# ---- exec_unit ----
exec_unit, sequential cells grouped by signal name:
Scale bar: 20 um.
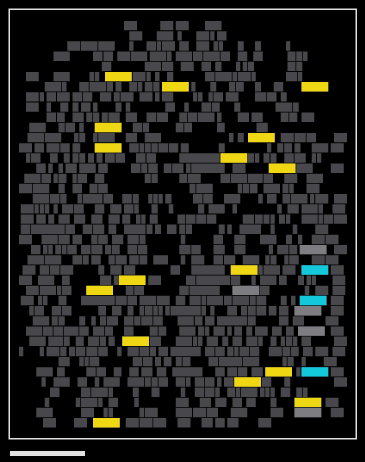
===== config.mk =====
export PLATFORM = sky130hd
export DESIGN_NAME = exec_unit
export DESIGN_NICKNAME = d
export VERILOG_FILES = /design/src/rtl/exec_pkg.sv /design/src/rtl/exec_unit_mul_seq.sv /design/src/rtl/exec_unit.sv
export SDC_FILE = /design/constraint.sdc
export NUM_CORES = 1
export LEC_CHECK = 0
export ABC_CLOCK_PERIOD_IN_PS = 3200
export CAP_MARGIN = 20
export CORE_ASPECT_RATIO = 1.25
export CORE_MARGIN = 2
export CORE_UTILIZATION = 40
export DETAILED_ROUTE_END_ITERATION = 8
export PLACE_DENSITY = 0.66
export SYNTH_ARGS = -nofsm -noshare
export SYNTH_HDL_FRONTEND = slang
export SYNTH_HIERARCHICAL = 1
export SYNTH_SLANG_ARGS = --single-unit

===== constraint.sdc =====
create_clock -name clk_pi -period 3.2 [get_ports clk_pi]
set_clock_uncertainty 0.1 [all_clocks]
set_input_delay 0.48 -clock clk_pi [delete_from_list [all_inputs] [get_ports clk_pi]]
set_output_delay 0.48 -clock clk_pi [all_outputs]
set_load 0.02 [all_outputs]

===== src/rtl/exec_pkg.sv =====
// Shared constants for the execute stage: opcodes, FSM encoding and default widths.
// The multiply opcode is only functional when the MUL_EN macro is defined.
package exec_pkg;

   localparam int DEF_DATA_W = 16;
   localparam int DEF_REG_AW = 3;

   localparam logic [3:0] OP_ADD = 4'h0;
   localparam logic [3:0] OP_ADC = 4'h1;
   localparam logic [3:0] OP_SUB = 4'h2;
   localparam logic [3:0] OP_SBB = 4'h3;
   localparam logic [3:0] OP_AND = 4'h4;
   localparam logic [3:0] OP_OR  = 4'h5;
   localparam logic [3:0] OP_XOR = 4'h6;
   localparam logic [3:0] OP_NOT = 4'h7;
   localparam logic [3:0] OP_SHL = 4'h8;
   localparam logic [3:0] OP_SHR = 4'h9;
   localparam logic [3:0] OP_CMP = 4'hA;
   localparam logic [3:0] OP_MUL = 4'hB;

   localparam logic [0:0] IDLE    = 1'b0;
   localparam logic [0:0] MUL_RUN = 1'b1;

endpackage


===== src/rtl/exec_unit_mul_seq.sv =====
// Shift-add multiplier: one partial product per cycle for DATA_W cycles.
// done is high during the final iteration; product then already includes that iteration.
module mul_seq
   import exec_pkg::*;
#(
   parameter int DATA_W = DEF_DATA_W
) (
   input  logic                  clk,
   input  logic                  rst,
   input  logic                  start,
   input  logic [DATA_W-1:0]     a,
   input  logic [DATA_W-1:0]     b,
   output logic                  done,
   output logic [2*DATA_W-1:0]   product
);

   localparam int CNT_W = (DATA_W > 1) ? $clog2(DATA_W) : 1;

   logic                busy;
   logic [CNT_W-1:0]    cnt;
   logic [2*DATA_W-1:0] acc;
   logic [2*DATA_W-1:0] mcand;
   logic [DATA_W-1:0]   mplier;

   assign product = mplier[0] ? (acc + mcand) : acc;
   assign done    = busy && (cnt == CNT_W'(DATA_W - 1));

   always_ff @(posedge clk) begin
      if (rst) begin
         busy <= 1'b0;
         cnt  <= '0;
      end else if (start) begin
         busy <= 1'b1;
         cnt  <= '0;
      end else if (busy) begin
         cnt <= cnt + 1'b1;
         if (done) busy <= 1'b0;
      end
   end

   // iteration datapath
   always_ff @(posedge clk) begin
      if (start) begin
         acc    <= '0;
         mcand  <= {{DATA_W{1'b0}}, a};
         mplier <= b;
      end else if (busy) begin
         acc    <= product;
         mcand  <= mcand << 1;
         mplier <= mplier >> 1;
      end
   end

endmodule


===== src/rtl/exec_unit.sv =====
// Execute stage: single-cycle ALU with registered result/flags and write-enables.
// Optional multi-cycle multiply (opcode B) is built only when MUL_EN is defined.
module exec_unit
   import exec_pkg::*;
#(
   parameter int DATA_W = DEF_DATA_W,
   parameter int REG_AW = DEF_REG_AW
) (
   input  logic              clk_pi,
   input  logic              reset_pi,
   input  logic              start_pi,
   input  logic [3:0]        opcode_pi,
   input  logic [REG_AW-1:0] dest_reg_pi,
   input  logic [DATA_W-1:0] reg1_data_pi,
   input  logic [DATA_W-1:0] reg2_data_pi,
   input  logic              current_carry_pi,
   input  logic              current_borrow_pi,
   output logic              ready_po,
   output logic              result_valid_po,
   output logic [DATA_W-1:0] result_po,
   output logic [REG_AW-1:0] dest_reg_po,
   output logic              reg_write_po,
   output logic              flag_write_po,
   output logic              new_carry_po,
   output logic              new_borrow_po
);

   logic [DATA_W:0]   ext_w;
   logic [DATA_W-1:0] alu_res;
   logic              alu_carry;
   logic              alu_borrow;
   logic              alu_rw;
   logic              alu_fw;

   // Undefined flags pass through; CMP shares SUB's datapath but suppresses the register write.
   always_comb begin
      ext_w      = '0;
      alu_res    = '0;
      alu_carry  = current_carry_pi;
      alu_borrow = current_borrow_pi;
      alu_rw     = 1'b1;
      alu_fw     = 1'b1;
      case (opcode_pi)
         OP_ADD, OP_ADC: begin
            ext_w     = {1'b0, reg1_data_pi} + {1'b0, reg2_data_pi}
                        + {{DATA_W{1'b0}}, (opcode_pi == OP_ADC) & current_carry_pi};
            alu_res   = ext_w[DATA_W-1:0];
            alu_carry = ext_w[DATA_W];
         end
         OP_SUB, OP_SBB, OP_CMP: begin
            ext_w      = {1'b0, reg1_data_pi} - {1'b0, reg2_data_pi}
                         - {{DATA_W{1'b0}}, (opcode_pi == OP_SBB) & current_borrow_pi};
            alu_res    = ext_w[DATA_W-1:0];
            alu_borrow = ext_w[DATA_W];
            alu_rw     = (opcode_pi != OP_CMP);
         end
         OP_AND: begin alu_res = reg1_data_pi & reg2_data_pi; alu_fw = 1'b0; end
         OP_OR:  begin alu_res = reg1_data_pi | reg2_data_pi; alu_fw = 1'b0; end
         OP_XOR: begin alu_res = reg1_data_pi ^ reg2_data_pi; alu_fw = 1'b0; end
         OP_NOT: begin alu_res = ~reg1_data_pi;               alu_fw = 1'b0; end
         OP_SHL: begin
            alu_res   = {reg1_data_pi[DATA_W-2:0], 1'b0};
            alu_carry = reg1_data_pi[DATA_W-1];
         end
         OP_SHR: begin
            alu_res   = {1'b0, reg1_data_pi[DATA_W-1:1]};
            alu_carry = reg1_data_pi[0];
         end
         default: begin
            alu_rw = 1'b0;
            alu_fw = 1'b0;
         end
      endcase
   end

`ifdef MUL_EN
   logic [0:0]          state;
   logic                mul_start;
   logic                mul_done;
   logic [2*DATA_W-1:0] mul_product;
   logic [REG_AW-1:0]   mul_dest;
   logic                mul_borrow;

   assign ready_po  = (state == IDLE);
   assign mul_start = start_pi && ready_po && (opcode_pi == OP_MUL);

   mul_seq #(.DATA_W(DATA_W)) u_mul_seq (
      .clk     (clk_pi),
      .rst     (reset_pi),
      .start   (mul_start),
      .a       (reg1_data_pi),
      .b       (reg2_data_pi),
      .done    (mul_done),
      .product (mul_product)
   );

   always_ff @(posedge clk_pi) begin
      if (mul_start) begin
         mul_dest   <= dest_reg_pi;
         mul_borrow <= current_borrow_pi;
      end
   end
`else
   assign ready_po = 1'b1;
`endif

   // output register stage
   always_ff @(posedge clk_pi) begin
      if (reset_pi) begin
`ifdef MUL_EN
         state <= IDLE;
`endif
         result_valid_po <= 1'b0;
         reg_write_po    <= 1'b0;
         flag_write_po   <= 1'b0;
         result_po       <= '0;
         dest_reg_po     <= '0;
         new_carry_po    <= 1'b0;
         new_borrow_po   <= 1'b0;
      end else begin
         result_valid_po <= 1'b0;
         reg_write_po    <= 1'b0;
         flag_write_po   <= 1'b0;
`ifdef MUL_EN
         if (state == MUL_RUN) begin
            if (mul_done) begin
               state           <= IDLE;
               result_valid_po <= 1'b1;
               reg_write_po    <= 1'b1;
               flag_write_po   <= 1'b1;
               result_po       <= mul_product[DATA_W-1:0];
               new_carry_po    <= |mul_product[2*DATA_W-1:DATA_W];
               new_borrow_po   <= mul_borrow;
               dest_reg_po     <= mul_dest;
            end
         end else if (mul_start) begin
            state <= MUL_RUN;
         end else
`endif
         if (start_pi) begin
            result_valid_po <= 1'b1;
            reg_write_po    <= alu_rw;
            flag_write_po   <= alu_fw;
            result_po       <= alu_res;
            dest_reg_po     <= dest_reg_pi;
            new_carry_po    <= alu_carry;
            new_borrow_po   <= alu_borrow;
         end
      end
   end

endmodule


==> flow_metrics.py <==
# Generated from Yosys and OpenROAD reports
metrics = {
    "run_status": {
        "status": "finished, final reports clean",
    },
    "logic_synthesis": {
        "avgSynthCellArea_um2": 7.26,
        "top_cell": "ha_1",
        "synthAdderAreaFrac": 0.220,
        "xor_area_frac": 0.0472,
        "synthFlopType": "dfxtp_1",
        "edf_count": 0,
        "common_cells": "62 x ha_1, 54 x inv_1, 46 x nand2_1",
    },
    "final_layout": {
        "nonClockInverterCount": 55,
        "fin_area_um2": 5670,
        "logic_area_um2": 3190,
        "comb_cells": 426,
        "reg_top3": "result_po: 16 flops, dest_reg_po: 3 flops",
        "final_cell_mix": "115 x buf_4, 60 x ha_1, 60 x clkdlybuf4s50_1",
        "largest_cell_class": "combinational gates",
        "diodes": 0,
        "comb_area_frac": 0.563,
        "lay_top_count": "buf_4",
    },
    "grt": {
        "grt_pass1_vias": 4755,
        "antenna_found_initial": 0,
        "busiest_layer": "met2",
    },
    "min_path": {
        "hp-class": "flip-flop to flip-flop",
    },
    "clocking": {
        "cts_resized": 15,
    },
    "flow_run": {
        "warnings": 57,
    },
    "critical_path": {
        "timing.critical_path.cells": "dlygate4sd2_1 > nor2_2 > nand3_4 > fa_2 > fa_2 > o211ai_2 > a21oi_2 > or3_4 > a311o_1 > a21oi_2 > xnor2_2 > a211oi_2",
        "cp_data_arrival_time_ps": 3170,
        "cp_max_fo": 2,
    },
    "routing": {
        "wl_per_cell_um": 18.0,
    },
    "pwr": {
        "comb-power_mw": 0.975,
        "swShare": 0.384,
    },
    "sta": {
        "finalWorstSetupSlack_ps": 120,
    },
}
## Picture notes: 'sequential cells grouped by signal name' of exec_unit
Key: result_po = yellow [placed flops 16]; dest_reg_po = cyan [placed flops 3]
Another 5 sequential cells are not coloured.
Seq area share: 0.0847
Flop area: 480 um^2
Layout Utilization: 0.593

[path summary, 6_finish.rpt]
check	start	end	slack, ps	cells past startpoint
worst max-delay path	opcode_pi[2]	new_borrow_po$_SDFFE_PP0P_	120	12
worst min-delay path	result_po[3]$_SDFFE_PP0P_	result_po[3]$_SDFFE_PP0P_	350	2
worst max register to register	result_po[14]$_SDFFE_PP0P_	result_po[14]$_SDFFE_PP0P_	1950	4
worst min register to register	result_po[3]$_SDFFE_PP0P_	result_po[3]$_SDFFE_PP0P_	350	2

# ---- simpleuart ----
simpleuart, cell area per tile:
13 x 13 tiles, from black (low) to pale yellow (high), 0 to 100% covered.
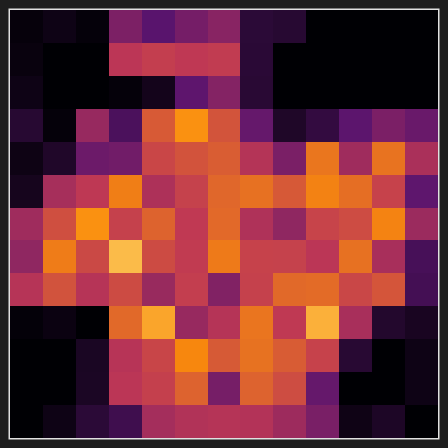
simpleuart, routed metal, one colour a layer:
Scale bar: 50 um. Only two layers are drawn.
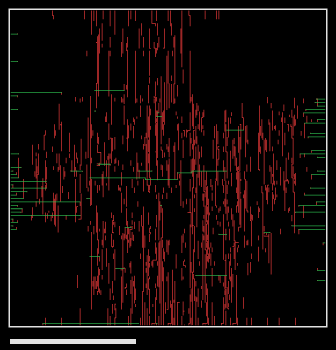
simpleuart, sequential cells grouped by signal name:
Scale bar: 50 um.
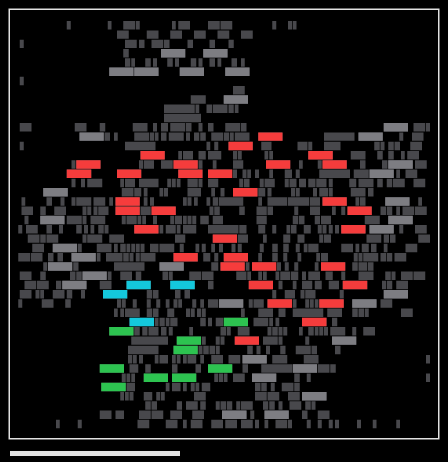
## src/rtl/simpleuart.sv

```systemverilog
// simpleuart: 8N1 UART with a programmable bit divider and a one-byte receive buffer.
// Define SIMPLEUART_RX_EN to build the receiver; without it the block is transmit-only.
module simpleuart #(
  parameter logic [31:0] DEFAULT_DIV = 32'd1
) (
  input  logic        clk,
  input  logic        resetn,
  output logic        ser_tx,
  input  logic        ser_rx,
  input  logic [3:0]  reg_div_we,
  input  logic [31:0] reg_div_di,
  output logic [31:0] reg_div_do,
  input  logic        reg_dat_we,
  input  logic        reg_dat_re,
  input  logic [31:0] reg_dat_di,
  output logic [31:0] reg_dat_do,
  output logic        reg_dat_wait
);

  logic [31:0] div_q, div_d;

  logic [9:0]  tx_pattern_q, tx_pattern_d;
  logic [3:0]  tx_bitcnt_q, tx_bitcnt_d;
  logic [31:0] tx_cnt_q, tx_cnt_d;
  logic        tx_dummy_q, tx_dummy_d;
  logic        tx_busy;

  logic        unused_bits;

  always_comb begin
    div_d = div_q;
    for (int i = 0; i < 4; i++) begin
      if (reg_div_we[i]) begin
        div_d[8*i +: 8] = reg_div_di[8*i +: 8];
      end
    end
  end

  assign tx_busy      = (tx_bitcnt_q != 4'd0) || tx_dummy_q;
  assign reg_dat_wait = reg_dat_we && tx_busy;
  assign ser_tx       = tx_pattern_q[0];
  assign reg_div_do   = div_q;

  // A pending dummy frame idles the line for 15 bit times after reset or a rate change.
  always_comb begin
    tx_pattern_d = tx_pattern_q;
    tx_bitcnt_d  = tx_bitcnt_q;
    tx_cnt_d     = tx_cnt_q + 32'd1;
    tx_dummy_d   = tx_dummy_q;
    if (tx_dummy_q && (tx_bitcnt_q == 4'd0)) begin
      tx_pattern_d = '1;
      tx_bitcnt_d  = 4'd15;
      tx_cnt_d     = '0;
      tx_dummy_d   = 1'b0;
    end else if (reg_dat_we && (tx_bitcnt_q == 4'd0)) begin
      tx_pattern_d = {1'b1, reg_dat_di[7:0], 1'b0};
      tx_bitcnt_d  = 4'd10;
      tx_cnt_d     = '0;
    end else if ((tx_bitcnt_q != 4'd0) && (tx_cnt_q > div_q)) begin
      tx_pattern_d = {1'b1, tx_pattern_q[9:1]};
      tx_bitcnt_d  = tx_bitcnt_q - 4'd1;
      tx_cnt_d     = '0;
    end
    if (reg_div_we != 4'd0) begin
      tx_dummy_d = 1'b1;
    end
  end

  always_ff @(posedge clk) begin
    if (!resetn) begin
      div_q        <= DEFAULT_DIV;
      tx_pattern_q <= '1;
      tx_bitcnt_q  <= '0;
      tx_cnt_q     <= '0;
      tx_dummy_q   <= 1'b1;
    end else begin
      div_q        <= div_d;
      tx_pattern_q <= tx_pattern_d;
      tx_bitcnt_q  <= tx_bitcnt_d;
      tx_cnt_q     <= tx_cnt_d;
      tx_dummy_q   <= tx_dummy_d;
    end
  end

`ifdef SIMPLEUART_RX_EN
  typedef enum logic [3:0] {
    RX_IDLE, RX_HALF,
    RX_BIT0, RX_BIT1, RX_BIT2, RX_BIT3,
    RX_BIT4, RX_BIT5, RX_BIT6, RX_BIT7,
    RX_STOP
  } rx_state_t;

  rx_state_t   rx_state_q, rx_state_d;
  logic [31:0] rx_cnt_q, rx_cnt_d;
  logic [7:0]  rx_pattern_q, rx_pattern_d;
  logic [7:0]  rx_buf_q, rx_buf_d;
  logic        rx_valid_q, rx_valid_d;

  // HALF waits about half a bit so each data bit is sampled near its middle.
  always_comb begin
    rx_state_d   = rx_state_q;
    rx_cnt_d     = rx_cnt_q + 32'd1;
    rx_pattern_d = rx_pattern_q;
    rx_buf_d     = rx_buf_q;
    rx_valid_d   = rx_valid_q && !reg_dat_re;
    case (rx_state_q)
      RX_IDLE: begin
        rx_cnt_d = '0;
        if (!ser_rx) begin
          rx_state_d = RX_HALF;
        end
      end
      RX_HALF: begin
        if ({rx_cnt_q, 1'b0} > {1'b0, div_q}) begin
          rx_state_d = RX_BIT0;
          rx_cnt_d   = '0;
        end
      end
      RX_STOP: begin
        if (rx_cnt_q > div_q) begin
          rx_buf_d   = rx_pattern_q;
          rx_valid_d = 1'b1;
          rx_state_d = RX_IDLE;
          rx_cnt_d   = '0;
        end
      end
      default: begin
        if (rx_cnt_q > div_q) begin
          rx_pattern_d = {ser_rx, rx_pattern_q[7:1]};
          rx_state_d   = rx_state_t'(rx_state_q + 4'd1);
          rx_cnt_d     = '0;
        end
      end
    endcase
  end

  always_ff @(posedge clk) begin
    if (!resetn) begin
      rx_state_q   <= RX_IDLE;
      rx_cnt_q     <= '0;
      rx_pattern_q <= '0;
      rx_buf_q     <= '0;
      rx_valid_q   <= 1'b0;
    end else begin
      rx_state_q   <= rx_state_d;
      rx_cnt_q     <= rx_cnt_d;
      rx_pattern_q <= rx_pattern_d;
      rx_buf_q     <= rx_buf_d;
      rx_valid_q   <= rx_valid_d;
    end
  end

  assign reg_dat_do  = rx_valid_q ? {24'd0, rx_buf_q} : 32'hFFFF_FFFF;
  assign unused_bits = &{1'b0, reg_dat_di[31:8]};
`else
  assign reg_dat_do  = 32'hFFFF_FFFF;
  assign unused_bits = &{1'b0, ser_rx, reg_dat_re, reg_dat_di[31:8]};
`endif

endmodule

```

## config.mk

```make
export PLATFORM = sky130hd
export DESIGN_NAME = simpleuart
export DESIGN_NICKNAME = d
export VERILOG_FILES = /design/src/rtl/simpleuart.sv
export SDC_FILE = /design/constraint.sdc
export NUM_CORES = 1
export LEC_CHECK = 0
export ABC_AREA = 1
export CORE_MARGIN = 2
export CORE_UTILIZATION = 30
export CTS_CLUSTER_DIAMETER = 120
export DETAILED_ROUTE_END_ITERATION = 12
export SYNTH_ARGS = -nofsm -noshare
export SYNTH_HDL_FRONTEND = slang
export SYNTH_SLANG_ARGS = --single-unit
```

## constraint.sdc

```tcl
create_clock -name clk -period 5.1 [get_ports clk]
set_input_delay 0.765 -clock clk [delete_from_list [all_inputs] [get_ports clk]]
set_output_delay 0.765 -clock clk [all_outputs]
set_load 0.01 [all_outputs]
```

==> flow_metrics.py <==
# Generated from Yosys and OpenROAD reports
metrics = {
    "run_status": {
        "status": "finished, final reports clean",
    },
    "pwr": {
        "leakagePower_nw": 2.43,
        "total_power_mw": 1.84,
    },
    "final_layout": {
        "nonClockInverterCount": 95,
        "nClkBuffers": 12,
        "diodes": 1,
        "final_util": 0.388,
        "layout.area.seq_um2": 1560,
        "sh_seq_area": 0.278,
    },
    "sta": {
        "hold_viol_final": 0,
        "finalWorstSetupSlack_ps": 2370,
        "setup_viol": 0,
        "tightest_slew_ps": 662,
    },
    "min_path": {
        "hp-class": "flip-flop to flip-flop",
        "hp-start": "tx_pattern_q[0]$_SDFFE_PP1P_",
    },
    "logic_synthesis": {
        "synthAdderAreaFrac": 0.0960,
        "async_flop_share": 0,
        "ys.flops": 78,
        "logic_family": "simple AND/OR/NAND/NOR gates",
        "ys_area_um2": 4430,
        "avgSynthCellArea_um2": 7.52,
        "ys_seq_frac": 0.352,
    },
    "flow_run": {
        "warnings": 52,
    },
    "grt": {
        "busiest_layer": "met2",
        "grt_pass1_wl_mm": 16.7,
        "grt_max_degree": 36,
    },
    "clocking": {
        "cts_resized": 0,
        "cts_tree": "yes",
    },
    "routing": {
        "top_layer": "met4",
        "drt_wl_total_mm": 9.66,
    },
    "floorplan": {
        "ios": 139,
        "tapcell.inserted": 184,
    },
    "critical_path": {
        "slowest_stage": "clkdlybuf4s50_1",
        "end_kind": "output pin",
        "crit_path_max_incr_delay_ps": 530,
        "cp_data_arrival_time_ps": 1970,
    },
}
Notes on 'cell area per tile' of simpleuart above:
3.0% of the tiles are over 75% full. The emptiest ninth of the die: top right. The fullest tile reaches 85%. 20% of the tiles are nearly empty.

Notes on 'routed metal, one colour a layer' of simpleuart above:
Key: M3 = green [wire length 461 um]; M2 = red [wire length 4270 um]

Notes on 'sequential cells grouped by signal name' of simpleuart above:
Key: tx_pattern_q = green [placed flops 9, where bottom middle]; tx_bitcnt_q = cyan [placed flops 4]; tx_cnt_q = red [placed flops 32]
Another 33 sequential cells are not coloured.

==> worst min-delay path, delay by kind of cell (launching register included) <==
family,cells,cell delay (ps)
DFF,1,320
and+or+nand+nor,2,100
==> where the power goes <==
part           switching, mW  internal (mW)  leakage (nW)
clock                  0.254          0.453         0.155
combinational          0.264          0.176          1.63
sequential            0.0307          0.665         0.639
total                  0.549           1.29          2.43
==> state kept, by name (all words and copies together), names as in the netlist <==
register,count
reg_div_do,32
tx_bitcnt_q,4
tx_cnt_q,32
tx_dummy_q,1
tx_pattern_q,9

# ---- dmem_access_ctrl ----
dmem_access_ctrl, routed metal, one colour a layer:
Scale bar: 20 um. Only two layers are drawn.
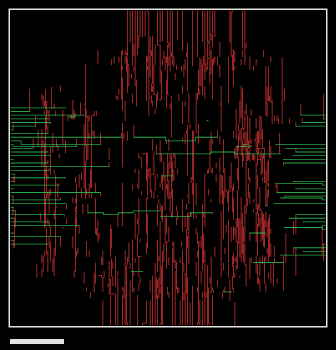
**src/rtl/dmem_access_ctrl.sv**
```systemverilog
// MEM-stage data memory access controller: turns EX/MEM load/store requests into a
// registered request/acknowledge transaction, stalling the pipeline until it completes.
module dmem_access_ctrl #(
  parameter int DSIZE   = 16,
  parameter int ASIZE   = 16,
  parameter int TIMEOUT = 8
) (
  input  logic             clk,
  input  logic             rst,
  input  logic             memRead_in,
  input  logic             memWrite_in,
  input  logic [ASIZE-1:0] addr_in,
  input  logic [DSIZE-1:0] wdata_in,
  output logic             mem_req,
  output logic             mem_we,
  output logic [ASIZE-1:0] mem_addr,
  output logic [DSIZE-1:0] mem_wdata,
  input  logic [DSIZE-1:0] mem_rdata,
  input  logic             mem_ack,
  output logic             stall,
  output logic [DSIZE-1:0] rdata_out,
  output logic             rdata_valid,
  output logic             err,
  output logic [15:0]      stall_cnt,
  output logic [1:0]       state_dbg
);

  // Handshake: mem_req rises on ACCESS entry and stays high, with mem_we/mem_addr/
  // mem_wdata frozen, until a cycle with mem_ack=1 (or timeout); mem_ack is only
  // sampled while mem_req=1 and a single ack cycle completes the transfer.
  typedef enum logic [1:0] {
    IDLE   = 2'd0,
    ACCESS = 2'd1,
    DONE   = 2'd2
  } state_t;

  localparam logic [3:0] WAIT_LAST = 4'(TIMEOUT - 1);

  state_t     state_q;
  state_t     state_nxt;
  logic [3:0] wait_cnt;
  logic       illegal_q;
  logic       req_any;
  logic       start;
  logic       finish_ack;
  logic       finish_to;

  assign req_any   = memRead_in | memWrite_in;
  assign state_dbg = state_q;

  always_comb begin
    state_nxt  = state_q;
    stall      = 1'b0;
    start      = 1'b0;
    finish_ack = 1'b0;
    finish_to  = 1'b0;
    case (state_q)
      IDLE: begin
        if (req_any) begin
          state_nxt = ACCESS;
          stall     = 1'b1;
          start     = 1'b1;
        end
      end
      ACCESS: begin
        stall = 1'b1;
        if (mem_ack) begin
          finish_ack = 1'b1;
          state_nxt  = DONE;
        end else if (wait_cnt == WAIT_LAST) begin
          finish_to = 1'b1;
          state_nxt = DONE;
        end
      end
      // The instruction advances in DONE; any request still visible is the same one.
      DONE:    state_nxt = IDLE;
      default: state_nxt = IDLE;
    endcase
  end

  always_ff @(posedge clk) begin
    if (rst) begin
      state_q <= IDLE;
    end else begin
      state_q <= state_nxt;
    end
  end

  always_ff @(posedge clk) begin
    if (rst) begin
      mem_req     <= 1'b0;
      mem_we      <= 1'b0;
      mem_addr    <= '0;
      mem_wdata   <= '0;
      rdata_out   <= '0;
      rdata_valid <= 1'b0;
      err         <= 1'b0;
      wait_cnt    <= 4'd0;
      illegal_q   <= 1'b0;
    end else begin
      rdata_valid <= 1'b0;
      err         <= 1'b0;
      if (start) begin
        mem_req   <= 1'b1;
        mem_we    <= memWrite_in;
        mem_addr  <= addr_in;
        mem_wdata <= wdata_in;
        wait_cnt  <= 4'd0;
        // Load and store together is malformed: the store goes out, the error is flagged.
        illegal_q <= memRead_in & memWrite_in;
      end
      if (state_q == ACCESS && !finish_ack && !finish_to) begin
        wait_cnt <= wait_cnt + 4'd1;
      end
      if (finish_ack) begin
        mem_req <= 1'b0;
        err     <= illegal_q;
        if (!mem_we) begin
          rdata_out   <= mem_rdata;
          rdata_valid <= 1'b1;
        end
      end
      if (finish_to) begin
        mem_req   <= 1'b0;
        rdata_out <= '0;
        err       <= 1'b1;
      end
    end
  end

  always_ff @(posedge clk) begin
    if (rst) begin
      stall_cnt <= 16'd0;
    end else if (stall && stall_cnt != 16'hFFFF) begin
      stall_cnt <= stall_cnt + 16'd1;
    end
  end

endmodule

```
**config.mk**
```make
export PLATFORM = sky130hd
export DESIGN_NAME = dmem_access_ctrl
export DESIGN_NICKNAME = d
export VERILOG_FILES = /design/src/rtl/dmem_access_ctrl.sv
export SDC_FILE = /design/constraint.sdc
export NUM_CORES = 1
export LEC_CHECK = 0
export CAP_MARGIN = 20
export CORE_MARGIN = 8
export CORE_UTILIZATION = 29
export CTS_CLUSTER_DIAMETER = 40
export CTS_CLUSTER_SIZE = 16
export DETAILED_ROUTE_END_ITERATION = 6
export PLACE_DENSITY = 0.58
export SLEW_MARGIN = 20
export SYNTH_ARGS = -nofsm -noshare
export SYNTH_HDL_FRONTEND = slang
export SYNTH_SLANG_ARGS = --single-unit
```
**constraint.sdc**
```tcl
create_clock -name clk -period 2.2 [get_ports clk]
set_input_delay 0.33 -clock clk [delete_from_list [all_inputs] [get_ports clk]]
set_output_delay 0.33 -clock clk [all_outputs]
set_load 0.005 [all_outputs]
```
==> flow_metrics.py <==
# Generated from Yosys and OpenROAD reports
metrics = {
    "critical_path": {
        "critPathBufInv": 3,
        "timing.critical_path.cells": "clkdlybuf4s50_1 > nor3_2 > or2_2 > inv_1 > clkdlybuf4s50_1",
    },
    "place": {
        "dpl-instance-area_um2": 4400,
        "port_buffers": 123,
    },
    "logic_synthesis": {
        "synthSimpleGateAreaFrac": 0.274,
        "synth_area_um2": 2940,
    },
    "routing": {
        "firstDrtPassIters": 4,
        "drt_wl_total_mm": 9.28,
    },
    "grt": {
        "grt_use_met2": 0.234,
        "grt_pass1_wl_mm": 15.0,
    },
    "final_layout": {
        "nFillCells": 1020,
        "comb_area_frac": 0.295,
        "drive_above_1_share": 0.0902,
        "nClkBuffers": 12,
    },
    "flow_run": {
        "warnings": 26,
    },
    "run_status": {
        "status": "finished, final reports clean",
    },
}
Notes on 'routed metal, one colour a layer' of dmem_access_ctrl above:
Key: M3 = green [wire length 989 um]; M2 = red [wire length 4440 um]

## worst max-delay path by stage
stage	from	endpoint	slack (ps)
after detailed placement	memWrite_in	stall_cnt[15]$_SDFFE_PP0P_	-140
after floorplan	stall_cnt[0]$_SDFFE_PP0P_	stall_cnt[5]$_SDFFE_PP0P_	320
final	memWrite_in	stall	120
after CTS	memRead_in	stall	100
after global placement	memWrite_in	stall_cnt[15]$_SDFFE_PP0P_	-100
after global routing	memWrite_in	stall	20
## logic make-up (layout without fill, tap and decap cells)
family,after synthesis,in the layout
simple gates,172,172
buf+inv,25,161
mux,5,5
compound gates,84,84
fa+ha+maj,2,2
flops,75,75

# ---- osd_window_pipe ----
**src/rtl/osd_window_pipe.sv**
```systemverilog
// osd_window_pipe: SCALE-replicated region image overlaid on a window of the pixel stream (OSD_BLEND_EN: 50% blend).
// Fixed RD_LAT+1 cycle latency on sync and data, one pixel per clock, no backpressure.
module osd_window_pipe #(
  parameter logic [11:0] X0     = 12'd650,
  parameter logic [11:0] Y0     = 12'd362,
  parameter int          WIN_W  = 256,
  parameter int          WIN_H  = 256,
  parameter int          SCALE  = 1,
  parameter int          RD_LAT = 1,
  parameter int          DW     = 8,
  parameter int          ADDR_W = 16
) (
  input  logic              pclk,
  input  logic              rst_n,
  input  logic              i_hs,
  input  logic              i_vs,
  input  logic              i_de,
  input  logic [23:0]       i_data,
  output logic              o_ram_rd_en,
  output logic [ADDR_W-1:0] o_ram_addr,
  input  logic [DW-1:0]     i_region_data,
  output logic              o_frame_start,
  output logic              o_hs,
  output logic              o_vs,
  output logic              o_de,
  output logic [23:0]       o_data
);

  localparam int COLS = WIN_W / SCALE;
  localparam int SW   = (SCALE > 1) ? $clog2(SCALE) : 1;
  localparam int XL   = int'(X0);
  localparam int XH   = XL + WIN_W - 1;
  localparam int YL   = int'(Y0);
  localparam int YH   = YL + WIN_H - 1;

  typedef struct packed {
    logic        hs;
    logic        vs;
    logic        de;
    logic        hit;
    logic [23:0] data;
  } stage_t;

  logic              de_d1_q, vs_d1_q;
  logic              y_ok_q, y_ok_d;
  logic [11:0]       x_q, x_d, y_q, y_d;
  logic [SW-1:0]     sub_x_q, sub_x_d, sub_y_q, sub_y_d;
  logic [ADDR_W-1:0] col_q, col_d, row_base_q, row_base_d, addr_q, addr_d;
  logic              rd_en_q, fs_q, hs_q, vs_q, de_q;
  logic [23:0]       data_q, data_d;
  stage_t            stage_q [RD_LAT];
  stage_t            tail;
  logic              de_fall, vs_rise, vs_fall, x_in, y_in, hit;
  logic [23:0]       region_rgb, mix;

  assign de_fall = de_d1_q & ~i_de;
  assign vs_rise = ~vs_d1_q & i_vs;
  assign vs_fall = vs_d1_q & ~i_vs;
  assign x_in    = (int'(x_q) >= XL) && (int'(x_q) <= XH);
  assign y_in    = (int'(y_q) >= YL) && (int'(y_q) <= YH);
  // y_ok_q stays low after reset so a half-counted frame never opens the window.
  assign hit     = i_de & y_ok_q & x_in & y_in;

  always_comb begin
    x_d    = i_de ? x_q + 12'd1 : 12'd0;
    y_d    = y_q;
    y_ok_d = y_ok_q;
    if (vs_rise) begin
      y_d    = 12'd0;
      y_ok_d = 1'b1;
    end else if (de_fall) begin
      y_d = y_q + 12'd1;
    end
  end

  always_comb begin
    sub_x_d    = sub_x_q;
    col_d      = col_q;
    sub_y_d    = sub_y_q;
    row_base_d = row_base_q;
    addr_d     = addr_q;
    if (fs_q) begin
      sub_x_d    = '0;
      col_d      = '0;
      sub_y_d    = '0;
      row_base_d = '0;
    end else if (hit) begin
      addr_d = row_base_q + col_q;
      if (sub_x_q == SW'(SCALE - 1)) begin
        sub_x_d = '0;
        col_d   = col_q + ADDR_W'(1);
      end else begin
        sub_x_d = sub_x_q + SW'(1);
      end
    end else if (rd_en_q) begin
      // End of a hit run: one displayed window line done, clipped or not.
      sub_x_d = '0;
      col_d   = '0;
      if (sub_y_q == SW'(SCALE - 1)) begin
        sub_y_d    = '0;
        row_base_d = row_base_q + ADDR_W'(COLS);
      end else begin
        sub_y_d = sub_y_q + SW'(1);
      end
    end
  end

  assign tail = stage_q[RD_LAT-1];

  if (DW == 24) begin : g_rgb
    assign region_rgb = i_region_data;
  end else begin : g_gray
    assign region_rgb = {3{i_region_data[7:0]}};
  end

`ifdef OSD_BLEND_EN
  for (genvar k = 0; k < 3; k++) begin : g_blend
    assign mix[8*k +: 8] = 8'(({1'b0, region_rgb[8*k +: 8]} + {1'b0, tail.data[8*k +: 8]}) >> 1);
  end
`else
  assign mix = region_rgb;
`endif

  assign data_d = tail.hit ? mix : tail.data;

  always_ff @(posedge pclk or negedge rst_n) begin
    if (!rst_n) begin
      de_d1_q    <= 1'b0;
      vs_d1_q    <= 1'b0;
      y_ok_q     <= 1'b0;
      x_q        <= '0;
      y_q        <= '0;
      sub_x_q    <= '0;
      col_q      <= '0;
      sub_y_q    <= '0;
      row_base_q <= '0;
      addr_q     <= '0;
      rd_en_q    <= 1'b0;
      fs_q       <= 1'b0;
      hs_q       <= 1'b0;
      vs_q       <= 1'b0;
      de_q       <= 1'b0;
      data_q     <= '0;
      for (int k = 0; k < RD_LAT; k++) stage_q[k] <= '0;
    end else begin
      de_d1_q    <= i_de;
      vs_d1_q    <= i_vs;
      y_ok_q     <= y_ok_d;
      x_q        <= x_d;
      y_q        <= y_d;
      sub_x_q    <= sub_x_d;
      col_q      <= col_d;
      sub_y_q    <= sub_y_d;
      row_base_q <= row_base_d;
      addr_q     <= addr_d;
      rd_en_q    <= hit;
      fs_q       <= vs_fall;
      stage_q[0] <= '{hs: i_hs, vs: i_vs, de: i_de, hit: hit, data: i_data};
      for (int k = 1; k < RD_LAT; k++) stage_q[k] <= stage_q[k-1];
      hs_q       <= tail.hs;
      vs_q       <= tail.vs;
      de_q       <= tail.de;
      data_q     <= data_d;
    end
  end

  assign o_ram_rd_en   = rd_en_q;
  assign o_ram_addr    = addr_q;
  assign o_frame_start = fs_q;
  assign o_hs          = hs_q;
  assign o_vs          = vs_q;
  assign o_de          = de_q;
  assign o_data        = data_q;

endmodule
```
**config.mk**
```make
export PLATFORM = sky130hd
export DESIGN_NAME = osd_window_pipe
export DESIGN_NICKNAME = d
export VERILOG_FILES = /design/src/rtl/osd_window_pipe.sv
export SDC_FILE = /design/constraint.sdc
export NUM_CORES = 1
export LEC_CHECK = 0
export CAP_MARGIN = 25
export CORE_MARGIN = 2
export CORE_UTILIZATION = 54
export DETAILED_ROUTE_END_ITERATION = 10
export GPL_ROUTABILITY_DRIVEN = 1
export HOLD_SLACK_MARGIN = 0.05
export PLACE_DENSITY = 0.84
export SLEW_MARGIN = 5
export SYNTH_ARGS = -nofsm -noshare
export SYNTH_HDL_FRONTEND = slang
export SYNTH_SLANG_ARGS = --single-unit
```
**constraint.sdc**
```tcl
create_clock -name pclk -period 3.06 [get_ports pclk]
set_input_delay 0.459 -clock pclk [delete_from_list [all_inputs] [get_ports pclk]]
set_output_delay 0.459 -clock pclk [all_outputs]
set_load 0.05 [all_outputs]
```
osd_window_pipe, routed metal, one colour a layer:
Scale bar: 20 um. Only two layers are drawn.
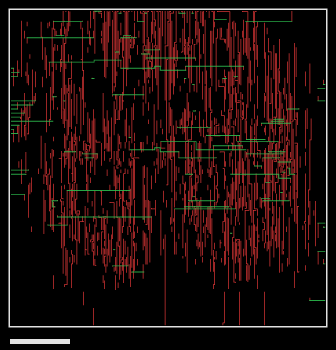
Key: M2 = red [wire length 6350 um]; M3 = green [wire length 590 um]
gr usage total: 0.237
vias: 4208
final wirelength: 12.2 mm

==> flow_metrics.py <==
# Generated from Yosys and OpenROAD reports
metrics = {
    "final_layout": {
        "comb_cells": 331,
        "drive_above_1_share": 0.131,
        "instances_no_fill": 746,
        "largest_cell_class": "registers",
        "sh_seq_area": 0.427,
        "diodes": 0,
        "areaGrowthSynthToFinish_pct": 27.5,
        "nonClkBufAreaFrac": 0.130,
    },
    "sta": {
        "slew-limit-headroom": 0.570,
        "fin_worst_skew_ps": 7.84,
    },
    "critical_path": {
        "reg2reg_slack_ps": 610,
        "cp.depth": 6,
    },
    "logic_synthesis": {
        "topCellsByArea": "dfrtp_1 54%, mux2_2 4.3%, ha_1 4.1%",
        "async_flop_share": 1.00,
    },
    "min_path": {
        "whs_path_depth": 1,
    },
    "grt": {
        "antenna_found_initial": 0,
    },
    "clocking": {
        "clk_pin_slew_ps": 60,
    },
    "routing": {
        "wl_per_cell_um": 16.4,
    },
    "pwr": {
        "p_int_mw": 2.78,
        "clk-power_mw": 1.78,
        "ir_worst_vdd_mv": 0.480,
    },
    "run_status": {
        "status": "finished, final reports clean",
    },
}
-- kinds of logic after synthesis --
logic type                 Yosys count  share of synthesized area
muxes                               24                     0.0484
other                                1                   0.000675
adders and majority gates           18                     0.0405
AOI/OAI and AO/OA                  102                      0.126
xor gates and xnor gates            28                     0.0441
buffers and inverters               54                     0.0392
DFF                                121                      0.545
and+or+nand+nor                    158                      0.157
-- layer usage --
layer / track usage / part of all wire / up-vias
li1: - / - / 1951
met1: 0.276 / 0.40 / 2075
met2: 0.398 / 0.52 / 143
met3: 0.0730 / 0.048 / 39
met4: 0.113 / 0.032 / 0
met5: 0 / 0 / -

# ---- binary_to_stochastic ----
$ cat src/rtl/binary_to_stochastic.sv
// Unipolar stochastic number generator: compares a saturated binary value against
// a full-period LFSR and emits the 2**LEN-bit stream serially and as a packed vector.
module binary_to_stochastic #(
  parameter int unsigned LEN  = 4,
  parameter int unsigned SEED = 1
) (
  input  logic                   clk,
  input  logic                   rst,
  input  logic                   in_valid,
  output logic                   in_ready,
  input  logic [LEN:0]           in_value,
  output logic                   sc_bit,
  output logic                   sc_bit_valid,
  output logic                   out_valid,
  input  logic                   out_ready,
  output logic [(2**LEN)-1:0]    sc_num,
  output logic                   busy
);

  localparam int unsigned N = 2 ** LEN;

  typedef enum logic [1:0] {
    IDLE = 2'd0,
    RUN  = 2'd1,
    DONE = 2'd2
  } state_e;

  state_e         state_q, state_d;
  logic [LEN-1:0] lfsr_q, lfsr_d;
  logic [LEN-1:0] cnt_q, cnt_d;
  logic [LEN:0]   val_q, val_d;
  logic [N-1:0]   sc_num_q, sc_num_d;

  logic           tap_fb;
  logic           fb;
  logic [LEN-1:0] lfsr_next;
  logic [LEN:0]   val_sat;

  // Maximal-length tap sets per stream length
  if (LEN == 5) begin : g_tap5
    assign tap_fb = lfsr_q[4] ^ lfsr_q[2];
  end else if (LEN == 8) begin : g_tap8
    assign tap_fb = lfsr_q[7] ^ lfsr_q[5] ^ lfsr_q[4] ^ lfsr_q[3];
  end else begin : g_tap_top2
    assign tap_fb = lfsr_q[LEN-1] ^ lfsr_q[LEN-2];
  end

  // de Bruijn extension splices the all-zero state into the sequence
  assign fb        = tap_fb ^ (lfsr_q[LEN-2:0] == '0);
  assign lfsr_next = {lfsr_q[LEN-2:0], fb};
  assign val_sat   = (in_value > (LEN+1)'(N)) ? (LEN+1)'(N) : in_value;

  assign in_ready     = (state_q == IDLE);
  assign sc_bit_valid = (state_q == RUN);
  assign out_valid    = (state_q == DONE);
  assign busy         = (state_q == RUN) || (state_q == DONE);
  assign sc_bit       = (state_q == RUN) && ({1'b0, lfsr_q} < val_q);
  assign sc_num       = sc_num_q;

  always_comb begin
    state_d  = state_q;
    lfsr_d   = lfsr_q;
    cnt_d    = cnt_q;
    val_d    = val_q;
    sc_num_d = sc_num_q;
    case (state_q)
      IDLE: begin
        if (in_valid) begin
          val_d    = val_sat;
          lfsr_d   = LEN'(SEED);
          cnt_d    = '0;
          sc_num_d = '0;
          state_d  = RUN;
        end
      end
      RUN: begin
        sc_num_d[cnt_q] = sc_bit;
        lfsr_d          = lfsr_next;
        cnt_d           = cnt_q + LEN'(1);
        if (cnt_q == LEN'(N - 1)) state_d = DONE;
      end
      DONE: begin
        if (out_ready) state_d = IDLE;
      end
      default: state_d = IDLE;
    endcase
  end

  always_ff @(posedge clk) begin
    if (rst) begin
      state_q  <= IDLE;
      lfsr_q   <= LEN'(SEED);
      cnt_q    <= '0;
      val_q    <= '0;
      sc_num_q <= '0;
    end else begin
      state_q  <= state_d;
      lfsr_q   <= lfsr_d;
      cnt_q    <= cnt_d;
      val_q    <= val_d;
      sc_num_q <= sc_num_d;
    end
  end

endmodule

$ cat config.mk
export PLATFORM = sky130hd
export DESIGN_NAME = binary_to_stochastic
export DESIGN_NICKNAME = d
export VERILOG_FILES = /design/src/rtl/binary_to_stochastic.sv
export SDC_FILE = /design/constraint.sdc
export NUM_CORES = 1
export LEC_CHECK = 0
export CAP_MARGIN = 0
export CORE_UTILIZATION = 55
export DETAILED_ROUTE_END_ITERATION = 8
export PLACE_DENSITY = 0.84
export SLEW_MARGIN = 20
export SYNTH_ARGS = -nofsm -noshare
export SYNTH_HDL_FRONTEND = slang
export SYNTH_SLANG_ARGS = --single-unit
export TNS_END_PERCENT = 5
$ cat constraint.sdc
create_clock -name clk -period 4.8 [get_ports clk]
set_clock_uncertainty 0.2 [all_clocks]
set_input_delay 0.72 -clock clk [delete_from_list [all_inputs] [get_ports clk]]
set_output_delay 0.72 -clock clk [all_outputs]
set_load 0.005 [all_outputs]
binary_to_stochastic, routed metal, one colour a layer:
Scale bar: 20 um. Only two layers are drawn.
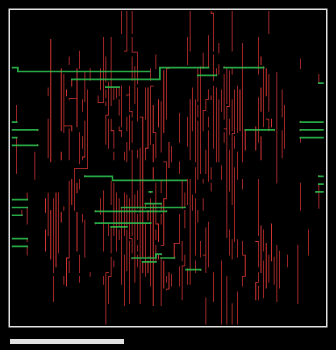
Key: M3 = green [wire length 175 um]; M2 = red [wire length 1520 um]

==> flow_metrics.py <==
# Generated from Yosys and OpenROAD reports
metrics = {
    "critical_path": {
        "cp.required_ps": 3880,
        "reg2reg_slack_ps": 2460,
        "critPathTopFamily": "AND-OR/OR-AND gates",
        "crit_path_max_incr_delay_ps": 710,
        "crit_path_start": "state_q[1]$_SDFFE_PP0P_",
        "r2r_cells": 6,
        "critPathBufInv": 2,
    },
    "min_path": {
        "hp-class": "flip-flop to flip-flop",
    },
    "final_layout": {
        "drive_above_1_share": 0.0693,
        "final_cell_mix": "31 x dfxtp_1, 30 x nor2_1, 29 x clkdlybuf4s50_1",
        "comb_area_frac": 0.438,
        "diodes": 0,
        "comb_cells": 123,
        "clock_area_frac": 0.0364,
        "lay_top_count": "dfxtp_1",
        "logic_area_um2": 830,
        "nets": 220,
        "nonClkBufAreaFrac": 0.157,
        "areaGrowthSynthToFinish_pct": 21.1,
    },
    "logic_synthesis": {
        "top_area_frac": 0.397,
        "ys_area_um2": 1560,
        "async_flop_share": 0,
        "synthFlopType": "dfxtp_1",
        "yosysUniqueCellTypes": 31,
        "ys_warn_count": 0,
    },
    "floorplan": {
        "tapcell.inserted": 30,
        "die_area_um2": 3060,
    },
    "sta": {
        "finalWorstSetupSlack_ps": 1150,
        "whs_ps": 289,
        "fmax_ghz": 0.274,
    },
    "run_status": {
        "status": "finished, final reports clean",
    },
    "routing": {
        "routed-wl-met2_mm": 1.52,
    },
    "grt": {
        "grt-ovfl-total": 0,
        "track_usage": 0.231,
    },
    "place": {
        "place_hpwl_mm": 2.21,
        "place_inst": 224,
    },
    "pwr": {
        "ir_worst_vdd_mv": 0.475,
        "power.density_nw_per_um2": 425,
    },
}
-- logic make-up after synthesis --
family                     synth area share
adders and majority gates            0.0801
AOI/OAI and AO/OA                     0.199
DFF                                   0.397
buffers and inverters                0.0721
and+or+nand+nor                       0.211
muxes                                0.0288
xor gates and xnor gates             0.0112
-- power by group --
group | switching (mW) | internal (mW) | total [mW]
clock network | 0.0893 | 0.0861 | 0.175
logic | 0.189 | 0.138 | 0.327
registers | 0.0217 | 0.280 | 0.302
total | 0.300 | 0.504 | 0.804

# ---- exp_job_sequencer ----
exp_job_sequencer, routing congestion:
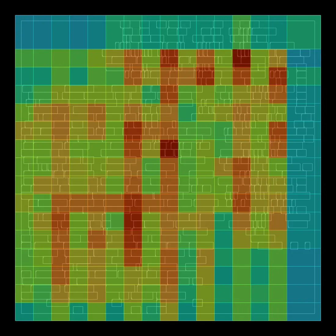
<file path="src/rtl/exp_job_sequencer.sv">
// Feeds x operands from a small FIFO to the exp accelerator one job at a time and returns results on a valid/ready port.
// Latency: 1 cycle from a visible FIFO entry to acc_start, 1 cycle from acc_done to res_valid; stalls in S_OUT until res_ready.

// Plain circular FIFO with an occupancy counter; push is ignored when full, pop when empty.
// Zero-latency head; no push-through bypass when full.
module exp_job_fifo #(
    parameter int W     = 16,
    parameter int DEPTH = 4
) (
    input  logic         clk,
    input  logic         rst,
    input  logic         push,
    input  logic [W-1:0] push_data,
    input  logic         pop,
    output logic [W-1:0] head,
    output logic         full,
    output logic         empty
);
    localparam int AW = (DEPTH > 1) ? $clog2(DEPTH) : 1;

    logic [W-1:0]  mem [DEPTH];
    logic [AW-1:0] wr_ptr;
    logic [AW-1:0] rd_ptr;
    logic [AW:0]   count;
    logic          push_ok;
    logic          pop_ok;

    assign full    = (count == (AW+1)'(DEPTH));
    assign empty   = (count == '0);
    assign push_ok = push && !full;
    assign pop_ok  = pop && !empty;
    assign head    = mem[rd_ptr];

    always_ff @(posedge clk or negedge rst) begin
        if (!rst) begin
            wr_ptr <= '0;
            rd_ptr <= '0;
            count  <= '0;
        end else begin
            if (push_ok) wr_ptr <= wr_ptr + 1'b1;
            if (pop_ok)  rd_ptr <= rd_ptr + 1'b1;
            case ({push_ok, pop_ok})
                2'b10:   count <= count + 1'b1;
                2'b01:   count <= count - 1'b1;
                default: count <= count;
            endcase
        end
    end

    always_ff @(posedge clk) begin
        if (push_ok) mem[wr_ptr] <= push_data;
    end
endmodule

module exp_job_sequencer #(
    parameter int X_W   = 16,
    parameter int R_W   = 16,
    parameter int DEPTH = 4,
    parameter int TMO   = 255
) (
    input  logic           clk,
    input  logic           rst,
    input  logic           in_valid,
    input  logic [X_W-1:0] in_data,
    output logic           in_ready,
    output logic           acc_start,
    output logic [X_W-1:0] acc_x,
    input  logic           acc_done,
    input  logic [R_W-1:0] acc_result,
    output logic           res_valid,
    output logic [R_W-1:0] res_data,
    input  logic           res_ready,
    output logic           busy,
    output logic           err,
    output logic [15:0]    job_cnt
);
    localparam int WD_W = $clog2(TMO + 1);

    typedef enum logic [2:0] {
        S_IDLE,
        S_START,
        S_ARM,
        S_RUN,
        S_OUT
    } state_t;

    state_t          state;
    state_t          state_nxt;
    logic [WD_W-1:0] wd_cnt;
    logic            fifo_full;
    logic            fifo_empty;
    logic [X_W-1:0]  fifo_head;
    logic            push;
    logic            launch;
    logic            finish;
    logic            wd_hit;
    logic            timeout;

    assign in_ready = !fifo_full;
    assign push     = in_valid && !fifo_full;
    assign launch   = (state == S_IDLE) && !fifo_empty && acc_done;
    assign finish   = (state == S_RUN) && acc_done;
    assign wd_hit   = (wd_cnt == WD_W'(TMO - 1));
    // A done sample in S_RUN wins over a timeout landing on the same cycle.
    assign timeout  = wd_hit && ((state == S_ARM) || ((state == S_RUN) && !acc_done));

    exp_job_fifo #(
        .W     (X_W),
        .DEPTH (DEPTH)
    ) u_fifo (
        .clk       (clk),
        .rst       (rst),
        .push      (push),
        .push_data (in_data),
        .pop       (launch),
        .head      (fifo_head),
        .full      (fifo_full),
        .empty     (fifo_empty)
    );

    always_ff @(posedge clk or negedge rst) begin
        if (!rst) state <= S_IDLE;
        else      state <= state_nxt;
    end

    always_comb begin
        state_nxt = state;
        case (state)
            S_IDLE:  if (launch) state_nxt = S_START;
            S_START: state_nxt = S_ARM;
            S_ARM: begin
                if (timeout)       state_nxt = S_IDLE;
                else if (!acc_done) state_nxt = S_RUN;
            end
            S_RUN: begin
                if (finish)       state_nxt = S_OUT;
                else if (timeout) state_nxt = S_IDLE;
            end
            S_OUT:   if (res_ready) state_nxt = S_IDLE;
            default: state_nxt = S_IDLE;
        endcase
    end

    always_comb begin
        acc_start = (state == S_START);
        res_valid = (state == S_OUT);
        busy      = (state != S_IDLE);
    end

    always_ff @(posedge clk or negedge rst) begin
        if (!rst) begin
            acc_x    <= '0;
            res_data <= '0;
            err      <= 1'b0;
            job_cnt  <= '0;
            wd_cnt   <= '0;
        end else begin
            if (launch) acc_x <= fifo_head;
            if (state == S_START)
                wd_cnt <= '0;
            else if ((state == S_ARM) || (state == S_RUN))
                wd_cnt <= wd_cnt + 1'b1;
            if (timeout) err <= 1'b1;
            if (finish) begin
                res_data <= acc_result;
                job_cnt  <= job_cnt + 16'd1;
            end
        end
    end
endmodule
</file>
<file path="config.mk">
export PLATFORM = sky130hd
export DESIGN_NAME = exp_job_sequencer
export DESIGN_NICKNAME = d
export VERILOG_FILES = /design/src/rtl/exp_job_sequencer.sv
export SDC_FILE = /design/constraint.sdc
export NUM_CORES = 1
export LEC_CHECK = 0
export ABC_CLOCK_PERIOD_IN_PS = 5300
export CAP_MARGIN = 40
export CORE_MARGIN = 2
export CORE_UTILIZATION = 42
export CTS_CLUSTER_SIZE = 16
export DETAILED_ROUTE_END_ITERATION = 7
export PLACE_DENSITY = 0.76
export SETUP_SLACK_MARGIN = 0.1
export SLEW_MARGIN = 25
export SYNTH_ARGS = -nofsm -noshare
export SYNTH_HDL_FRONTEND = slang
export SYNTH_SLANG_ARGS = --single-unit
</file>
<file path="constraint.sdc">
create_clock -name clk -period 5.3 [get_ports clk]
set_clock_uncertainty 0.1 [all_clocks]
set_input_delay 0.795 -clock clk [delete_from_list [all_inputs] [get_ports clk]]
set_output_delay 0.795 -clock clk [all_outputs]
set_load 0.03 [all_outputs]
</file>
==> flow_metrics.py <==
# Generated from Yosys and OpenROAD reports
metrics = {
    "sta": {
        "tightest_slew_ps": 750,
        "rsz0062_at_grt": "false",
        "fmax_ghz": 0.312,
        "whs_ps": 313,
    },
    "grt": {
        "grt-ovfl-total": 0,
        "grt_pass1_vias": 3235,
    },
    "logic_synthesis": {
        "aoi_share": 0.0130,
        "logic_family": "simple AND/OR/NAND/NOR gates",
        "top_cell": "nand2_1",
        "synth_area_leader_cell": "edfxtp_1",
        "async_flop_share": 0.511,
        "synthFlopType": "dfrtp_1",
        "ys_area_um2": 5300,
        "yosysUniqueCellTypes": 40,
        "avgSynthCellArea_um2": 15.1,
    },
    "critical_path": {
        "cp.depth": 2,
        "end_kind": "output pin",
        "rr_endpoint": "u_fifo.count[2]$_DFFE_PN0P_",
        "cp_data_arrival_time_ps": 2310,
    },
    "run_status": {
        "status": "finished, final reports clean",
    },
    "clocking": {
        "insertion_delay_ps": 420,
        "h-tree-depth": 4,
        "cts_setup_buffers": 0,
        "clk_pin_slew_ps": 60,
    },
    "place": {
        "place_inst": 608,
    },
    "final_layout": {
        "comb_cells": 199,
        "fin_area_um2": 7050,
        "logic_area_um2": 1570,
        "nFillCells": 1001,
        "seq_cells": 131,
    },
    "floorplan": {
        "rows": 41,
        "die_area_um2": 13500,
    },
    "pwr": {
        "total_power_mw": 4.15,
    },
}
## Picture notes: 'routing congestion' of exp_job_sequencer
Layout Utilization: 0.566
met2 Usage GRT: 0.269
WL per Instance: 16.0 um

layer usage:
metal	up-vias	part of all wire
met1	1612	0.43
met2	77	0.52
met4	0	0.011
li1	1466	-
met3	9	0.041
met5	-	0
registers in the layout, indices dropped and copies added, names as in the netlist:
register,flops
acc_x,16
err,1
job_cnt,16
res_data,16
state,3
u_fifo.count,3
u_fifo.mem,64
u_fifo.rd_ptr,2
u_fifo.wr_ptr,2
wd_cnt,8
report_power, final:
group	internal [mW]	total, mW	switching [mW]
Sequential	1.36	1.58	0.220
Clock	0.793	1.24	0.443
Combinational	0.624	1.33	0.707

# ---- pll_reset_sequencer ----
pll_reset_sequencer, cell area per tile:
6 x 6 tiles, from black (low) to pale yellow (high), 0 to 100% covered.
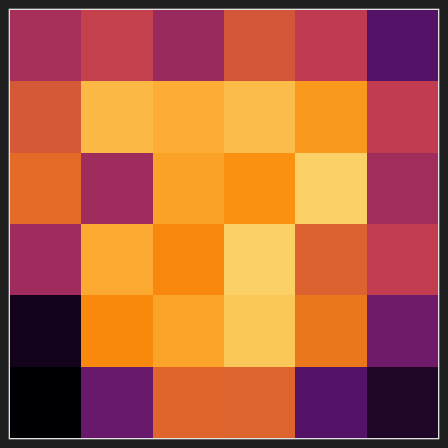
pll_reset_sequencer, placed cells, one colour a class:
Scale bar: 20 um. Fill, decap, tap and diode cells in grey.
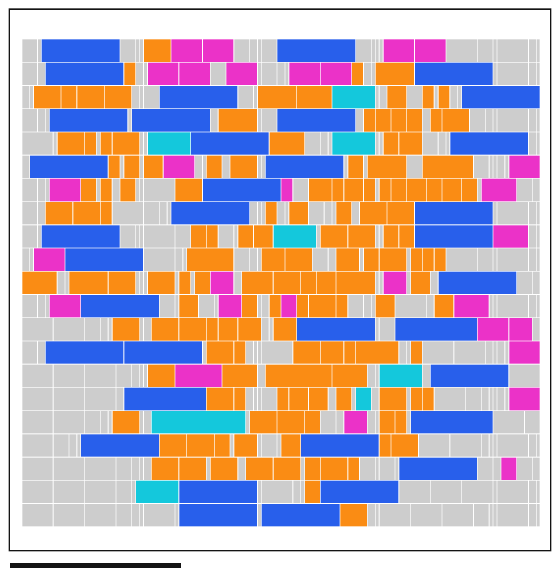
--- config.mk ---
export PLATFORM = sky130hd
export DESIGN_NAME = pll_reset_sequencer
export DESIGN_NICKNAME = d
export VERILOG_FILES = /design/src/rtl/pll_reset_sequencer.sv
export SDC_FILE = /design/constraint.sdc
export NUM_CORES = 1
export LEC_CHECK = 0
export CAP_MARGIN = 30
export CORE_UTILIZATION = 51
export DETAILED_ROUTE_END_ITERATION = 8
export GPL_TIMING_DRIVEN = 0
export PLACE_DENSITY = 0.75
export SYNTH_ARGS = -nofsm -noshare
export SYNTH_HDL_FRONTEND = slang
export SYNTH_SLANG_ARGS = --single-unit
export TNS_END_PERCENT = 1
--- constraint.sdc ---
create_clock -name clk27mhz -period 2.3 [get_ports clk27mhz]
set_clock_uncertainty 0.15 [all_clocks]
set_input_delay 0.575 -clock clk27mhz [delete_from_list [all_inputs] [get_ports clk27mhz]]
set_output_delay 0.575 -clock clk27mhz [all_outputs]
set_load 0.03 [all_outputs]
--- src/rtl/pll_reset_sequencer.sv ---
// Sequences the rPLL reset, qualifies lock and releases downstream reset.
// Repeated lock failures latch a fault.
module pll_reset_sequencer #(
    parameter int PLL_RST_CYCLES = 27,
    parameter int LOCK_TIMEOUT   = 27000,
    parameter int STABLE_CYCLES  = 2700,
    parameter int MAX_RETRIES    = 3
) (
    input  logic       clk27mhz,
    input  logic       rst,
    input  logic       lock_i,
    output logic       pll_reset_o,
    output logic       sys_rst_n_o,
    output logic       ready_o,
    output logic       fault_o,
    output logic [3:0] retry_cnt_o,
    output logic [7:0] loss_cnt_o
);

    localparam int MAX_A = (PLL_RST_CYCLES > LOCK_TIMEOUT) ? PLL_RST_CYCLES : LOCK_TIMEOUT;
    localparam int MAX_P = (MAX_A > STABLE_CYCLES) ? MAX_A : STABLE_CYCLES;
    localparam int CNT_W = (MAX_P > 1) ? $clog2(MAX_P) : 1;

    typedef enum logic [2:0] {
        PLL_RST,
        WAIT_LOCK,
        STABLE,
        RUN,
        FAULT
    } state_t;

    state_t           state, state_nxt;
    logic [CNT_W-1:0] cnt;
    logic [3:0]       retry_nxt;
    logic [7:0]       loss_nxt;
    logic             lock_m, lock_s;

    always_ff @(posedge clk27mhz or negedge rst) begin
        if (!rst) begin
            lock_m <= 1'b0;
            lock_s <= 1'b0;
        end else begin
            lock_m <= lock_i;
            lock_s <= lock_m;
        end
    end

    // A lock edge on the timeout/completion cycle takes priority over the count.
    always_comb begin
        state_nxt = state;
        retry_nxt = retry_cnt_o;
        loss_nxt  = loss_cnt_o;
        case (state)
            PLL_RST: begin
                if (cnt == CNT_W'(PLL_RST_CYCLES - 1))
                    state_nxt = WAIT_LOCK;
            end
            WAIT_LOCK: begin
                if (lock_s) begin
                    state_nxt = STABLE;
                end else if (cnt == CNT_W'(LOCK_TIMEOUT - 1)) begin
                    if (retry_cnt_o == 4'(MAX_RETRIES)) begin
                        state_nxt = FAULT;
                    end else begin
                        retry_nxt = retry_cnt_o + 4'd1;
                        state_nxt = PLL_RST;
                    end
                end
            end
            STABLE: begin
                if (!lock_s) begin
                    state_nxt = WAIT_LOCK;
                end else if (cnt == CNT_W'(STABLE_CYCLES - 1)) begin
                    state_nxt = RUN;
                    retry_nxt = 4'd0;
                end
            end
            RUN: begin
                if (!lock_s) begin
                    state_nxt = PLL_RST;
                    if (loss_cnt_o != 8'hFF)
                        loss_nxt = loss_cnt_o + 8'd1;
                end
            end
            FAULT: ;
            default: state_nxt = PLL_RST;
        endcase
    end

    always_ff @(posedge clk27mhz or negedge rst) begin
        if (!rst) begin
            state       <= PLL_RST;
            cnt         <= '0;
            pll_reset_o <= 1'b1;
            sys_rst_n_o <= 1'b0;
            ready_o     <= 1'b0;
            fault_o     <= 1'b0;
            retry_cnt_o <= 4'd0;
            loss_cnt_o  <= 8'd0;
        end else begin
            state <= state_nxt;
            if (state_nxt != state)
                cnt <= '0;
            else if (state != RUN && state != FAULT)
                cnt <= cnt + 1'b1;
            // Outputs follow the next state so they switch with the state register.
            pll_reset_o <= (state_nxt == PLL_RST) || (state_nxt == FAULT);
            sys_rst_n_o <= (state_nxt == RUN);
            ready_o     <= (state_nxt == RUN);
            fault_o     <= (state_nxt == FAULT);
            retry_cnt_o <= retry_nxt;
            loss_cnt_o  <= loss_nxt;
        end
    end

endmodule

==> flow_metrics.py <==
# Generated from Yosys and OpenROAD reports
metrics = {
    "logic_synthesis": {
        "synth.net_count": 193,
        "synthSimpleGateAreaFrac": 0.228,
        "netlist_instances": 186,
        "top_cell": "dfrtp_1",
    },
    "flow_run": {
        "warnings": 30,
    },
    "sta": {
        "finalWorstSetupSlack_ps": -217,
        "setup_viol": 15,
        "slew_violations": 0,
    },
    "routing": {
        "top_layer": "met4",
        "viasPerCell": 5.77,
    },
    "critical_path": {
        "r2r_cells": 6,
    },
    "grt": {
        "antenna_found_initial": 0,
    },
    "clocking": {
        "cts-root-buf": "clkbuf_8",
    },
    "run_status": {
        "status": "finished, violations left",
        "violations": "negative setup slack",
    },
    "final_layout": {
        "nonClkBufAreaFrac": 0.116,
    },
    "place": {
        "port_buffers": 18,
    },
}
## Picture notes: 'cell area per tile' of pll_reset_sequencer
The densest ninth of the die: middle. The fullest tile reaches 90%. 31% of the tiles are over 75% full. 2.8% of the tiles are nearly empty. The emptiest ninth of the die: bottom left. The mean over all tiles is 57%.
CORE AREA: 3470 um^2
Layout Utilization: 0.671
FP Core Util: 0.552

## Picture notes: 'placed cells, one colour a class' of pll_reset_sequencer
Key: clock drivers and dummy loads = cyan [cells 8]; remaining buffers and delay cells = magenta [cells 29]; remaining logic cells = orange [cells 144]; registers = blue [cells 35]
Seq area share: 0.378
post-route cell area: 2330 um^2
row cnt: 21

critical path, cell delays in order, from the launching register on:
cell	delay [ps]
dfrtp_2	420
or4_4	550
nor4_4	290
o22ai_2	150
or4b_4	580
buf_8	180
a21oi_2	130
sequential cells by signal, indices dropped and copies added, names as in the netlist:
register	cells
ready_o	1
pll_reset_o	1
cnt	15
loss_cnt_o	8
retry_cnt_o	4
state	3
lock_m	1
lock_s	1
fault_o	1
what timing repair did:
action / 4_1_cts / 5_1_grt
pin swaps: 3 / 1
endpoints found under the setup margin: 15 / 17
endpoints found under the hold margin: 0 / 0
gates resized: 7 / 3
setup buffers: 3 / 0

# ---- mmio_oam_dma_m_flat ----
===== config.mk =====
export PLATFORM = sky130hd
export DESIGN_NAME = mmio_oam_dma_m_flat
export DESIGN_NICKNAME = d
export VERILOG_FILES = /design/src/rtl/mmio_oam_dma_m_pkg.sv /design/src/rtl/mmio_oam_dma_m_if.sv /design/src/rtl/mmio_oam_dma_m_seq.sv /design/src/rtl/mmio_oam_dma_m.sv /design/src/flat_wrapper.sv
export SDC_FILE = /design/constraint.sdc
export NUM_CORES = 1
export LEC_CHECK = 0
export ABC_AREA = 1
export CAP_MARGIN = 20
export CORE_ASPECT_RATIO = 1.1
export CORE_MARGIN = 2
export CORE_UTILIZATION = 50
export DETAILED_ROUTE_END_ITERATION = 16
export PLACE_DENSITY = 0.86
export SETUP_SLACK_MARGIN = 0.02
export SLEW_MARGIN = 20
export SYNTH_ARGS = -nofsm -noshare
export SYNTH_HDL_FRONTEND = slang
export SYNTH_SLANG_ARGS = --single-unit

===== constraint.sdc =====
create_clock -name clk_4mhz -period 4 [get_ports clk_4mhz]
set_input_delay 1.2 -clock clk_4mhz [delete_from_list [all_inputs] [get_ports clk_4mhz]]
set_output_delay 1.2 -clock clk_4mhz [all_outputs]
set_load 0.03 [all_outputs]

===== src/rtl/mmio_oam_dma_m_pkg.sv =====
// Shared CPU-side definitions for the OAM DMA slice: state encoding and fixed addresses.
package cpu_defs;
  typedef enum logic [1:0] {DMA_IDLE, DMA_START, DMA_XFER} dma_state_e;

  localparam logic [15:0]  OAM_DMA_REG = 16'hFF46;
  localparam logic [15:0]  OAM_BASE    = 16'hFE00;
  localparam int unsigned  OAM_SIZE    = 160;
endpackage


===== src/rtl/mmio_oam_dma_m_if.sv =====
// Bus bundle for the OAM DMA engine: MMIO slave side plus the MMU DMA request port.
interface mmio_oam_dma_m_if;
  logic [15:0] mmio_addr;
  logic        mmio_wr;
  logic        mmio_rd;
  logic [7:0]  mmio_wdata;
  logic [7:0]  mmio_rdata;
  logic [15:0] dma_addr;
  logic        dma_rd;
  logic        dma_wr;
  logic [7:0]  dma_wdata;
  logic [7:0]  dma_rdata;
  logic        dma_active;

  modport master (
    output mmio_addr, mmio_wr, mmio_rd, mmio_wdata, dma_rdata,
    input  mmio_rdata, dma_addr, dma_rd, dma_wr, dma_wdata, dma_active
  );

  modport slave (
    input  mmio_addr, mmio_wr, mmio_rd, mmio_wdata, dma_rdata,
    output mmio_rdata, dma_addr, dma_rd, dma_wr, dma_wdata, dma_active
  );
endinterface


===== src/rtl/mmio_oam_dma_m_seq.sv =====
// OAM DMA sequencer: start delay, per-byte phase counter and byte index, emitting
// the read/capture/write strobes and a done pulse on the final write.
module oam_dma_seq_m
  import cpu_defs::*;
#(
  parameter int unsigned NUM_BYTES       = OAM_SIZE,
  parameter int unsigned CYCLES_PER_BYTE = 4,
  parameter int unsigned START_DELAY     = 4,
  parameter int unsigned RD_LATENCY      = 1
) (
  input  logic       clk_4mhz,
  input  logic       rst,
  input  logic       start,
  output logic       rd_pulse,
  output logic       cap_pulse,
  output logic       wr_pulse,
  output logic       done,
  output logic [7:0] idx
);
  localparam int unsigned PW = $clog2(CYCLES_PER_BYTE);
  localparam int unsigned DW = (START_DELAY > 1) ? $clog2(START_DELAY) : 1;

  localparam logic [PW-1:0] PH_CAP   = PW'(RD_LATENCY);
  localparam logic [PW-1:0] PH_LAST  = PW'(CYCLES_PER_BYTE - 1);
  localparam logic [DW-1:0] DLY_LAST = DW'(START_DELAY - 1);
  localparam logic [7:0]    IDX_LAST = 8'(NUM_BYTES - 1);

  dma_state_e    state_q, state_d;
  logic [DW-1:0] dly_q, dly_d;
  logic [PW-1:0] phase_q, phase_d;
  logic [7:0]    idx_q, idx_d;

  always_ff @(posedge clk_4mhz) begin
    if (rst) begin
      state_q <= DMA_IDLE;
      dly_q   <= '0;
      phase_q <= '0;
      idx_q   <= '0;
    end else begin
      state_q <= state_d;
      dly_q   <= dly_d;
      phase_q <= phase_d;
      idx_q   <= idx_d;
    end
  end

  always_comb begin
    state_d   = state_q;
    dly_d     = dly_q;
    phase_d   = phase_q;
    idx_d     = idx_q;
    rd_pulse  = 1'b0;
    cap_pulse = 1'b0;
    wr_pulse  = 1'b0;
    done      = 1'b0;

    case (state_q)
      DMA_START: begin
        if (dly_q == DLY_LAST) begin
          state_d = DMA_XFER;
          phase_d = '0;
          idx_d   = '0;
        end else begin
          dly_d = dly_q + 1'b1;
        end
      end
      DMA_XFER: begin
        rd_pulse  = (phase_q == '0);
        cap_pulse = (phase_q == PH_CAP);
        wr_pulse  = (phase_q == PH_LAST);
        if (phase_q == PH_LAST) begin
          phase_d = '0;
          if (idx_q == IDX_LAST) begin
            done    = 1'b1;
            state_d = DMA_IDLE;
          end else begin
            idx_d = idx_q + 8'd1;
          end
        end else begin
          phase_d = phase_q + 1'b1;
        end
      end
      default: ;
    endcase

    // A register write restarts the copy after this cycle's strobes have been issued,
    // so a write landing on the final byte still completes that byte.
    if (start) begin
      state_d = DMA_START;
      dly_d   = '0;
      phase_d = '0;
      idx_d   = '0;
    end
  end

  assign idx = idx_q;
endmodule


===== src/rtl/mmio_oam_dma_m.sv =====
// OAM DMA engine at FF46: copies 160 bytes from XX00..XX9F to OAM via the MMU DMA port.
// Optional build macro DMA_ECHO_REMAP_EN maps source pages E0..FF onto C0..DF.
module mmio_oam_dma_m
  import cpu_defs::*;
#(
  parameter int unsigned NUM_BYTES       = OAM_SIZE,
  parameter int unsigned CYCLES_PER_BYTE = 4,
  parameter int unsigned START_DELAY     = 4,
  parameter logic [15:0] REG_ADDR        = OAM_DMA_REG,
  parameter logic [15:0] DST_BASE        = OAM_BASE,
  parameter int unsigned RD_LATENCY      = 1
) (
  input  logic             clk_4mhz,
  input  logic             rst,
  mmio_oam_dma_m_if.slave  bus
);
  logic [7:0] src_hi_q, src_hi_d;
  logic [7:0] rdata_q, rdata_d;
  logic [7:0] byte_q, byte_d;
  logic       active_q, active_d;
  logic [7:0] src_eff;
  logic       reg_wr;
  logic       rd_pulse, cap_pulse, wr_pulse, done;
  logic [7:0] idx;

  assign reg_wr = bus.mmio_wr && (bus.mmio_addr == REG_ADDR);

`ifdef DMA_ECHO_REMAP_EN
  assign src_eff = (src_hi_q >= 8'hE0) ? (src_hi_q - 8'h20) : src_hi_q;
`else
  assign src_eff = src_hi_q;
`endif

  oam_dma_seq_m #(
    .NUM_BYTES       (NUM_BYTES),
    .CYCLES_PER_BYTE (CYCLES_PER_BYTE),
    .START_DELAY     (START_DELAY),
    .RD_LATENCY      (RD_LATENCY)
  ) u_seq (
    .clk_4mhz  (clk_4mhz),
    .rst       (rst),
    .start     (reg_wr),
    .rd_pulse  (rd_pulse),
    .cap_pulse (cap_pulse),
    .wr_pulse  (wr_pulse),
    .done      (done),
    .idx       (idx)
  );

  always_ff @(posedge clk_4mhz) begin
    if (rst) begin
      src_hi_q <= '0;
      rdata_q  <= '1;
      byte_q   <= '0;
      active_q <= 1'b0;
    end else begin
      src_hi_q <= src_hi_d;
      rdata_q  <= rdata_d;
      byte_q   <= byte_d;
      active_q <= active_d;
    end
  end

  always_comb begin
    src_hi_d = reg_wr ? bus.mmio_wdata : src_hi_q;
    rdata_d  = rdata_q;
    if (bus.mmio_rd) begin
      rdata_d = (bus.mmio_addr == REG_ADDR) ? src_hi_q : 8'hFF;
    end
    byte_d   = cap_pulse ? bus.dma_rdata : byte_q;
    // A restart on the done cycle keeps the engine busy.
    active_d = reg_wr ? 1'b1 : (done ? 1'b0 : active_q);
  end

  always_comb begin
    bus.dma_rd    = rd_pulse;
    bus.dma_wr    = wr_pulse;
    bus.dma_addr  = '0;
    bus.dma_wdata = '0;
    if (rd_pulse) begin
      bus.dma_addr = {src_eff, idx};
    end else if (wr_pulse) begin
      bus.dma_addr  = DST_BASE + {8'h00, idx};
      bus.dma_wdata = byte_q;
    end
  end

  assign bus.mmio_rdata = rdata_q;
  assign bus.dma_active = active_q;
endmodule


===== src/flat_wrapper.sv =====
// flat-port wrapper written by rule: the top's interface ports become plain ports
module mmio_oam_dma_m_flat import cpu_defs::*;
#(
  parameter int unsigned NUM_BYTES       = OAM_SIZE,
  parameter int unsigned CYCLES_PER_BYTE = 4,
  parameter int unsigned START_DELAY     = 4,
  parameter logic [15:0] REG_ADDR        = OAM_DMA_REG,
  parameter logic [15:0] DST_BASE        = OAM_BASE,
  parameter int unsigned RD_LATENCY      = 1
)
  (clk_4mhz, rst, bus_mmio_addr, bus_mmio_wr, bus_mmio_rd, bus_mmio_wdata, bus_dma_rdata, bus_mmio_rdata, bus_dma_addr, bus_dma_rd, bus_dma_wr, bus_dma_wdata, bus_dma_active);
  mmio_oam_dma_m_if bus_i ();
  input  logic clk_4mhz;
  input  logic rst;
  input wire logic [$bits(bus_i.mmio_addr)-1:0] bus_mmio_addr;
  input wire logic [$bits(bus_i.mmio_wr)-1:0] bus_mmio_wr;
  input wire logic [$bits(bus_i.mmio_rd)-1:0] bus_mmio_rd;
  input wire logic [$bits(bus_i.mmio_wdata)-1:0] bus_mmio_wdata;
  input wire logic [$bits(bus_i.dma_rdata)-1:0] bus_dma_rdata;
  output wire logic [$bits(bus_i.mmio_rdata)-1:0] bus_mmio_rdata;
  output wire logic [$bits(bus_i.dma_addr)-1:0] bus_dma_addr;
  output wire logic [$bits(bus_i.dma_rd)-1:0] bus_dma_rd;
  output wire logic [$bits(bus_i.dma_wr)-1:0] bus_dma_wr;
  output wire logic [$bits(bus_i.dma_wdata)-1:0] bus_dma_wdata;
  output wire logic [$bits(bus_i.dma_active)-1:0] bus_dma_active;
  assign bus_i.mmio_addr = bus_mmio_addr;
  assign bus_i.mmio_wr = bus_mmio_wr;
  assign bus_i.mmio_rd = bus_mmio_rd;
  assign bus_i.mmio_wdata = bus_mmio_wdata;
  assign bus_i.dma_rdata = bus_dma_rdata;
  assign bus_mmio_rdata = bus_i.mmio_rdata;
  assign bus_dma_addr = bus_i.dma_addr;
  assign bus_dma_rd = bus_i.dma_rd;
  assign bus_dma_wr = bus_i.dma_wr;
  assign bus_dma_wdata = bus_i.dma_wdata;
  assign bus_dma_active = bus_i.dma_active;
  mmio_oam_dma_m #(.NUM_BYTES(NUM_BYTES), .CYCLES_PER_BYTE(CYCLES_PER_BYTE), .START_DELAY(START_DELAY), .REG_ADDR(REG_ADDR), .DST_BASE(DST_BASE), .RD_LATENCY(RD_LATENCY)) u_core (.clk_4mhz(clk_4mhz), .rst(rst), .bus(bus_i));
endmodule

mmio_oam_dma_m_flat, routed metal, one colour a layer:
Scale bar: 20 um. Only two layers are drawn.
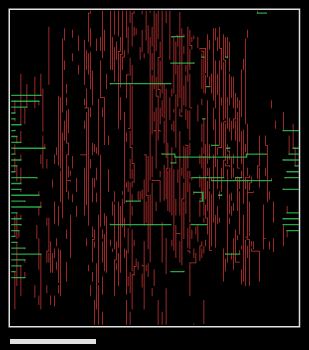
Key: M2 = red [wire length 2660 um]; M3 = green [wire length 230 um]
WL per Instance: 11.8 um
vias: 2189

==> flow_metrics.py <==
# Generated from Yosys and OpenROAD reports
metrics = {
    "logic_synthesis": {
        "common_cells": "72 x nand2_1, 53 x inv_1, 44 x nor2_1",
        "ys_cells": 323,
        "netlist_instances": 323,
        "ys_warn_count": 0,
        "synthFlopType": "dfxtp_1",
        "aoi_share": 0.109,
        "synth_area_um2": 2170,
        "synthAdderAreaFrac": 0.0403,
        "synth.net_count": 366,
    },
    "grt": {
        "grt_max_degree": 27,
        "grt_use_met2": 0.408,
        "grt_pass1_vias": 2046,
    },
    "sta": {
        "period_minus_slack_ps": 3760,
    },
    "final_layout": {
        "clock_area_frac": 0.0449,
        "comb_area_frac": 0.370,
        "final_util": 0.715,
    },
    "run_status": {
        "status": "finished, final reports clean",
    },
    "floorplan": {
        "fp_util": 0.511,
        "tapcell.inserted": 54,
    },
    "clocking": {
        "h-tree-depth": 2,
        "postCtsHoldBufs": 0,
        "cts_resized": 0,
        "cts_made_buffers": 5,
        "cts.path.max_buffers": 2,
    },
    "routing": {
        "route.detailed.drc": 0,
        "viasPerCell": 4.88,
    },
    "critical_path": {
        "cp.required_ps": 2800,
        "end_kind": "output pin",
        "crit_path_start_kind": "flip-flop",
        "r2r_cells": 10,
    },
    "pwr": {
        "power.density_nw_per_um2": 305,
        "leakagePower_nw": 1.21,
        "total_power_mw": 0.928,
    },
    "flow_run": {
        "warnings": 29,
    },
}
[worst max-delay path: stages, from the launching register on]
cell	delay [ps]
dfxtp_1	380
ha_1	200
buf_4	200
nand2_1	80
inv_1	120
nand2_1	300
o21ai_0	250
clkdlybuf4s50_1	730
[power breakdown]
part / switching [mW] / total, mW / leakage [nW] / internal, mW
logic: 0.0729 / 0.135 / 0.828 / 0.0624
registers: 0.00505 / 0.401 / 0.316 / 0.396
clock network: 0.142 / 0.391 / 0.0644 / 0.249

# ---- instr_encoder ----
instr_encoder, cell area per tile:
12 x 15 tiles, from black (low) to pale yellow (high), 0 to 100% covered.
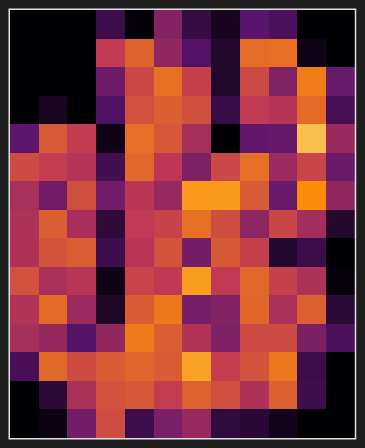
instr_encoder, routed metal, one colour a layer:
Scale bar: 20 um. Only two layers are drawn.
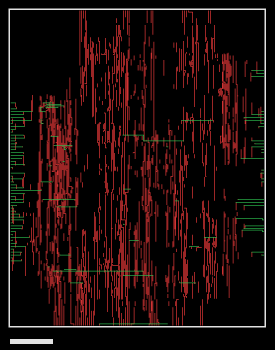
==> src/rtl/instr_encoder_pkg.sv <==
// Shared types and immediate range limits for the instruction encoder.
package instr_encoder_pkg;

  typedef logic [31:0] instr_t;

  typedef enum logic [2:0] {
    FMT_R     = 3'd0,
    FMT_I     = 3'd1,
    FMT_S     = 3'd2,
    FMT_B     = 3'd3,
    FMT_U     = 3'd4,
    FMT_J     = 3'd5,
    FMT_CSR_I = 3'd6
  } instr_format_t;

  typedef enum logic [1:0] {
    ERR_NONE     = 2'b00,
    ERR_RANGE    = 2'b01,
    ERR_MISALIGN = 2'b10,
    ERR_BADFMT   = 2'b11
  } err_code_t;

  localparam int IMM_I_MIN = -2048;
  localparam int IMM_I_MAX = 2047;
  localparam int IMM_B_MIN = -4096;
  localparam int IMM_B_MAX = 4094;
  localparam int IMM_J_MIN = -(1 << 20);
  localparam int IMM_J_MAX = (1 << 20) - 2;

  typedef struct packed {
    instr_t    instr;
    logic      err;
    err_code_t code;
  } fifo_entry_t;

  localparam int unsigned ENTRY_W = $bits(fifo_entry_t);

endpackage

==> src/rtl/instr_encoder_fifo.sv <==
// Two-entry FIFO buffering encoded words; head is always mem[rp].
module encoder_fifo #(
  parameter int unsigned W = 32
) (
  input  logic         clk,
  input  logic         rstn,
  input  logic         push,
  input  logic [W-1:0] push_data,
  input  logic         pop,
  output logic [W-1:0] pop_data,
  output logic [1:0]   count
);

  logic [W-1:0] mem [2];
  logic         wp;
  logic         rp;

  always_ff @(posedge clk or negedge rstn) begin
    if (!rstn) begin
      for (int unsigned i = 0; i < 2; i++) mem[i] <= '0;
      wp    <= 1'b0;
      rp    <= 1'b0;
      count <= '0;
    end else begin
      if (push) begin
        mem[wp] <= push_data;
        wp      <= ~wp;
      end
      if (pop) rp <= ~rp;
      case ({push, pop})
        2'b10:   count <= count + 2'd1;
        2'b01:   count <= count - 2'd1;
        default: count <= count;
      endcase
    end
  end

  assign pop_data = mem[rp];

endmodule

==> src/rtl/instr_encoder.sv <==
// Packs instruction fields and immediates into 32-bit words, flags
// unrepresentable immediates, and buffers results in a 2-entry FIFO.
module instr_encoder
  import instr_encoder_pkg::*;
(
  input  logic          clk,
  input  logic          rstn,
  input  logic          in_valid,
  output logic          in_ready,
  input  instr_format_t in_fmt,
  input  logic [6:0]    in_opcode,
  input  logic [4:0]    in_rd,
  input  logic [4:0]    in_rs1,
  input  logic [4:0]    in_rs2,
  input  logic [2:0]    in_funct3,
  input  logic [6:0]    in_funct7,
  input  logic [11:0]   in_csr,
  input  logic [31:0]   in_imm,
  output logic          out_valid,
  input  logic          out_ready,
  output instr_t        out_instr,
  output logic          out_err,
  output logic [1:0]    out_err_code,
  output logic [15:0]   err_count
);

  logic signed [31:0] imm_s;
  instr_t             enc_instr;
  err_code_t          enc_code;
  fifo_entry_t        push_entry;
  fifo_entry_t        head;
  logic [ENTRY_W-1:0] head_bits;
  logic [1:0]         fifo_count;
  logic               push;
  logic               pop;

  assign imm_s = in_imm;

  // Priority bad format > misaligned > range falls out of the case/if ordering.
  always_comb begin
    enc_instr = '0;
    enc_code  = ERR_NONE;
    case (in_fmt)
      FMT_R: enc_instr = {in_funct7, in_rs2, in_rs1, in_funct3, in_rd, in_opcode};
      FMT_I: begin
        enc_instr = {in_imm[11:0], in_rs1, in_funct3, in_rd, in_opcode};
        if (imm_s < IMM_I_MIN || imm_s > IMM_I_MAX) enc_code = ERR_RANGE;
      end
      FMT_S: begin
        enc_instr = {in_imm[11:5], in_rs2, in_rs1, in_funct3, in_imm[4:0], in_opcode};
        if (imm_s < IMM_I_MIN || imm_s > IMM_I_MAX) enc_code = ERR_RANGE;
      end
      FMT_B: begin
        enc_instr = {in_imm[12], in_imm[10:5], in_rs2, in_rs1, in_funct3,
                     in_imm[4:1], in_imm[11], in_opcode};
        if (in_imm[0]) enc_code = ERR_MISALIGN;
        else if (imm_s < IMM_B_MIN || imm_s > IMM_B_MAX) enc_code = ERR_RANGE;
      end
      FMT_U: begin
        enc_instr = {in_imm[31:12], in_rd, in_opcode};
        if (in_imm[11:0] != '0) enc_code = ERR_RANGE;
      end
      FMT_J: begin
        enc_instr = {in_imm[20], in_imm[10:1], in_imm[11], in_imm[19:12], in_rd, in_opcode};
        if (in_imm[0]) enc_code = ERR_MISALIGN;
        else if (imm_s < IMM_J_MIN || imm_s > IMM_J_MAX) enc_code = ERR_RANGE;
      end
      FMT_CSR_I: begin
        enc_instr = {in_csr, in_imm[4:0], in_funct3, in_rd, in_opcode};
        if (in_imm[31:5] != '0) enc_code = ERR_RANGE;
      end
      default: begin
        enc_instr = '0;
        enc_code  = ERR_BADFMT;
      end
    endcase
  end

  assign push_entry = '{instr: enc_instr, err: (enc_code != ERR_NONE), code: enc_code};

  assign in_ready  = (fifo_count < 2'd2);
  assign out_valid = (fifo_count != 2'd0);
  assign push      = in_valid && in_ready;
  assign pop       = out_valid && out_ready;

  encoder_fifo #(.W(ENTRY_W)) u_fifo (
    .clk       (clk),
    .rstn      (rstn),
    .push      (push),
    .push_data (push_entry),
    .pop       (pop),
    .pop_data  (head_bits),
    .count     (fifo_count)
  );

  assign head         = fifo_entry_t'(head_bits);
  assign out_instr    = out_valid ? head.instr : '0;
  assign out_err      = out_valid && head.err;
  assign out_err_code = out_valid ? head.code : ERR_NONE;

  always_ff @(posedge clk or negedge rstn) begin
    if (!rstn) begin
      err_count <= '0;
    end else if (pop && head.err && err_count != 16'hFFFF) begin
      err_count <= err_count + 16'd1;
    end
  end

endmodule

==> config.mk <==
export PLATFORM = sky130hd
export DESIGN_NAME = instr_encoder
export DESIGN_NICKNAME = d
export VERILOG_FILES = /design/src/rtl/instr_encoder_pkg.sv /design/src/rtl/instr_encoder_fifo.sv /design/src/rtl/instr_encoder.sv
export SDC_FILE = /design/constraint.sdc
export NUM_CORES = 1
export LEC_CHECK = 0
export CAP_MARGIN = 25
export CELL_PAD_IN_SITES_DETAIL_PLACEMENT = 0
export CELL_PAD_IN_SITES_GLOBAL_PLACEMENT = 2
export CORE_ASPECT_RATIO = 1.25
export CORE_MARGIN = 2
export CORE_UTILIZATION = 30
export CTS_CLUSTER_DIAMETER = 150
export CTS_CLUSTER_SIZE = 12
export DETAILED_ROUTE_END_ITERATION = 8
export PLACE_DENSITY = 0.92
export SYNTH_ARGS = -nofsm -noshare
export SYNTH_HDL_FRONTEND = slang
export SYNTH_SLANG_ARGS = --single-unit
==> constraint.sdc <==
create_clock -name clk -period 3.05 [get_ports clk]
set_input_delay 0.61 -clock clk [delete_from_list [all_inputs] [get_ports clk]]
set_output_delay 0.61 -clock clk [all_outputs]
set_load 0.03 [all_outputs]
==> flow_metrics.py <==
# Generated from Yosys and OpenROAD reports
metrics = {
    "floorplan": {
        "die_w_um": 118,
        "tapcell.inserted": 216,
    },
    "place": {
        "post-place-ws_ps": 334,
        "place_inst": 899,
    },
    "logic_synthesis": {
        "aoi_share": 0.144,
        "ys_cells": 565,
        "async_flop_share": 1.00,
        "netlist_instances": 565,
        "ys_seq_frac": 0.460,
    },
    "sta": {
        "slew_violations": 0,
        "tightest_slew_ps": 948,
        "finalWorstSetupSlack_ps": 148,
    },
    "pwr": {
        "clock_power_share": 0.178,
        "p_seq_mw": 2.02,
        "swShare": 0.415,
        "power.density_nw_per_um2": 919,
        "leakagePower_nw": 3.01,
        "p_int_mw": 3.69,
        "p_seq_frac": 0.320,
    },
    "routing": {
        "routed-wl-met2_mm": 6.84,
    },
    "clocking": {
        "clkSinkCount": 90,
        "cts_setup_buffers": 0,
    },
    "critical_path": {
        "slowest_stage": "dfrtp_2",
        "cp_data_arrival_time_ps": 2290,
        "crit_path_max_incr_delay_ps": 670,
    },
    "run_status": {
        "status": "finished, final reports clean",
    },
    "final_layout": {
        "largest_cell_class": "combinational gates",
    },
}
Notes on 'cell area per tile' of instr_encoder above:
The fullest tile reaches 86%. The densest ninth of the die: middle. 2.8% of the tiles are over 75% full. The mean over all tiles is 38%. 13% of the tiles are nearly empty. The emptiest ninth of the die: top left.
CORE AREA: 16100 um^2
Layout Utilization: 0.427
FP Core Util: 0.305

Notes on 'routed metal, one colour a layer' of instr_encoder above:
Key: M3 = green [wire length 626 um]; M2 = red [wire length 6840 um]
WL per Instance: 15.2 um
vias: 4425
gr usage total: 0.163

[cell usage after synthesis (10+ instances only)]
| library cell | number | area [um^2] |
|---|---|---|
| a21oi_1 | 16 | 80.1 |
| a22oi_1 | 10 | 75.1 |
| clkbuf_1 | 28 | 105 |
| dfrtp_1 | 90 | 2250 |
| inv_1 | 10 | 37.5 |
| mux2i_1 | 44 | 440 |
| nand2_1 | 120 | 450 |
| nand4_1 | 11 | 68.8 |
| nor2_1 | 56 | 210 |
| nor2b_1 | 15 | 93.8 |
| o21ai_0 | 71 | 355 |
| xnor2_1 | 16 | 140 |

# ---- csr_counter_bank ----
<file path="config.mk">
export PLATFORM = sky130hd
export DESIGN_NAME = csr_counter_bank
export DESIGN_NICKNAME = d
export VERILOG_FILES = /design/src/rtl/csr_pkg.sv /design/src/rtl/csr_counter.sv /design/src/rtl/csr_counter_bank.sv
export SDC_FILE = /design/constraint.sdc
export NUM_CORES = 2
export LEC_CHECK = 0
export ABC_CLOCK_PERIOD_IN_PS = 33000
export CAP_MARGIN = 20
export CORE_AREA = 2 2 177 352
export CTS_CLUSTER_SIZE = 14
export DETAILED_ROUTE_END_ITERATION = 10
export DIE_AREA = 0 0 179 354
export DONT_BUFFER_PORTS = 1
export PLACE_DENSITY = 0.71
export SYNTH_ARGS = -nofsm -noshare
export SYNTH_HDL_FRONTEND = slang
export SYNTH_SLANG_ARGS = --single-unit
</file>
<file path="constraint.sdc">
create_clock -name clock -period 33 [get_ports clock]
set_input_delay 6.6 -clock clock [delete_from_list [all_inputs] [get_ports clock]]
set_output_delay 6.6 -clock clock [all_outputs]
set_load 0.05 [all_outputs]
</file>
<file path="src/rtl/csr_pkg.sv">
// Shared constants and helpers for the Zicntr/Zihpm counter bank.
package csr_pkg;

    // Low-half addresses; the high half of a counter sits at +CsrHiOffset.
    localparam logic [11:0] CsrCycle         = 12'hC00;
    localparam logic [11:0] CsrTime          = 12'hC01;
    localparam logic [11:0] CsrInstret       = 12'hC02;
    localparam logic [11:0] CsrHpmcounter3   = 12'hC03;
    localparam logic [11:0] CsrMcycle        = 12'hB00;
    localparam logic [11:0] CsrMinstret      = 12'hB02;
    localparam logic [11:0] CsrMhpmcounter3  = 12'hB03;
    localparam logic [11:0] CsrMcountinhibit = 12'h320;
    localparam logic [11:0] CsrMhpmevent3    = 12'h323;
    localparam logic [11:0] CsrHiOffset      = 12'h080;

    localparam logic [2:0] F3Rw  = 3'b001;
    localparam logic [2:0] F3Rs  = 3'b010;
    localparam logic [2:0] F3Rc  = 3'b011;
    localparam logic [2:0] F3Rwi = 3'b101;
    localparam logic [2:0] F3Rsi = 3'b110;
    localparam logic [2:0] F3Rci = 3'b111;

    // Counter slot index doubles as the mcountinhibit bit index.
    localparam int unsigned IdxCycle   = 0;
    localparam int unsigned IdxTime    = 1;
    localparam int unsigned IdxInstret = 2;
    localparam int unsigned IdxHpm3    = 3;

    typedef enum logic [1:0] {OpNone, OpRw, OpRs, OpRc} csr_op_e;

    function automatic csr_op_e csr_decode_op(logic [2:0] f3);
        case (f3)
            F3Rw, F3Rwi: return OpRw;
            F3Rs, F3Rsi: return OpRs;
            F3Rc, F3Rci: return OpRc;
            default:     return OpNone;
        endcase
    endfunction

    function automatic logic [31:0] csr_merge(csr_op_e op, logic [31:0] old_val,
                                              logic [31:0] val);
        case (op)
            OpRw:    return val;
            OpRs:    return old_val | val;
            OpRc:    return old_val & ~val;
            default: return old_val;
        endcase
    endfunction

endpackage

</file>
<file path="src/rtl/csr_counter.sv">
// One CNT_WIDTH counter with per-half write strobes; a write wins over the increment.
module csr_counter #(
    parameter int unsigned CNT_WIDTH = 64
) (
    input  logic                 clk_i,
    input  logic                 rst_i,
    input  logic                 inc_i,
    input  logic                 wr_lo_i,
    input  logic                 wr_hi_i,
    input  logic [31:0]          wdata_i,
    output logic [CNT_WIDTH-1:0] value_o
);

    logic [CNT_WIDTH-1:0] value_q, value_d;
    logic [63:0]          merged;

    always_comb begin
        // Merge in a 64-bit view so bits at or above CNT_WIDTH drop out naturally.
        merged = 64'(value_q);
        if (wr_lo_i) merged[31:0] = wdata_i;
        if (wr_hi_i) merged[63:32] = wdata_i;
        if (wr_lo_i || wr_hi_i) begin
            value_d = merged[CNT_WIDTH-1:0];
        end else if (inc_i) begin
            value_d = value_q + CNT_WIDTH'(1);
        end else begin
            value_d = value_q;
        end
    end

    always_ff @(posedge clk_i or posedge rst_i) begin
        if (rst_i) value_q <= '0;
        else       value_q <= value_d;
    end

    assign value_o = value_q;

endmodule

</file>
<file path="src/rtl/csr_counter_bank.sv">
// Zicntr/Zihpm counter bank: decode, RW/RS/RC merge, inhibit, event select and time prescaler.
module csr_counter_bank
    import csr_pkg::*;
#(
    parameter int unsigned CNT_WIDTH  = 64,
    parameter int unsigned NUM_HPM    = 4,
    parameter int unsigned NUM_EVENTS = 8,
    parameter int unsigned TIME_DIV   = 1
) (
    input  logic                  clock,
    input  logic                  reset,
    input  logic                  instr_retired,
    input  logic [NUM_EVENTS-1:0] hpm_events,
    input  logic [11:0]           csr_num,
    input  logic                  read_csr,
    input  logic                  write_csr,
    input  logic [2:0]            write_function,
    input  logic [31:0]           write_value,
    output logic [31:0]           read_value,
    output logic                  illegal_instr_exception
);

    localparam int unsigned NumCnt  = IdxHpm3 + NUM_HPM;
    localparam int unsigned HpmA    = (NUM_HPM > 0) ? NUM_HPM : 1;
    localparam int unsigned EvW     = $clog2(NUM_EVENTS + 1);
    localparam int unsigned PreW    = (TIME_DIV > 1) ? $clog2(TIME_DIV) : 1;
    localparam logic [31:0] InhMask = ((32'h1 << (IdxHpm3 + NUM_HPM)) - 32'h1) & ~32'h2;

    logic [31:0]     inhibit_q, inhibit_d;
    logic [EvW-1:0]  event_q [HpmA];
    logic [EvW-1:0]  event_d [HpmA];
    logic [PreW-1:0] presc_q, presc_d;
    logic            time_tick;

    logic [63:0]       cnt_val [NumCnt];
    logic [NumCnt-1:0] cnt_inc, cnt_wr_lo, cnt_wr_hi;

    logic        is_user_cnt, is_mach_cnt, is_inh, is_evt, cnt_hi;
    logic [4:0]  cnt_idx;
    logic        addr_ok, illegal, wr_en;
    logic [31:0] rdata, wdata;
    csr_op_e     op;

    assign cnt_hi      = csr_num[7];
    assign cnt_idx     = csr_num[4:0];
    assign is_user_cnt = (csr_num[11:8] == CsrCycle[11:8]) && (csr_num[6:5] == 2'b00);
    assign is_mach_cnt = (csr_num[11:8] == CsrMcycle[11:8]) && (csr_num[6:5] == 2'b00);
    assign is_inh      = (csr_num == CsrMcountinhibit);
    assign is_evt      = (csr_num[11:5] == CsrMhpmevent3[11:5]) && !is_inh;

    always_comb begin
        addr_ok = 1'b0;
        rdata   = '0;
        if (is_user_cnt || is_mach_cnt) begin
            for (int unsigned k = 0; k < NumCnt; k++) begin
                if (cnt_idx == 5'(k) && (is_user_cnt || k != IdxTime)) begin
                    addr_ok = !cnt_hi || (CNT_WIDTH > 32);
                    rdata   = cnt_hi ? cnt_val[k][63:32] : cnt_val[k][31:0];
                end
            end
        end else if (is_inh) begin
            addr_ok = 1'b1;
            rdata   = inhibit_q;
        end else if (is_evt) begin
            for (int unsigned i = 0; i < NUM_HPM; i++) begin
                if (cnt_idx == 5'(IdxHpm3 + i)) begin
                    addr_ok = 1'b1;
                    rdata   = 32'(event_q[i]);
                end
            end
        end
    end

    assign op      = csr_decode_op(write_function);
    assign illegal = (read_csr || write_csr) &&
                     (!addr_ok || (write_csr && (is_user_cnt || op == OpNone)));
    assign wr_en   = write_csr && !illegal;
    assign wdata   = csr_merge(op, rdata, write_value);

    assign read_value              = (read_csr && !illegal) ? rdata : '0;
    assign illegal_instr_exception = illegal;

    assign time_tick = (presc_q == PreW'(TIME_DIV - 1));
    assign presc_d   = time_tick ? '0 : presc_q + PreW'(1);

    always_comb begin
        inhibit_d = inhibit_q;
        event_d   = event_q;
        if (wr_en && is_inh) inhibit_d = wdata & InhMask;
        for (int unsigned i = 0; i < NUM_HPM; i++) begin
            if (wr_en && is_evt && cnt_idx == 5'(IdxHpm3 + i)) event_d[i] = wdata[EvW-1:0];
        end

        for (int unsigned k = 0; k < NumCnt; k++) begin
            cnt_wr_lo[k] = wr_en && is_mach_cnt && !cnt_hi && (cnt_idx == 5'(k));
            cnt_wr_hi[k] = wr_en && is_mach_cnt && cnt_hi && (cnt_idx == 5'(k));
        end

        // Inhibit uses the pre-edge value, so a new inhibit applies from the next cycle.
        cnt_inc[IdxCycle]   = !inhibit_q[IdxCycle];
        cnt_inc[IdxTime]    = time_tick;
        cnt_inc[IdxInstret] = instr_retired && !inhibit_q[IdxInstret];
        for (int unsigned i = 0; i < NUM_HPM; i++) begin
            cnt_inc[IdxHpm3 + i] = 1'b0;
            for (int unsigned e = 0; e < NUM_EVENTS; e++) begin
                if (event_q[i] == EvW'(e + 1) && hpm_events[e]) begin
                    cnt_inc[IdxHpm3 + i] = !inhibit_q[IdxHpm3 + i];
                end
            end
        end
    end

    always_ff @(posedge clock or posedge reset) begin
        if (reset) begin
            inhibit_q <= '0;
            presc_q   <= '0;
            for (int unsigned i = 0; i < HpmA; i++) event_q[i] <= '0;
        end else begin
            inhibit_q <= inhibit_d;
            presc_q   <= presc_d;
            event_q   <= event_d;
        end
    end

    for (genvar k = 0; k < NumCnt; k++) begin : g_cnt
        logic [CNT_WIDTH-1:0] value;

        csr_counter #(
            .CNT_WIDTH(CNT_WIDTH)
        ) u_cnt (
            .clk_i  (clock),
            .rst_i  (reset),
            .inc_i  (cnt_inc[k]),
            .wr_lo_i(cnt_wr_lo[k]),
            .wr_hi_i(cnt_wr_hi[k]),
            .wdata_i(wdata),
            .value_o(value)
        );

        assign cnt_val[k] = 64'(value);
    end

endmodule

</file>
==> flow_metrics.py <==
# Generated from Yosys and OpenROAD reports
metrics = {
    "grt": {
        "busiest_layer": "met2",
        "antenna_found_initial": 14,
        "grt_pass1_vias": 33476,
    },
    "place": {
        "place_inst": 4593,
        "dpl-instance-area_um2": 33800,
        "gp_congestion": 1.08,
    },
    "critical_path": {
        "reg2reg_slack_ps": 29040,
        "timing.rr.start": "g_cnt[3].u_cnt.value_o[46]$_DFFE_PP0P_",
        "worstSetupEndpoint": "read_value[30]",
        "slowest_stage": "nor2b_1",
        "critPathTopFamily": "simple AND/OR/NAND/NOR gates",
    },
    "routing": {
        "drt_wl_total_mm": 160,
        "wl_met1_mm": 52.0,
        "top_layer": "met5",
        "ant_nets": 0,
    },
    "sta": {
        "period_minus_slack_ps": 16800,
        "period_used_share": 0.509,
    },
    "clocking": {
        "clk_pin_slew_ps": 60,
        "cts_made_buffers": 48,
    },
    "pwr": {
        "power.density_nw_per_um2": 36.0,
        "p_sw_mw": 0.347,
    },
    "final_layout": {
        "lay_top_count": "dfrtp_1",
        "logic_area_um2": 20000,
        "comb_cells": 3175,
    },
    "logic_synthesis": {
        "ys_area_um2": 33000,
        "top_cell": "dfrtp_1",
        "synthFlopType": "dfrtp_1",
    },
    "run_status": {
        "status": "finished, final reports clean",
    },
}
==> flip-flops by register name, indices dropped and copies added, names as in the netlist <==
name / cells
g_cnt.u_cnt.value_o: 448
event_q: 16
inhibit_q: 6
==> cells by family after synthesis <==
kind of cell	share of synthesized area
compound gates	0.234
xor+xnor	0.0241
fa+ha+maj	0.00265
buf+inv	0.0418
flops	0.356
mux	0.0883
simple gates	0.253
csr_counter_bank, sequential cells grouped by signal name:
Scale bar: 50 um.
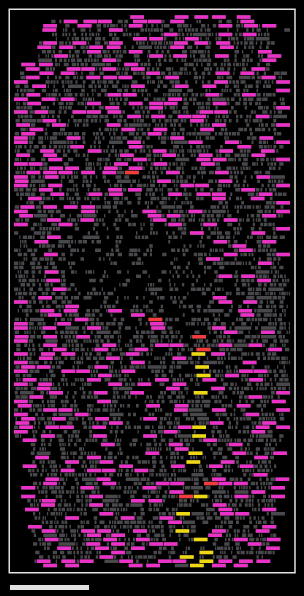
Key: inhibit_q = red [placed flops 6]; g_cnt.u_cnt.value_o = magenta [placed flops 448, where widely spread]; event_q = yellow [placed flops 16]
Layout Utilization: 0.587
Flop area: 11800 um^2

csr_counter_bank, routed metal, one colour a layer:
Scale bar: 50 um. Only two layers are drawn.
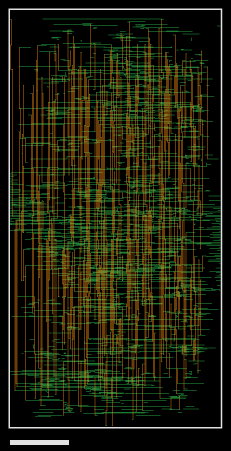
Key: M3 = green [wire length 17800 um]; M4 = orange [wire length 19800 um]
gr usage total: 0.504
vias: 35937

csr_counter_bank, placed cells, one colour a class:
Scale bar: 50 um. Fill, decap, tap and diode cells in grey.
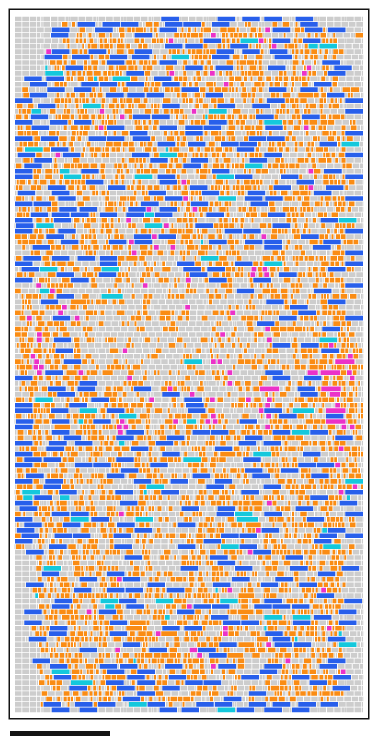
Key: remaining logic cells = orange [cells 3238]; registers = blue [cells 470]; remaining buffers and delay cells = magenta [cells 119]; clock drivers and dummy loads = cyan [cells 79]
CORE AREA: 60700 um^2
post-route cell area: 35600 um^2


# ---- mvmu_mem_agent ----
mvmu_mem_agent, sequential cells grouped by signal name:
Scale bar: 100 um.
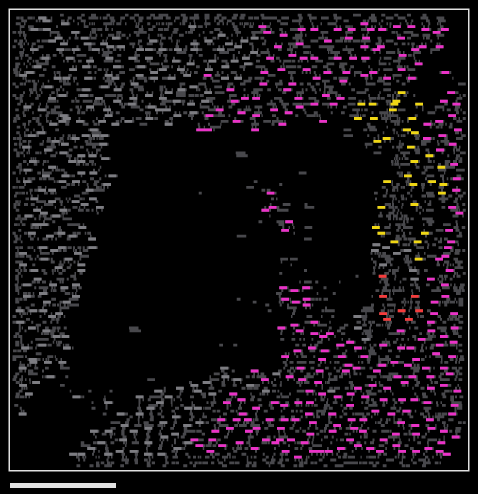
mvmu_mem_agent, placed cells, one colour a class:
Scale bar: 100 um. Fill, decap, tap and diode cells in grey.
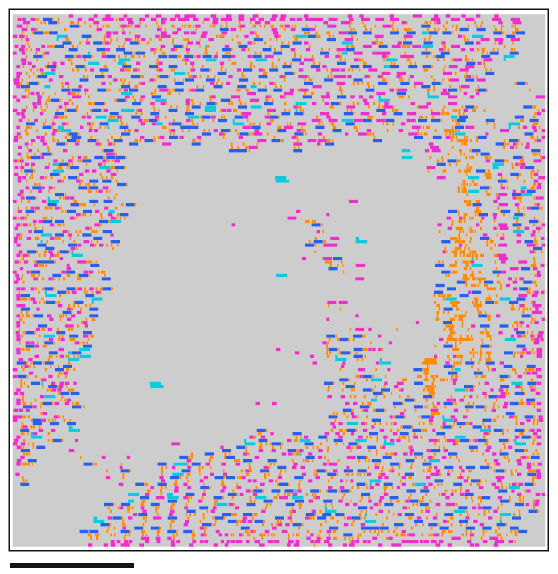
mvmu_mem_agent, cell area per tile:
22 x 22 tiles, from black (low) to pale yellow (high), 0 to 100% covered.
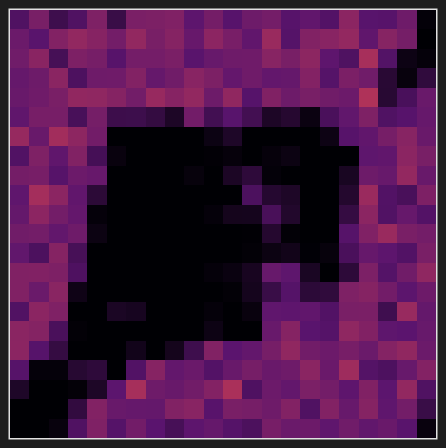
`src/rtl/mvmu_agent_pkg.sv`:
```
// Shared types and constants for the MVMU-side MU lane agent.
// The agent RTL that imports this package honours `MVMU_AGENT_PREFETCH_EN (one-entry read prefetch).
package mvmu_agent_pkg;

    localparam int MVMU_I_DEPTH = 256;
    localparam int MEM_WIDTH    = 8;
    localparam int ADDR_W       = 32;
    localparam int DATA_W       = MVMU_I_DEPTH;
    localparam int BATCH_W      = 8;
    localparam int ADDR_STEP    = MVMU_I_DEPTH / MEM_WIDTH;

    typedef enum logic [2:0] {
        ST_IDLE     = 3'd0,
        ST_RD_REQ   = 3'd1,
        ST_RD_WAIT  = 3'd2,
        ST_CMP_SEND = 3'd3,
        ST_CMP_RECV = 3'd4,
        ST_WR       = 3'd5,
        ST_DONE     = 3'd6
    } state_t;

    // Byte address of batch idx; wraps modulo 2^ADDR_W.
    function automatic logic [ADDR_W-1:0] batch_addr(input logic [ADDR_W-1:0] src,
                                                     input logic [BATCH_W-1:0] idx);
        return src + ADDR_W'(idx) * ADDR_W'(ADDR_STEP);
    endfunction

endpackage

```
`src/rtl/mvmu_mem_agent.sv`:
```
// MVMU lane agent: fetch a batch from MU, pass it through compute, write the result back.
// Optional `MVMU_AGENT_PREFETCH_EN overlaps the next batch read with the current result wait.
module mvmu_mem_agent
    import mvmu_agent_pkg::*;
(
    input  logic               clk,
    input  logic               RSTn,
    input  logic               start,
    input  logic [ADDR_W-1:0]  cfg_src_addr,
    input  logic [BATCH_W-1:0] cfg_num_batch,
    output logic               busy,
    output logic               done,
    output logic               mu_rd_en,
    output logic [ADDR_W-1:0]  mu_rd_addr,
    input  logic [DATA_W-1:0]  mu_rd_data,
    output logic               mu_wr_en,
    output logic [BATCH_W-1:0] mu_wr_batch,
    output logic [DATA_W-1:0]  mu_wr_data,
    output logic               cmp_in_valid,
    input  logic               cmp_in_ready,
    output logic [DATA_W-1:0]  cmp_in_data,
    input  logic               cmp_out_valid,
    output logic               cmp_out_ready,
    input  logic [DATA_W-1:0]  cmp_out_data
);

    // Handshakes: a transfer happens on a rising edge where valid and ready are both high;
    // cmp_in_valid/cmp_in_data hold steady until that edge, cmp_out_ready is high only in CMP_RECV.

    state_t             state;
    state_t             state_nxt;
    logic [BATCH_W-1:0] idx;
    logic [ADDR_W-1:0]  src_q;
    logic [BATCH_W-1:0] num_q;
    logic [DATA_W-1:0]  in_buf;
    logic [DATA_W-1:0]  out_buf;
    logic               last;

    assign last = (idx == num_q - 8'd1);

`ifdef MVMU_AGENT_PREFETCH_EN
    logic [DATA_W-1:0]  pf_buf;
    logic               pf_vld;
    logic               pf_req;
    logic               pf_cap;
    logic               pf_hit;
    logic               more_left;

    assign more_left = ({1'b0, idx} + 9'd1) < {1'b0, num_q};
    // Read data returning in the WR cycle is forwarded straight into in_buf.
    assign pf_hit    = pf_vld | pf_cap;
`endif

    always_ff @(posedge clk) begin
        if (!RSTn) state <= ST_IDLE;
        else       state <= state_nxt;
    end

    always_comb begin
        state_nxt = state;
        case (state)
            ST_IDLE:     if (start) state_nxt = (cfg_num_batch == '0) ? ST_DONE : ST_RD_REQ;
            ST_RD_REQ:   state_nxt = ST_RD_WAIT;
            ST_RD_WAIT:  state_nxt = ST_CMP_SEND;
            ST_CMP_SEND: if (cmp_in_ready) state_nxt = ST_CMP_RECV;
            ST_CMP_RECV: if (cmp_out_valid) state_nxt = ST_WR;
`ifdef MVMU_AGENT_PREFETCH_EN
            ST_WR:       state_nxt = last ? ST_DONE : (pf_hit ? ST_CMP_SEND : ST_RD_REQ);
`else
            ST_WR:       state_nxt = last ? ST_DONE : ST_RD_REQ;
`endif
            ST_DONE:     state_nxt = ST_IDLE;
            default:     state_nxt = ST_IDLE;
        endcase
    end

    always_ff @(posedge clk) begin
        if (!RSTn) begin
            idx     <= '0;
            src_q   <= '0;
            num_q   <= '0;
            in_buf  <= '0;
            out_buf <= '0;
`ifdef MVMU_AGENT_PREFETCH_EN
            pf_buf  <= '0;
            pf_vld  <= 1'b0;
            pf_req  <= 1'b0;
            pf_cap  <= 1'b0;
`endif
        end else begin
            if (state == ST_IDLE && start) begin
                src_q <= cfg_src_addr;
                num_q <= cfg_num_batch;
                idx   <= '0;
            end
            if (state == ST_RD_WAIT) in_buf <= mu_rd_data;
            if (state == ST_CMP_RECV && cmp_out_valid) out_buf <= cmp_out_data;
            if (state == ST_WR && !last) begin
                idx <= idx + 8'd1;
`ifdef MVMU_AGENT_PREFETCH_EN
                if (pf_hit) in_buf <= pf_cap ? mu_rd_data : pf_buf;
`endif
            end
`ifdef MVMU_AGENT_PREFETCH_EN
            // One request on the SEND->RECV transition; data returns the following cycle.
            pf_req <= (state == ST_CMP_SEND) && cmp_in_ready && more_left && !pf_vld;
            pf_cap <= pf_req;
            if (pf_cap) pf_buf <= mu_rd_data;
            if (state == ST_WR && !last && pf_hit) pf_vld <= 1'b0;
            else if (pf_cap)                       pf_vld <= 1'b1;
`endif
        end
    end

    always_comb begin
        busy          = (state != ST_IDLE);
        done          = (state == ST_DONE);
        mu_rd_en      = (state == ST_RD_REQ);
        mu_rd_addr    = (state == ST_RD_REQ) ? batch_addr(src_q, idx) : '0;
        mu_wr_en      = (state == ST_WR);
        mu_wr_batch   = (state == ST_WR) ? idx : '0;
        mu_wr_data    = (state == ST_WR) ? out_buf : '0;
        cmp_in_valid  = (state == ST_CMP_SEND);
        cmp_in_data   = (state == ST_CMP_SEND) ? in_buf : '0;
        cmp_out_ready = (state == ST_CMP_RECV);
`ifdef MVMU_AGENT_PREFETCH_EN
        if (pf_req) begin
            mu_rd_en   = 1'b1;
            mu_rd_addr = batch_addr(src_q, idx + 8'd1);
        end
`endif
    end

endmodule

```
`config.mk`:
```
export PLATFORM = sky130hd
export DESIGN_NAME = mvmu_mem_agent
export DESIGN_NICKNAME = d
export VERILOG_FILES = /design/src/rtl/mvmu_agent_pkg.sv /design/src/rtl/mvmu_mem_agent.sv
export SDC_FILE = /design/constraint.sdc
export NUM_CORES = 1
export LEC_CHECK = 0
export ABC_AREA = 1
export CAP_MARGIN = 40
export CORE_AREA = 2 2 432 434
export CTS_CLUSTER_DIAMETER = 150
export DETAILED_ROUTE_END_ITERATION = 10
export DIE_AREA = 0 0 434 436
export PLACE_DENSITY = 0.31
export REMOVE_ABC_BUFFERS = 1
export SLEW_MARGIN = 10
export SYNTH_ARGS = -nofsm -noshare
export SYNTH_HDL_FRONTEND = slang
export SYNTH_SLANG_ARGS = --single-unit
```
`constraint.sdc`:
```
create_clock -name clk -period 4.6 [get_ports clk]
set_input_delay 1.38 -clock clk [delete_from_list [all_inputs] [get_ports clk]]
set_output_delay 1.38 -clock clk [all_outputs]
set_load 0.05 [all_outputs]
```
==> flow_metrics.py <==
# Generated from Yosys and OpenROAD reports
metrics = {
    "sta": {
        "whs_ps": 449,
    },
    "critical_path": {
        "cp_max_fo": 61,
        "slowest_stage": "dfxtp_1",
        "end_kind": "output pin",
        "crit_type": "flip-flop to output pin",
    },
    "pwr": {
        "comb-power_mw": 2.78,
    },
    "place": {
        "post-place-ws_ps": 616,
    },
    "final_layout": {
        "logic_area_um2": 9080,
    },
    "run_status": {
        "status": "finished, final reports clean",
    },
    "clocking": {
        "cts_tree": "yes",
    },
    "min_path": {
        "holdPathEnd": "out_buf[243]$_SDFFE_PN0P_",
        "hp-class": "flip-flop to flip-flop",
    },
    "logic_synthesis": {
        "netlist_instances": 3313,
        "ys_area_um2": 24200,
        "synth_area_leader_cell": "dfxtp_1",
        "ys.flops": 563,
    },
    "routing": {
        "met3_length_mm": 10.3,
    },
    "grt": {
        "track_usage": 0.138,
    },
}
About 'sequential cells grouped by signal name' of mvmu_mem_agent:
Key: num_q = red [placed flops 8]; out_buf = magenta [placed flops 256]; src_q = yellow [placed flops 32]
Another 267 sequential cells are not coloured.

About 'placed cells, one colour a class' of mvmu_mem_agent:
Key: registers = blue [cells 563]; clock drivers and dummy loads = cyan [cells 144]; remaining logic cells = orange [cells 2506]; remaining buffers and delay cells = magenta [cells 1179]
Layout Utilization: 0.223
post-route cell area: 41200 um^2
row cnt: 158
Seq area share: 0.274
CORE AREA: 185000 um^2

About 'cell area per tile' of mvmu_mem_agent:
The mean over all tiles is 20%. 25% of the tiles are nearly empty. The fullest tile reaches 46%. The emptiest ninth of the die: middle.

-- what timing repair did --
| item | in CTS | in global routing |
|---|---|---|
| pin swaps | 0 | 3 |
| gates resized | 146 | 115 |
| setup buffers | 0 | 2 |
| hold buffers | 0 | 0 |
| setup endpoints to repair | 145 | 118 |
-- layout make-up --
class / count / share of cell area
tap: 2480 / 0.0754
timing repair buffer: 1179 / 0.308
multi-input combinational: 1917 / 0.221
clock buffer: 122 / 0.0605
antenna: 23 / 0.00140
clock inverter: 22 / 0.00581
sequential: 563 / 0.274
inverter: 589 / 0.0543

# ---- wb_stage ----
wb_stage, sequential cells grouped by signal name:
Scale bar: 50 um.
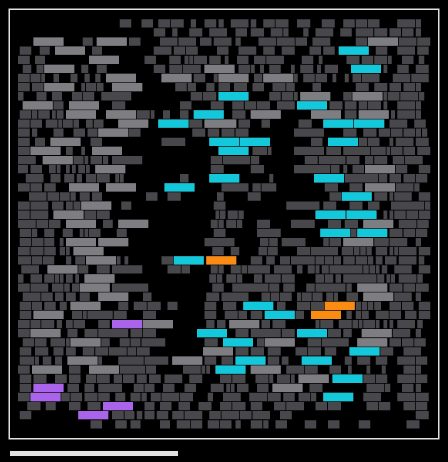
wb_stage, placed cells, one colour a class:
Scale bar: 50 um. Fill, decap, tap and diode cells in grey.
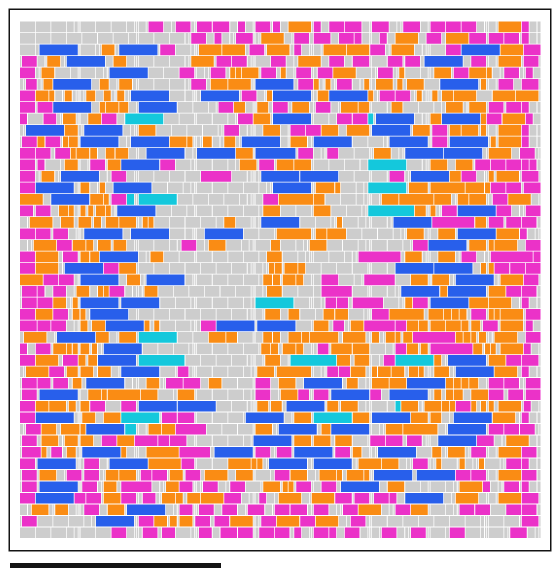
wb_stage, cell area per tile:
13 x 13 tiles, from black (low) to pale yellow (high), 0 to 100% covered.
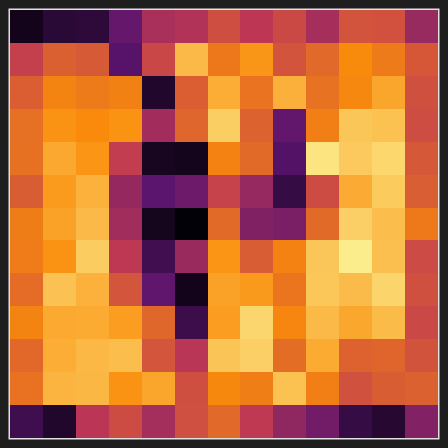
--- config.mk ---
export PLATFORM = sky130hd
export DESIGN_NAME = wb_stage
export DESIGN_NICKNAME = d
export VERILOG_FILES = /design/src/rtl/wb_stage.sv
export SDC_FILE = /design/constraint.sdc
export NUM_CORES = 1
export LEC_CHECK = 0
export CAP_MARGIN = 40
export CORE_MARGIN = 2
export CORE_UTILIZATION = 43
export DETAILED_ROUTE_END_ITERATION = 16
export PLACE_DENSITY = 0.9
export REMOVE_ABC_BUFFERS = 1
export SLEW_MARGIN = 20
export SYNTH_ARGS = -nofsm -noshare
export SYNTH_HDL_FRONTEND = slang
export SYNTH_SLANG_ARGS = --single-unit
--- constraint.sdc ---
create_clock -name clk -period 4.15 [get_ports clk]
set_clock_uncertainty 0.2 [all_clocks]
set_input_delay 1.0375 -clock clk [delete_from_list [all_inputs] [get_ports clk]]
set_output_delay 1.0375 -clock clk [all_outputs]
set_load 0.01 [all_outputs]
--- src/rtl/wb_stage.sv ---
// Purpose : MEM/WB pipeline register, load-data formatter, regfile write port driver,
//           same-cycle write->read bypass to ID, and retired-instruction counter.
// Latency : instruction captured at posedge N is written (WE/W_addr/W_data) during cycle N+1.
// Backpr. : hold freezes the stage and suppresses WE; flush kills the entering instruction.
//
// Ports
//   clk            core clock, all state on rising edge
//   rst            asynchronous active-low reset
//   mem_valid      MEM holds a real instruction
//   mem_reg_we     instruction writes a GPR
//   mem_wr_addr    destination GPR
//   mem_to_reg     1: result is load data, 0: ALU result
//   mem_load_type  000 LW, 001 LH, 010 LHU, 011 LB, 100 LBU, others LW
//   mem_alu_result ALU result / effective address ([1:0] = byte offset)
//   mem_rdata      raw aligned word from data memory
//   hold           WB frozen (downstream stall)
//   flush          kill instruction entering WB
//   rf_addr_a/_b   ID read addresses
//   rf_data_a/_b   regfile read data
//   WE/W_addr/W_data  regfile write port
//   id_data_a/_b   bypassed read data to ID
//   retire_cnt     retired-instruction count (wraps)

module wb_stage #(
    parameter int CNT_W      = 32,
    parameter bit BIG_ENDIAN = 1'b0
) (
    input  logic             clk,
    input  logic             rst,
    input  logic             mem_valid,
    input  logic             mem_reg_we,
    input  logic [4:0]       mem_wr_addr,
    input  logic             mem_to_reg,
    input  logic [2:0]       mem_load_type,
    input  logic [31:0]      mem_alu_result,
    input  logic [31:0]      mem_rdata,
    input  logic             hold,
    input  logic             flush,
    input  logic [4:0]       rf_addr_a,
    input  logic [4:0]       rf_addr_b,
    input  logic [31:0]      rf_data_a,
    input  logic [31:0]      rf_data_b,
    output logic             WE,
    output logic [4:0]       W_addr,
    output logic [31:0]      W_data,
    output logic [31:0]      id_data_a,
    output logic [31:0]      id_data_b,
    output logic [CNT_W-1:0] retire_cnt
);

    localparam logic [2:0] LT_LW  = 3'b000;
    localparam logic [2:0] LT_LH  = 3'b001;
    localparam logic [2:0] LT_LHU = 3'b010;
    localparam logic [2:0] LT_LB  = 3'b011;
    localparam logic [2:0] LT_LBU = 3'b100;

    // Captured MEM/WB fields
    logic             r_valid;
    logic             r_reg_we;
    logic [4:0]       r_wr_addr;
    logic             r_mem_to_reg;
    logic [2:0]       r_load_type;
    logic [31:0]      r_alu_result;
    logic [31:0]      r_rdata;
    logic [CNT_W-1:0] r_retire_cnt;

    // Formatter intermediates
    logic [1:0]       w_offset;
    logic [1:0]       w_lane;
    logic             w_hsel;
    logic [7:0]       w_byte;
    logic [15:0]      w_half;
    logic [31:0]      w_load;
    logic [31:0]      w_wdata;
    logic             w_we;

    // ------------------------------------------------------------------
    // Pipeline register: flush beats hold beats normal capture.
    // Only valid is cleared on flush; the other fields are don't-care then.
    // ------------------------------------------------------------------
    always_ff @(posedge clk or negedge rst) begin
        if (!rst) begin
            r_valid      <= 1'b0;
            r_reg_we     <= 1'b0;
            r_wr_addr    <= 5'd0;
            r_mem_to_reg <= 1'b0;
            r_load_type  <= 3'd0;
            r_alu_result <= 32'd0;
            r_rdata      <= 32'd0;
        end else if (flush) begin
            r_valid      <= 1'b0;
        end else if (!hold) begin
            r_valid      <= mem_valid;
            r_reg_we     <= mem_reg_we;
            r_wr_addr    <= mem_wr_addr;
            r_mem_to_reg <= mem_to_reg;
            r_load_type  <= mem_load_type;
            r_alu_result <= mem_alu_result;
            r_rdata      <= mem_rdata;
        end
    end

    // ------------------------------------------------------------------
    // Retire counter: the instruction in WB retires in any cycle it is not
    // held, whether or not it writes a register. Wraps naturally.
    // ------------------------------------------------------------------
    always_ff @(posedge clk or negedge rst) begin
        if (!rst) begin
            r_retire_cnt <= '0;
        end else if (r_valid && !hold) begin
            r_retire_cnt <= r_retire_cnt + {{(CNT_W-1){1'b0}}, 1'b1};
        end
    end

    // ------------------------------------------------------------------
    // Load alignment. For big-endian, byte 0 lives in [31:24], so the
    // physical lane is the inverted offset; the same holds for halfwords.
    // ------------------------------------------------------------------
    always_comb begin
        w_offset = r_alu_result[1:0];
        w_lane   = BIG_ENDIAN ? ~w_offset : w_offset;
        w_hsel   = BIG_ENDIAN ? ~w_offset[1] : w_offset[1];

        w_byte = 8'h00;
        unique case (w_lane)
            2'd0:    w_byte = r_rdata[7:0];
            2'd1:    w_byte = r_rdata[15:8];
            2'd2:    w_byte = r_rdata[23:16];
            default: w_byte = r_rdata[31:24];
        endcase

        w_half = w_hsel ? r_rdata[31:16] : r_rdata[15:0];

        w_load = r_rdata;
        case (r_load_type)
            LT_LH:   w_load = {{16{w_half[15]}}, w_half};
            LT_LHU:  w_load = {16'h0000, w_half};
            LT_LB:   w_load = {{24{w_byte[7]}}, w_byte};
            LT_LBU:  w_load = {24'h000000, w_byte};
            LT_LW:   w_load = r_rdata;
            default: w_load = r_rdata;  // reserved encodings behave as LW
        endcase

        w_wdata = r_mem_to_reg ? w_load : r_alu_result;
    end

    // $0 is never written, and a held instruction writes only once hold drops.
    assign w_we = r_valid & r_reg_we & (r_wr_addr != 5'd0) & ~hold;

    assign WE         = w_we;
    assign W_addr     = r_wr_addr;
    assign W_data     = w_wdata;
    assign retire_cnt = r_retire_cnt;

    // Regfile reads the old value in the write cycle; forward the new one.
    // Gating by WE keeps $0 and held/invalid slots out of the bypass.
    assign id_data_a = (w_we && (rf_addr_a == r_wr_addr)) ? w_wdata : rf_data_a;
    assign id_data_b = (w_we && (rf_addr_b == r_wr_addr)) ? w_wdata : rf_data_b;

endmodule

==> flow_metrics.py <==
# Generated from Yosys and OpenROAD reports
metrics = {
    "logic_synthesis": {
        "ys_seq_frac": 0.407,
        "xor_area_frac": 0.0559,
        "synth_area_leader_cell": "dfrtp_1",
        "edf_count": 0,
        "top_area_frac": 0.407,
        "yosysUniqueCellTypes": 54,
    },
    "sta": {
        "whs_ps": 273,
        "slew_violations": 0,
        "period_used_share": 0.981,
        "hold_viol_final": 0,
        "period_minus_slack_ps": 4070,
    },
    "critical_path": {
        "cp.required_ps": 2910,
        "crit_path_max_incr_delay_ps": 330,
        "reg2reg_slack_ps": 1930,
        "cp.depth": 9,
    },
    "floorplan": {
        "rows": 45,
    },
    "place": {
        "gp_congestion": 0.793,
        "place_inst": 1011,
    },
    "final_layout": {
        "logic_area_um2": 3720,
        "nets": 1003,
        "comb_cells": 402,
        "seq_cells": 107,
        "comb_area_frac": 0.365,
        "n_all_buffers": 323,
        "nonClkBufAreaFrac": 0.315,
    },
    "pwr": {
        "maxPowerGroup": "registers",
        "leakagePower_nw": 4.25,
        "p_seq_frac": 0.365,
        "pwr-share-comb": 0.361,
    },
    "routing": {
        "ant_nets": 0,
        "drt_iter0_drc": 314,
    },
    "clocking": {
        "cts.path.max_buffers": 2,
        "clk_pin_slew_ps": 70,
        "cts-root-buf": "clkbuf_16",
        "cts_made_buffers": 9,
    },
    "run_status": {
        "status": "finished, final reports clean",
    },
    "grt": {
        "grt_max_degree": 75,
        "grt_pass1_vias": 5868,
        "grt_pass1_wl_mm": 32.9,
    },
    "min_path": {
        "whs_path_depth": 1,
        "holdPathEnd": "retire_cnt[31]$_DFFE_PN0P_",
    },
}
About 'sequential cells grouped by signal name' of wb_stage:
Key: r_load_type = orange [placed flops 3]; r_rdata = cyan [placed flops 32]; W_addr = purple [placed flops 5, where bottom left]
Another 67 sequential cells are not coloured.
Layout Utilization: 0.676
Flop area: 2680 um^2

About 'placed cells, one colour a class' of wb_stage:
Key: registers = blue [cells 107]; remaining logic cells = orange [cells 408]; clock drivers and dummy loads = cyan [cells 16]; remaining buffers and delay cells = magenta [cells 323]

About 'cell area per tile' of wb_stage:
0.60% of the tiles are nearly empty. 33% of the tiles are over 75% full. The fullest tile reaches 96%.
FP Core Util: 0.436
CORE AREA: 15100 um^2

## metal layers
metal,vias to the layer above,wire [um],GRT usage
met4,0,524,0.0918
met3,30,1790,0.0747
met2,255,11100,0.471
met1,2779,8330,0.308
met5,-,0,0
li1,2608,-,-
## stage by stage
step	instance area (um^2)	total power, mW
2_1_floorplan	6380	1.93
3_3_place_gp	9740	2.58
3_5_place_dp	9740	2.62
4_1_cts	10200	3.59
5_1_grt	10200	3.74
6_report	10200	3.57
## worst register-to-register path, delay by kind of cell (launching register included)
kind,cells,cell delay (ps)
and+or+nand+nor,4,1110
DFF,1,420
adders and majority gates,1,210
xor gates and xnor gates,1,160


==> layout pictures side by side <==
Routed metal, one colour a layer.
Plate I
Scale bar: 100 um. Only two layers are drawn.
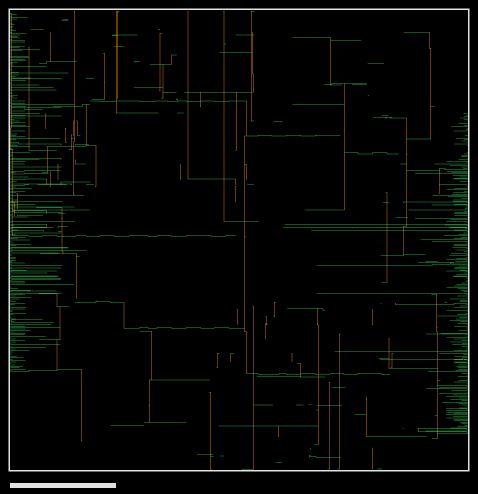
Plate II
Scale bar: 20 um. Only two layers are drawn.
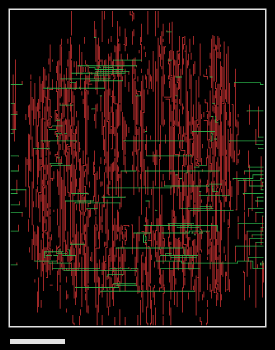
Plate III
Scale bar: 50 um. Only two layers are drawn.
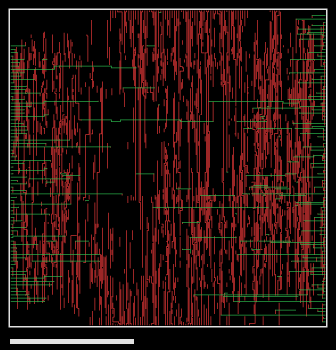
Plate IV
Scale bar: 20 um. Only two layers are drawn.
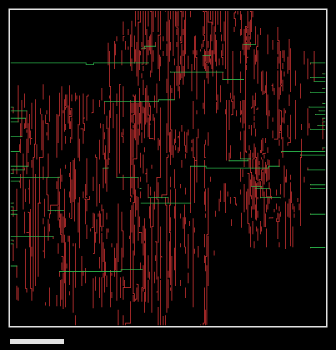
Plate V
Scale bar: 20 um. Only two layers are drawn.
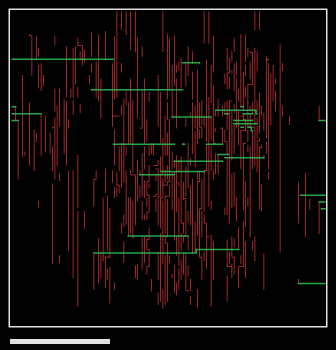
pll_reset_sequencer -> Plate V
exp_job_sequencer -> Plate IV
mvmu_mem_agent -> Plate I
exec_unit -> Plate II
wb_stage -> Plate III
Of these, least wire: Plate V
Of these, smallest die: Plate V


## Gallery

Placed cells, one colour a class.
image #1
Scale bar: 20 um. Fill, decap, tap and diode cells in grey.
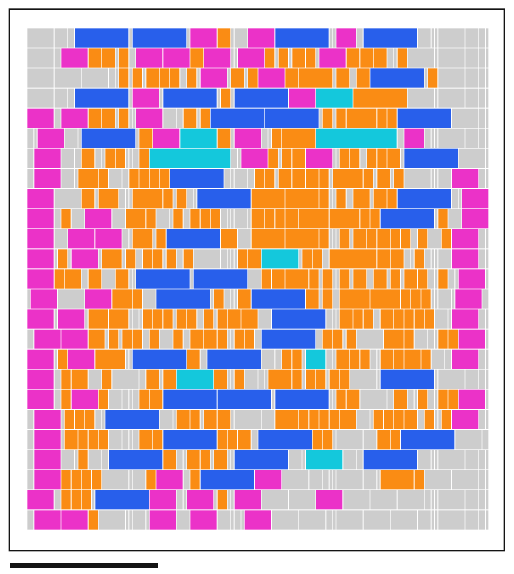
image #2
Scale bar: 20 um. Fill, decap, tap and diode cells in grey.
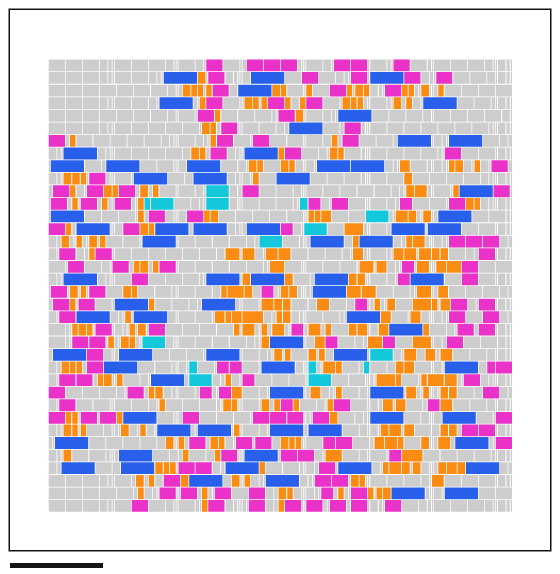
image #3
Scale bar: 20 um. Fill, decap, tap and diode cells in grey.
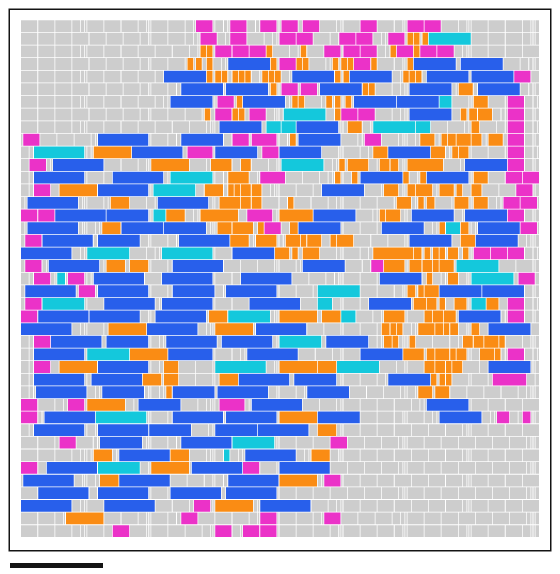
image #4
Scale bar: 20 um. Fill, decap, tap and diode cells in grey.
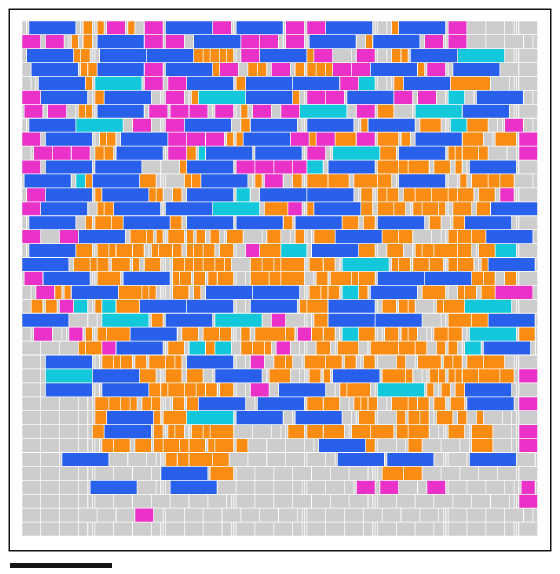
image #5
Scale bar: 20 um. Fill, decap, tap and diode cells in grey.
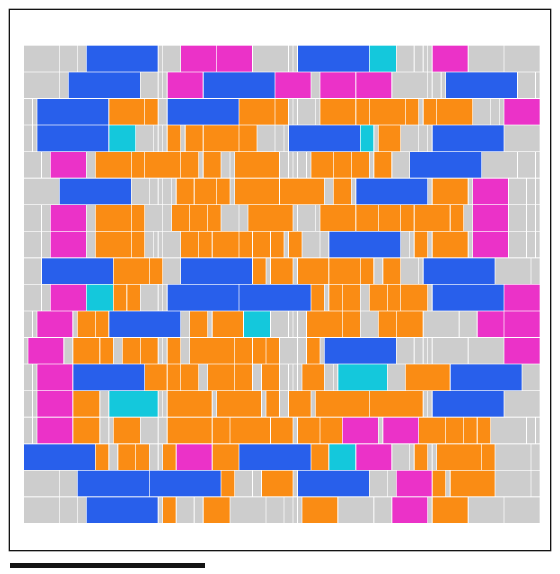
image #6
Scale bar: 50 um. Fill, decap, tap and diode cells in grey.
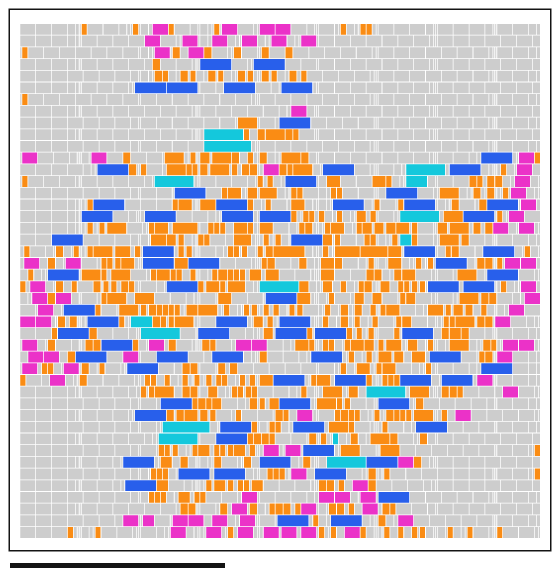
For dmem_access_ctrl, see image #2.
For simpleuart, see image #6.
For binary_to_stochastic, see image #5.
For mmio_oam_dma_m_flat, see image #1.
For osd_window_pipe, see image #4.
For exp_job_sequencer, see image #3.

No activity file was given, so power comes from the tool's default toggle rates.
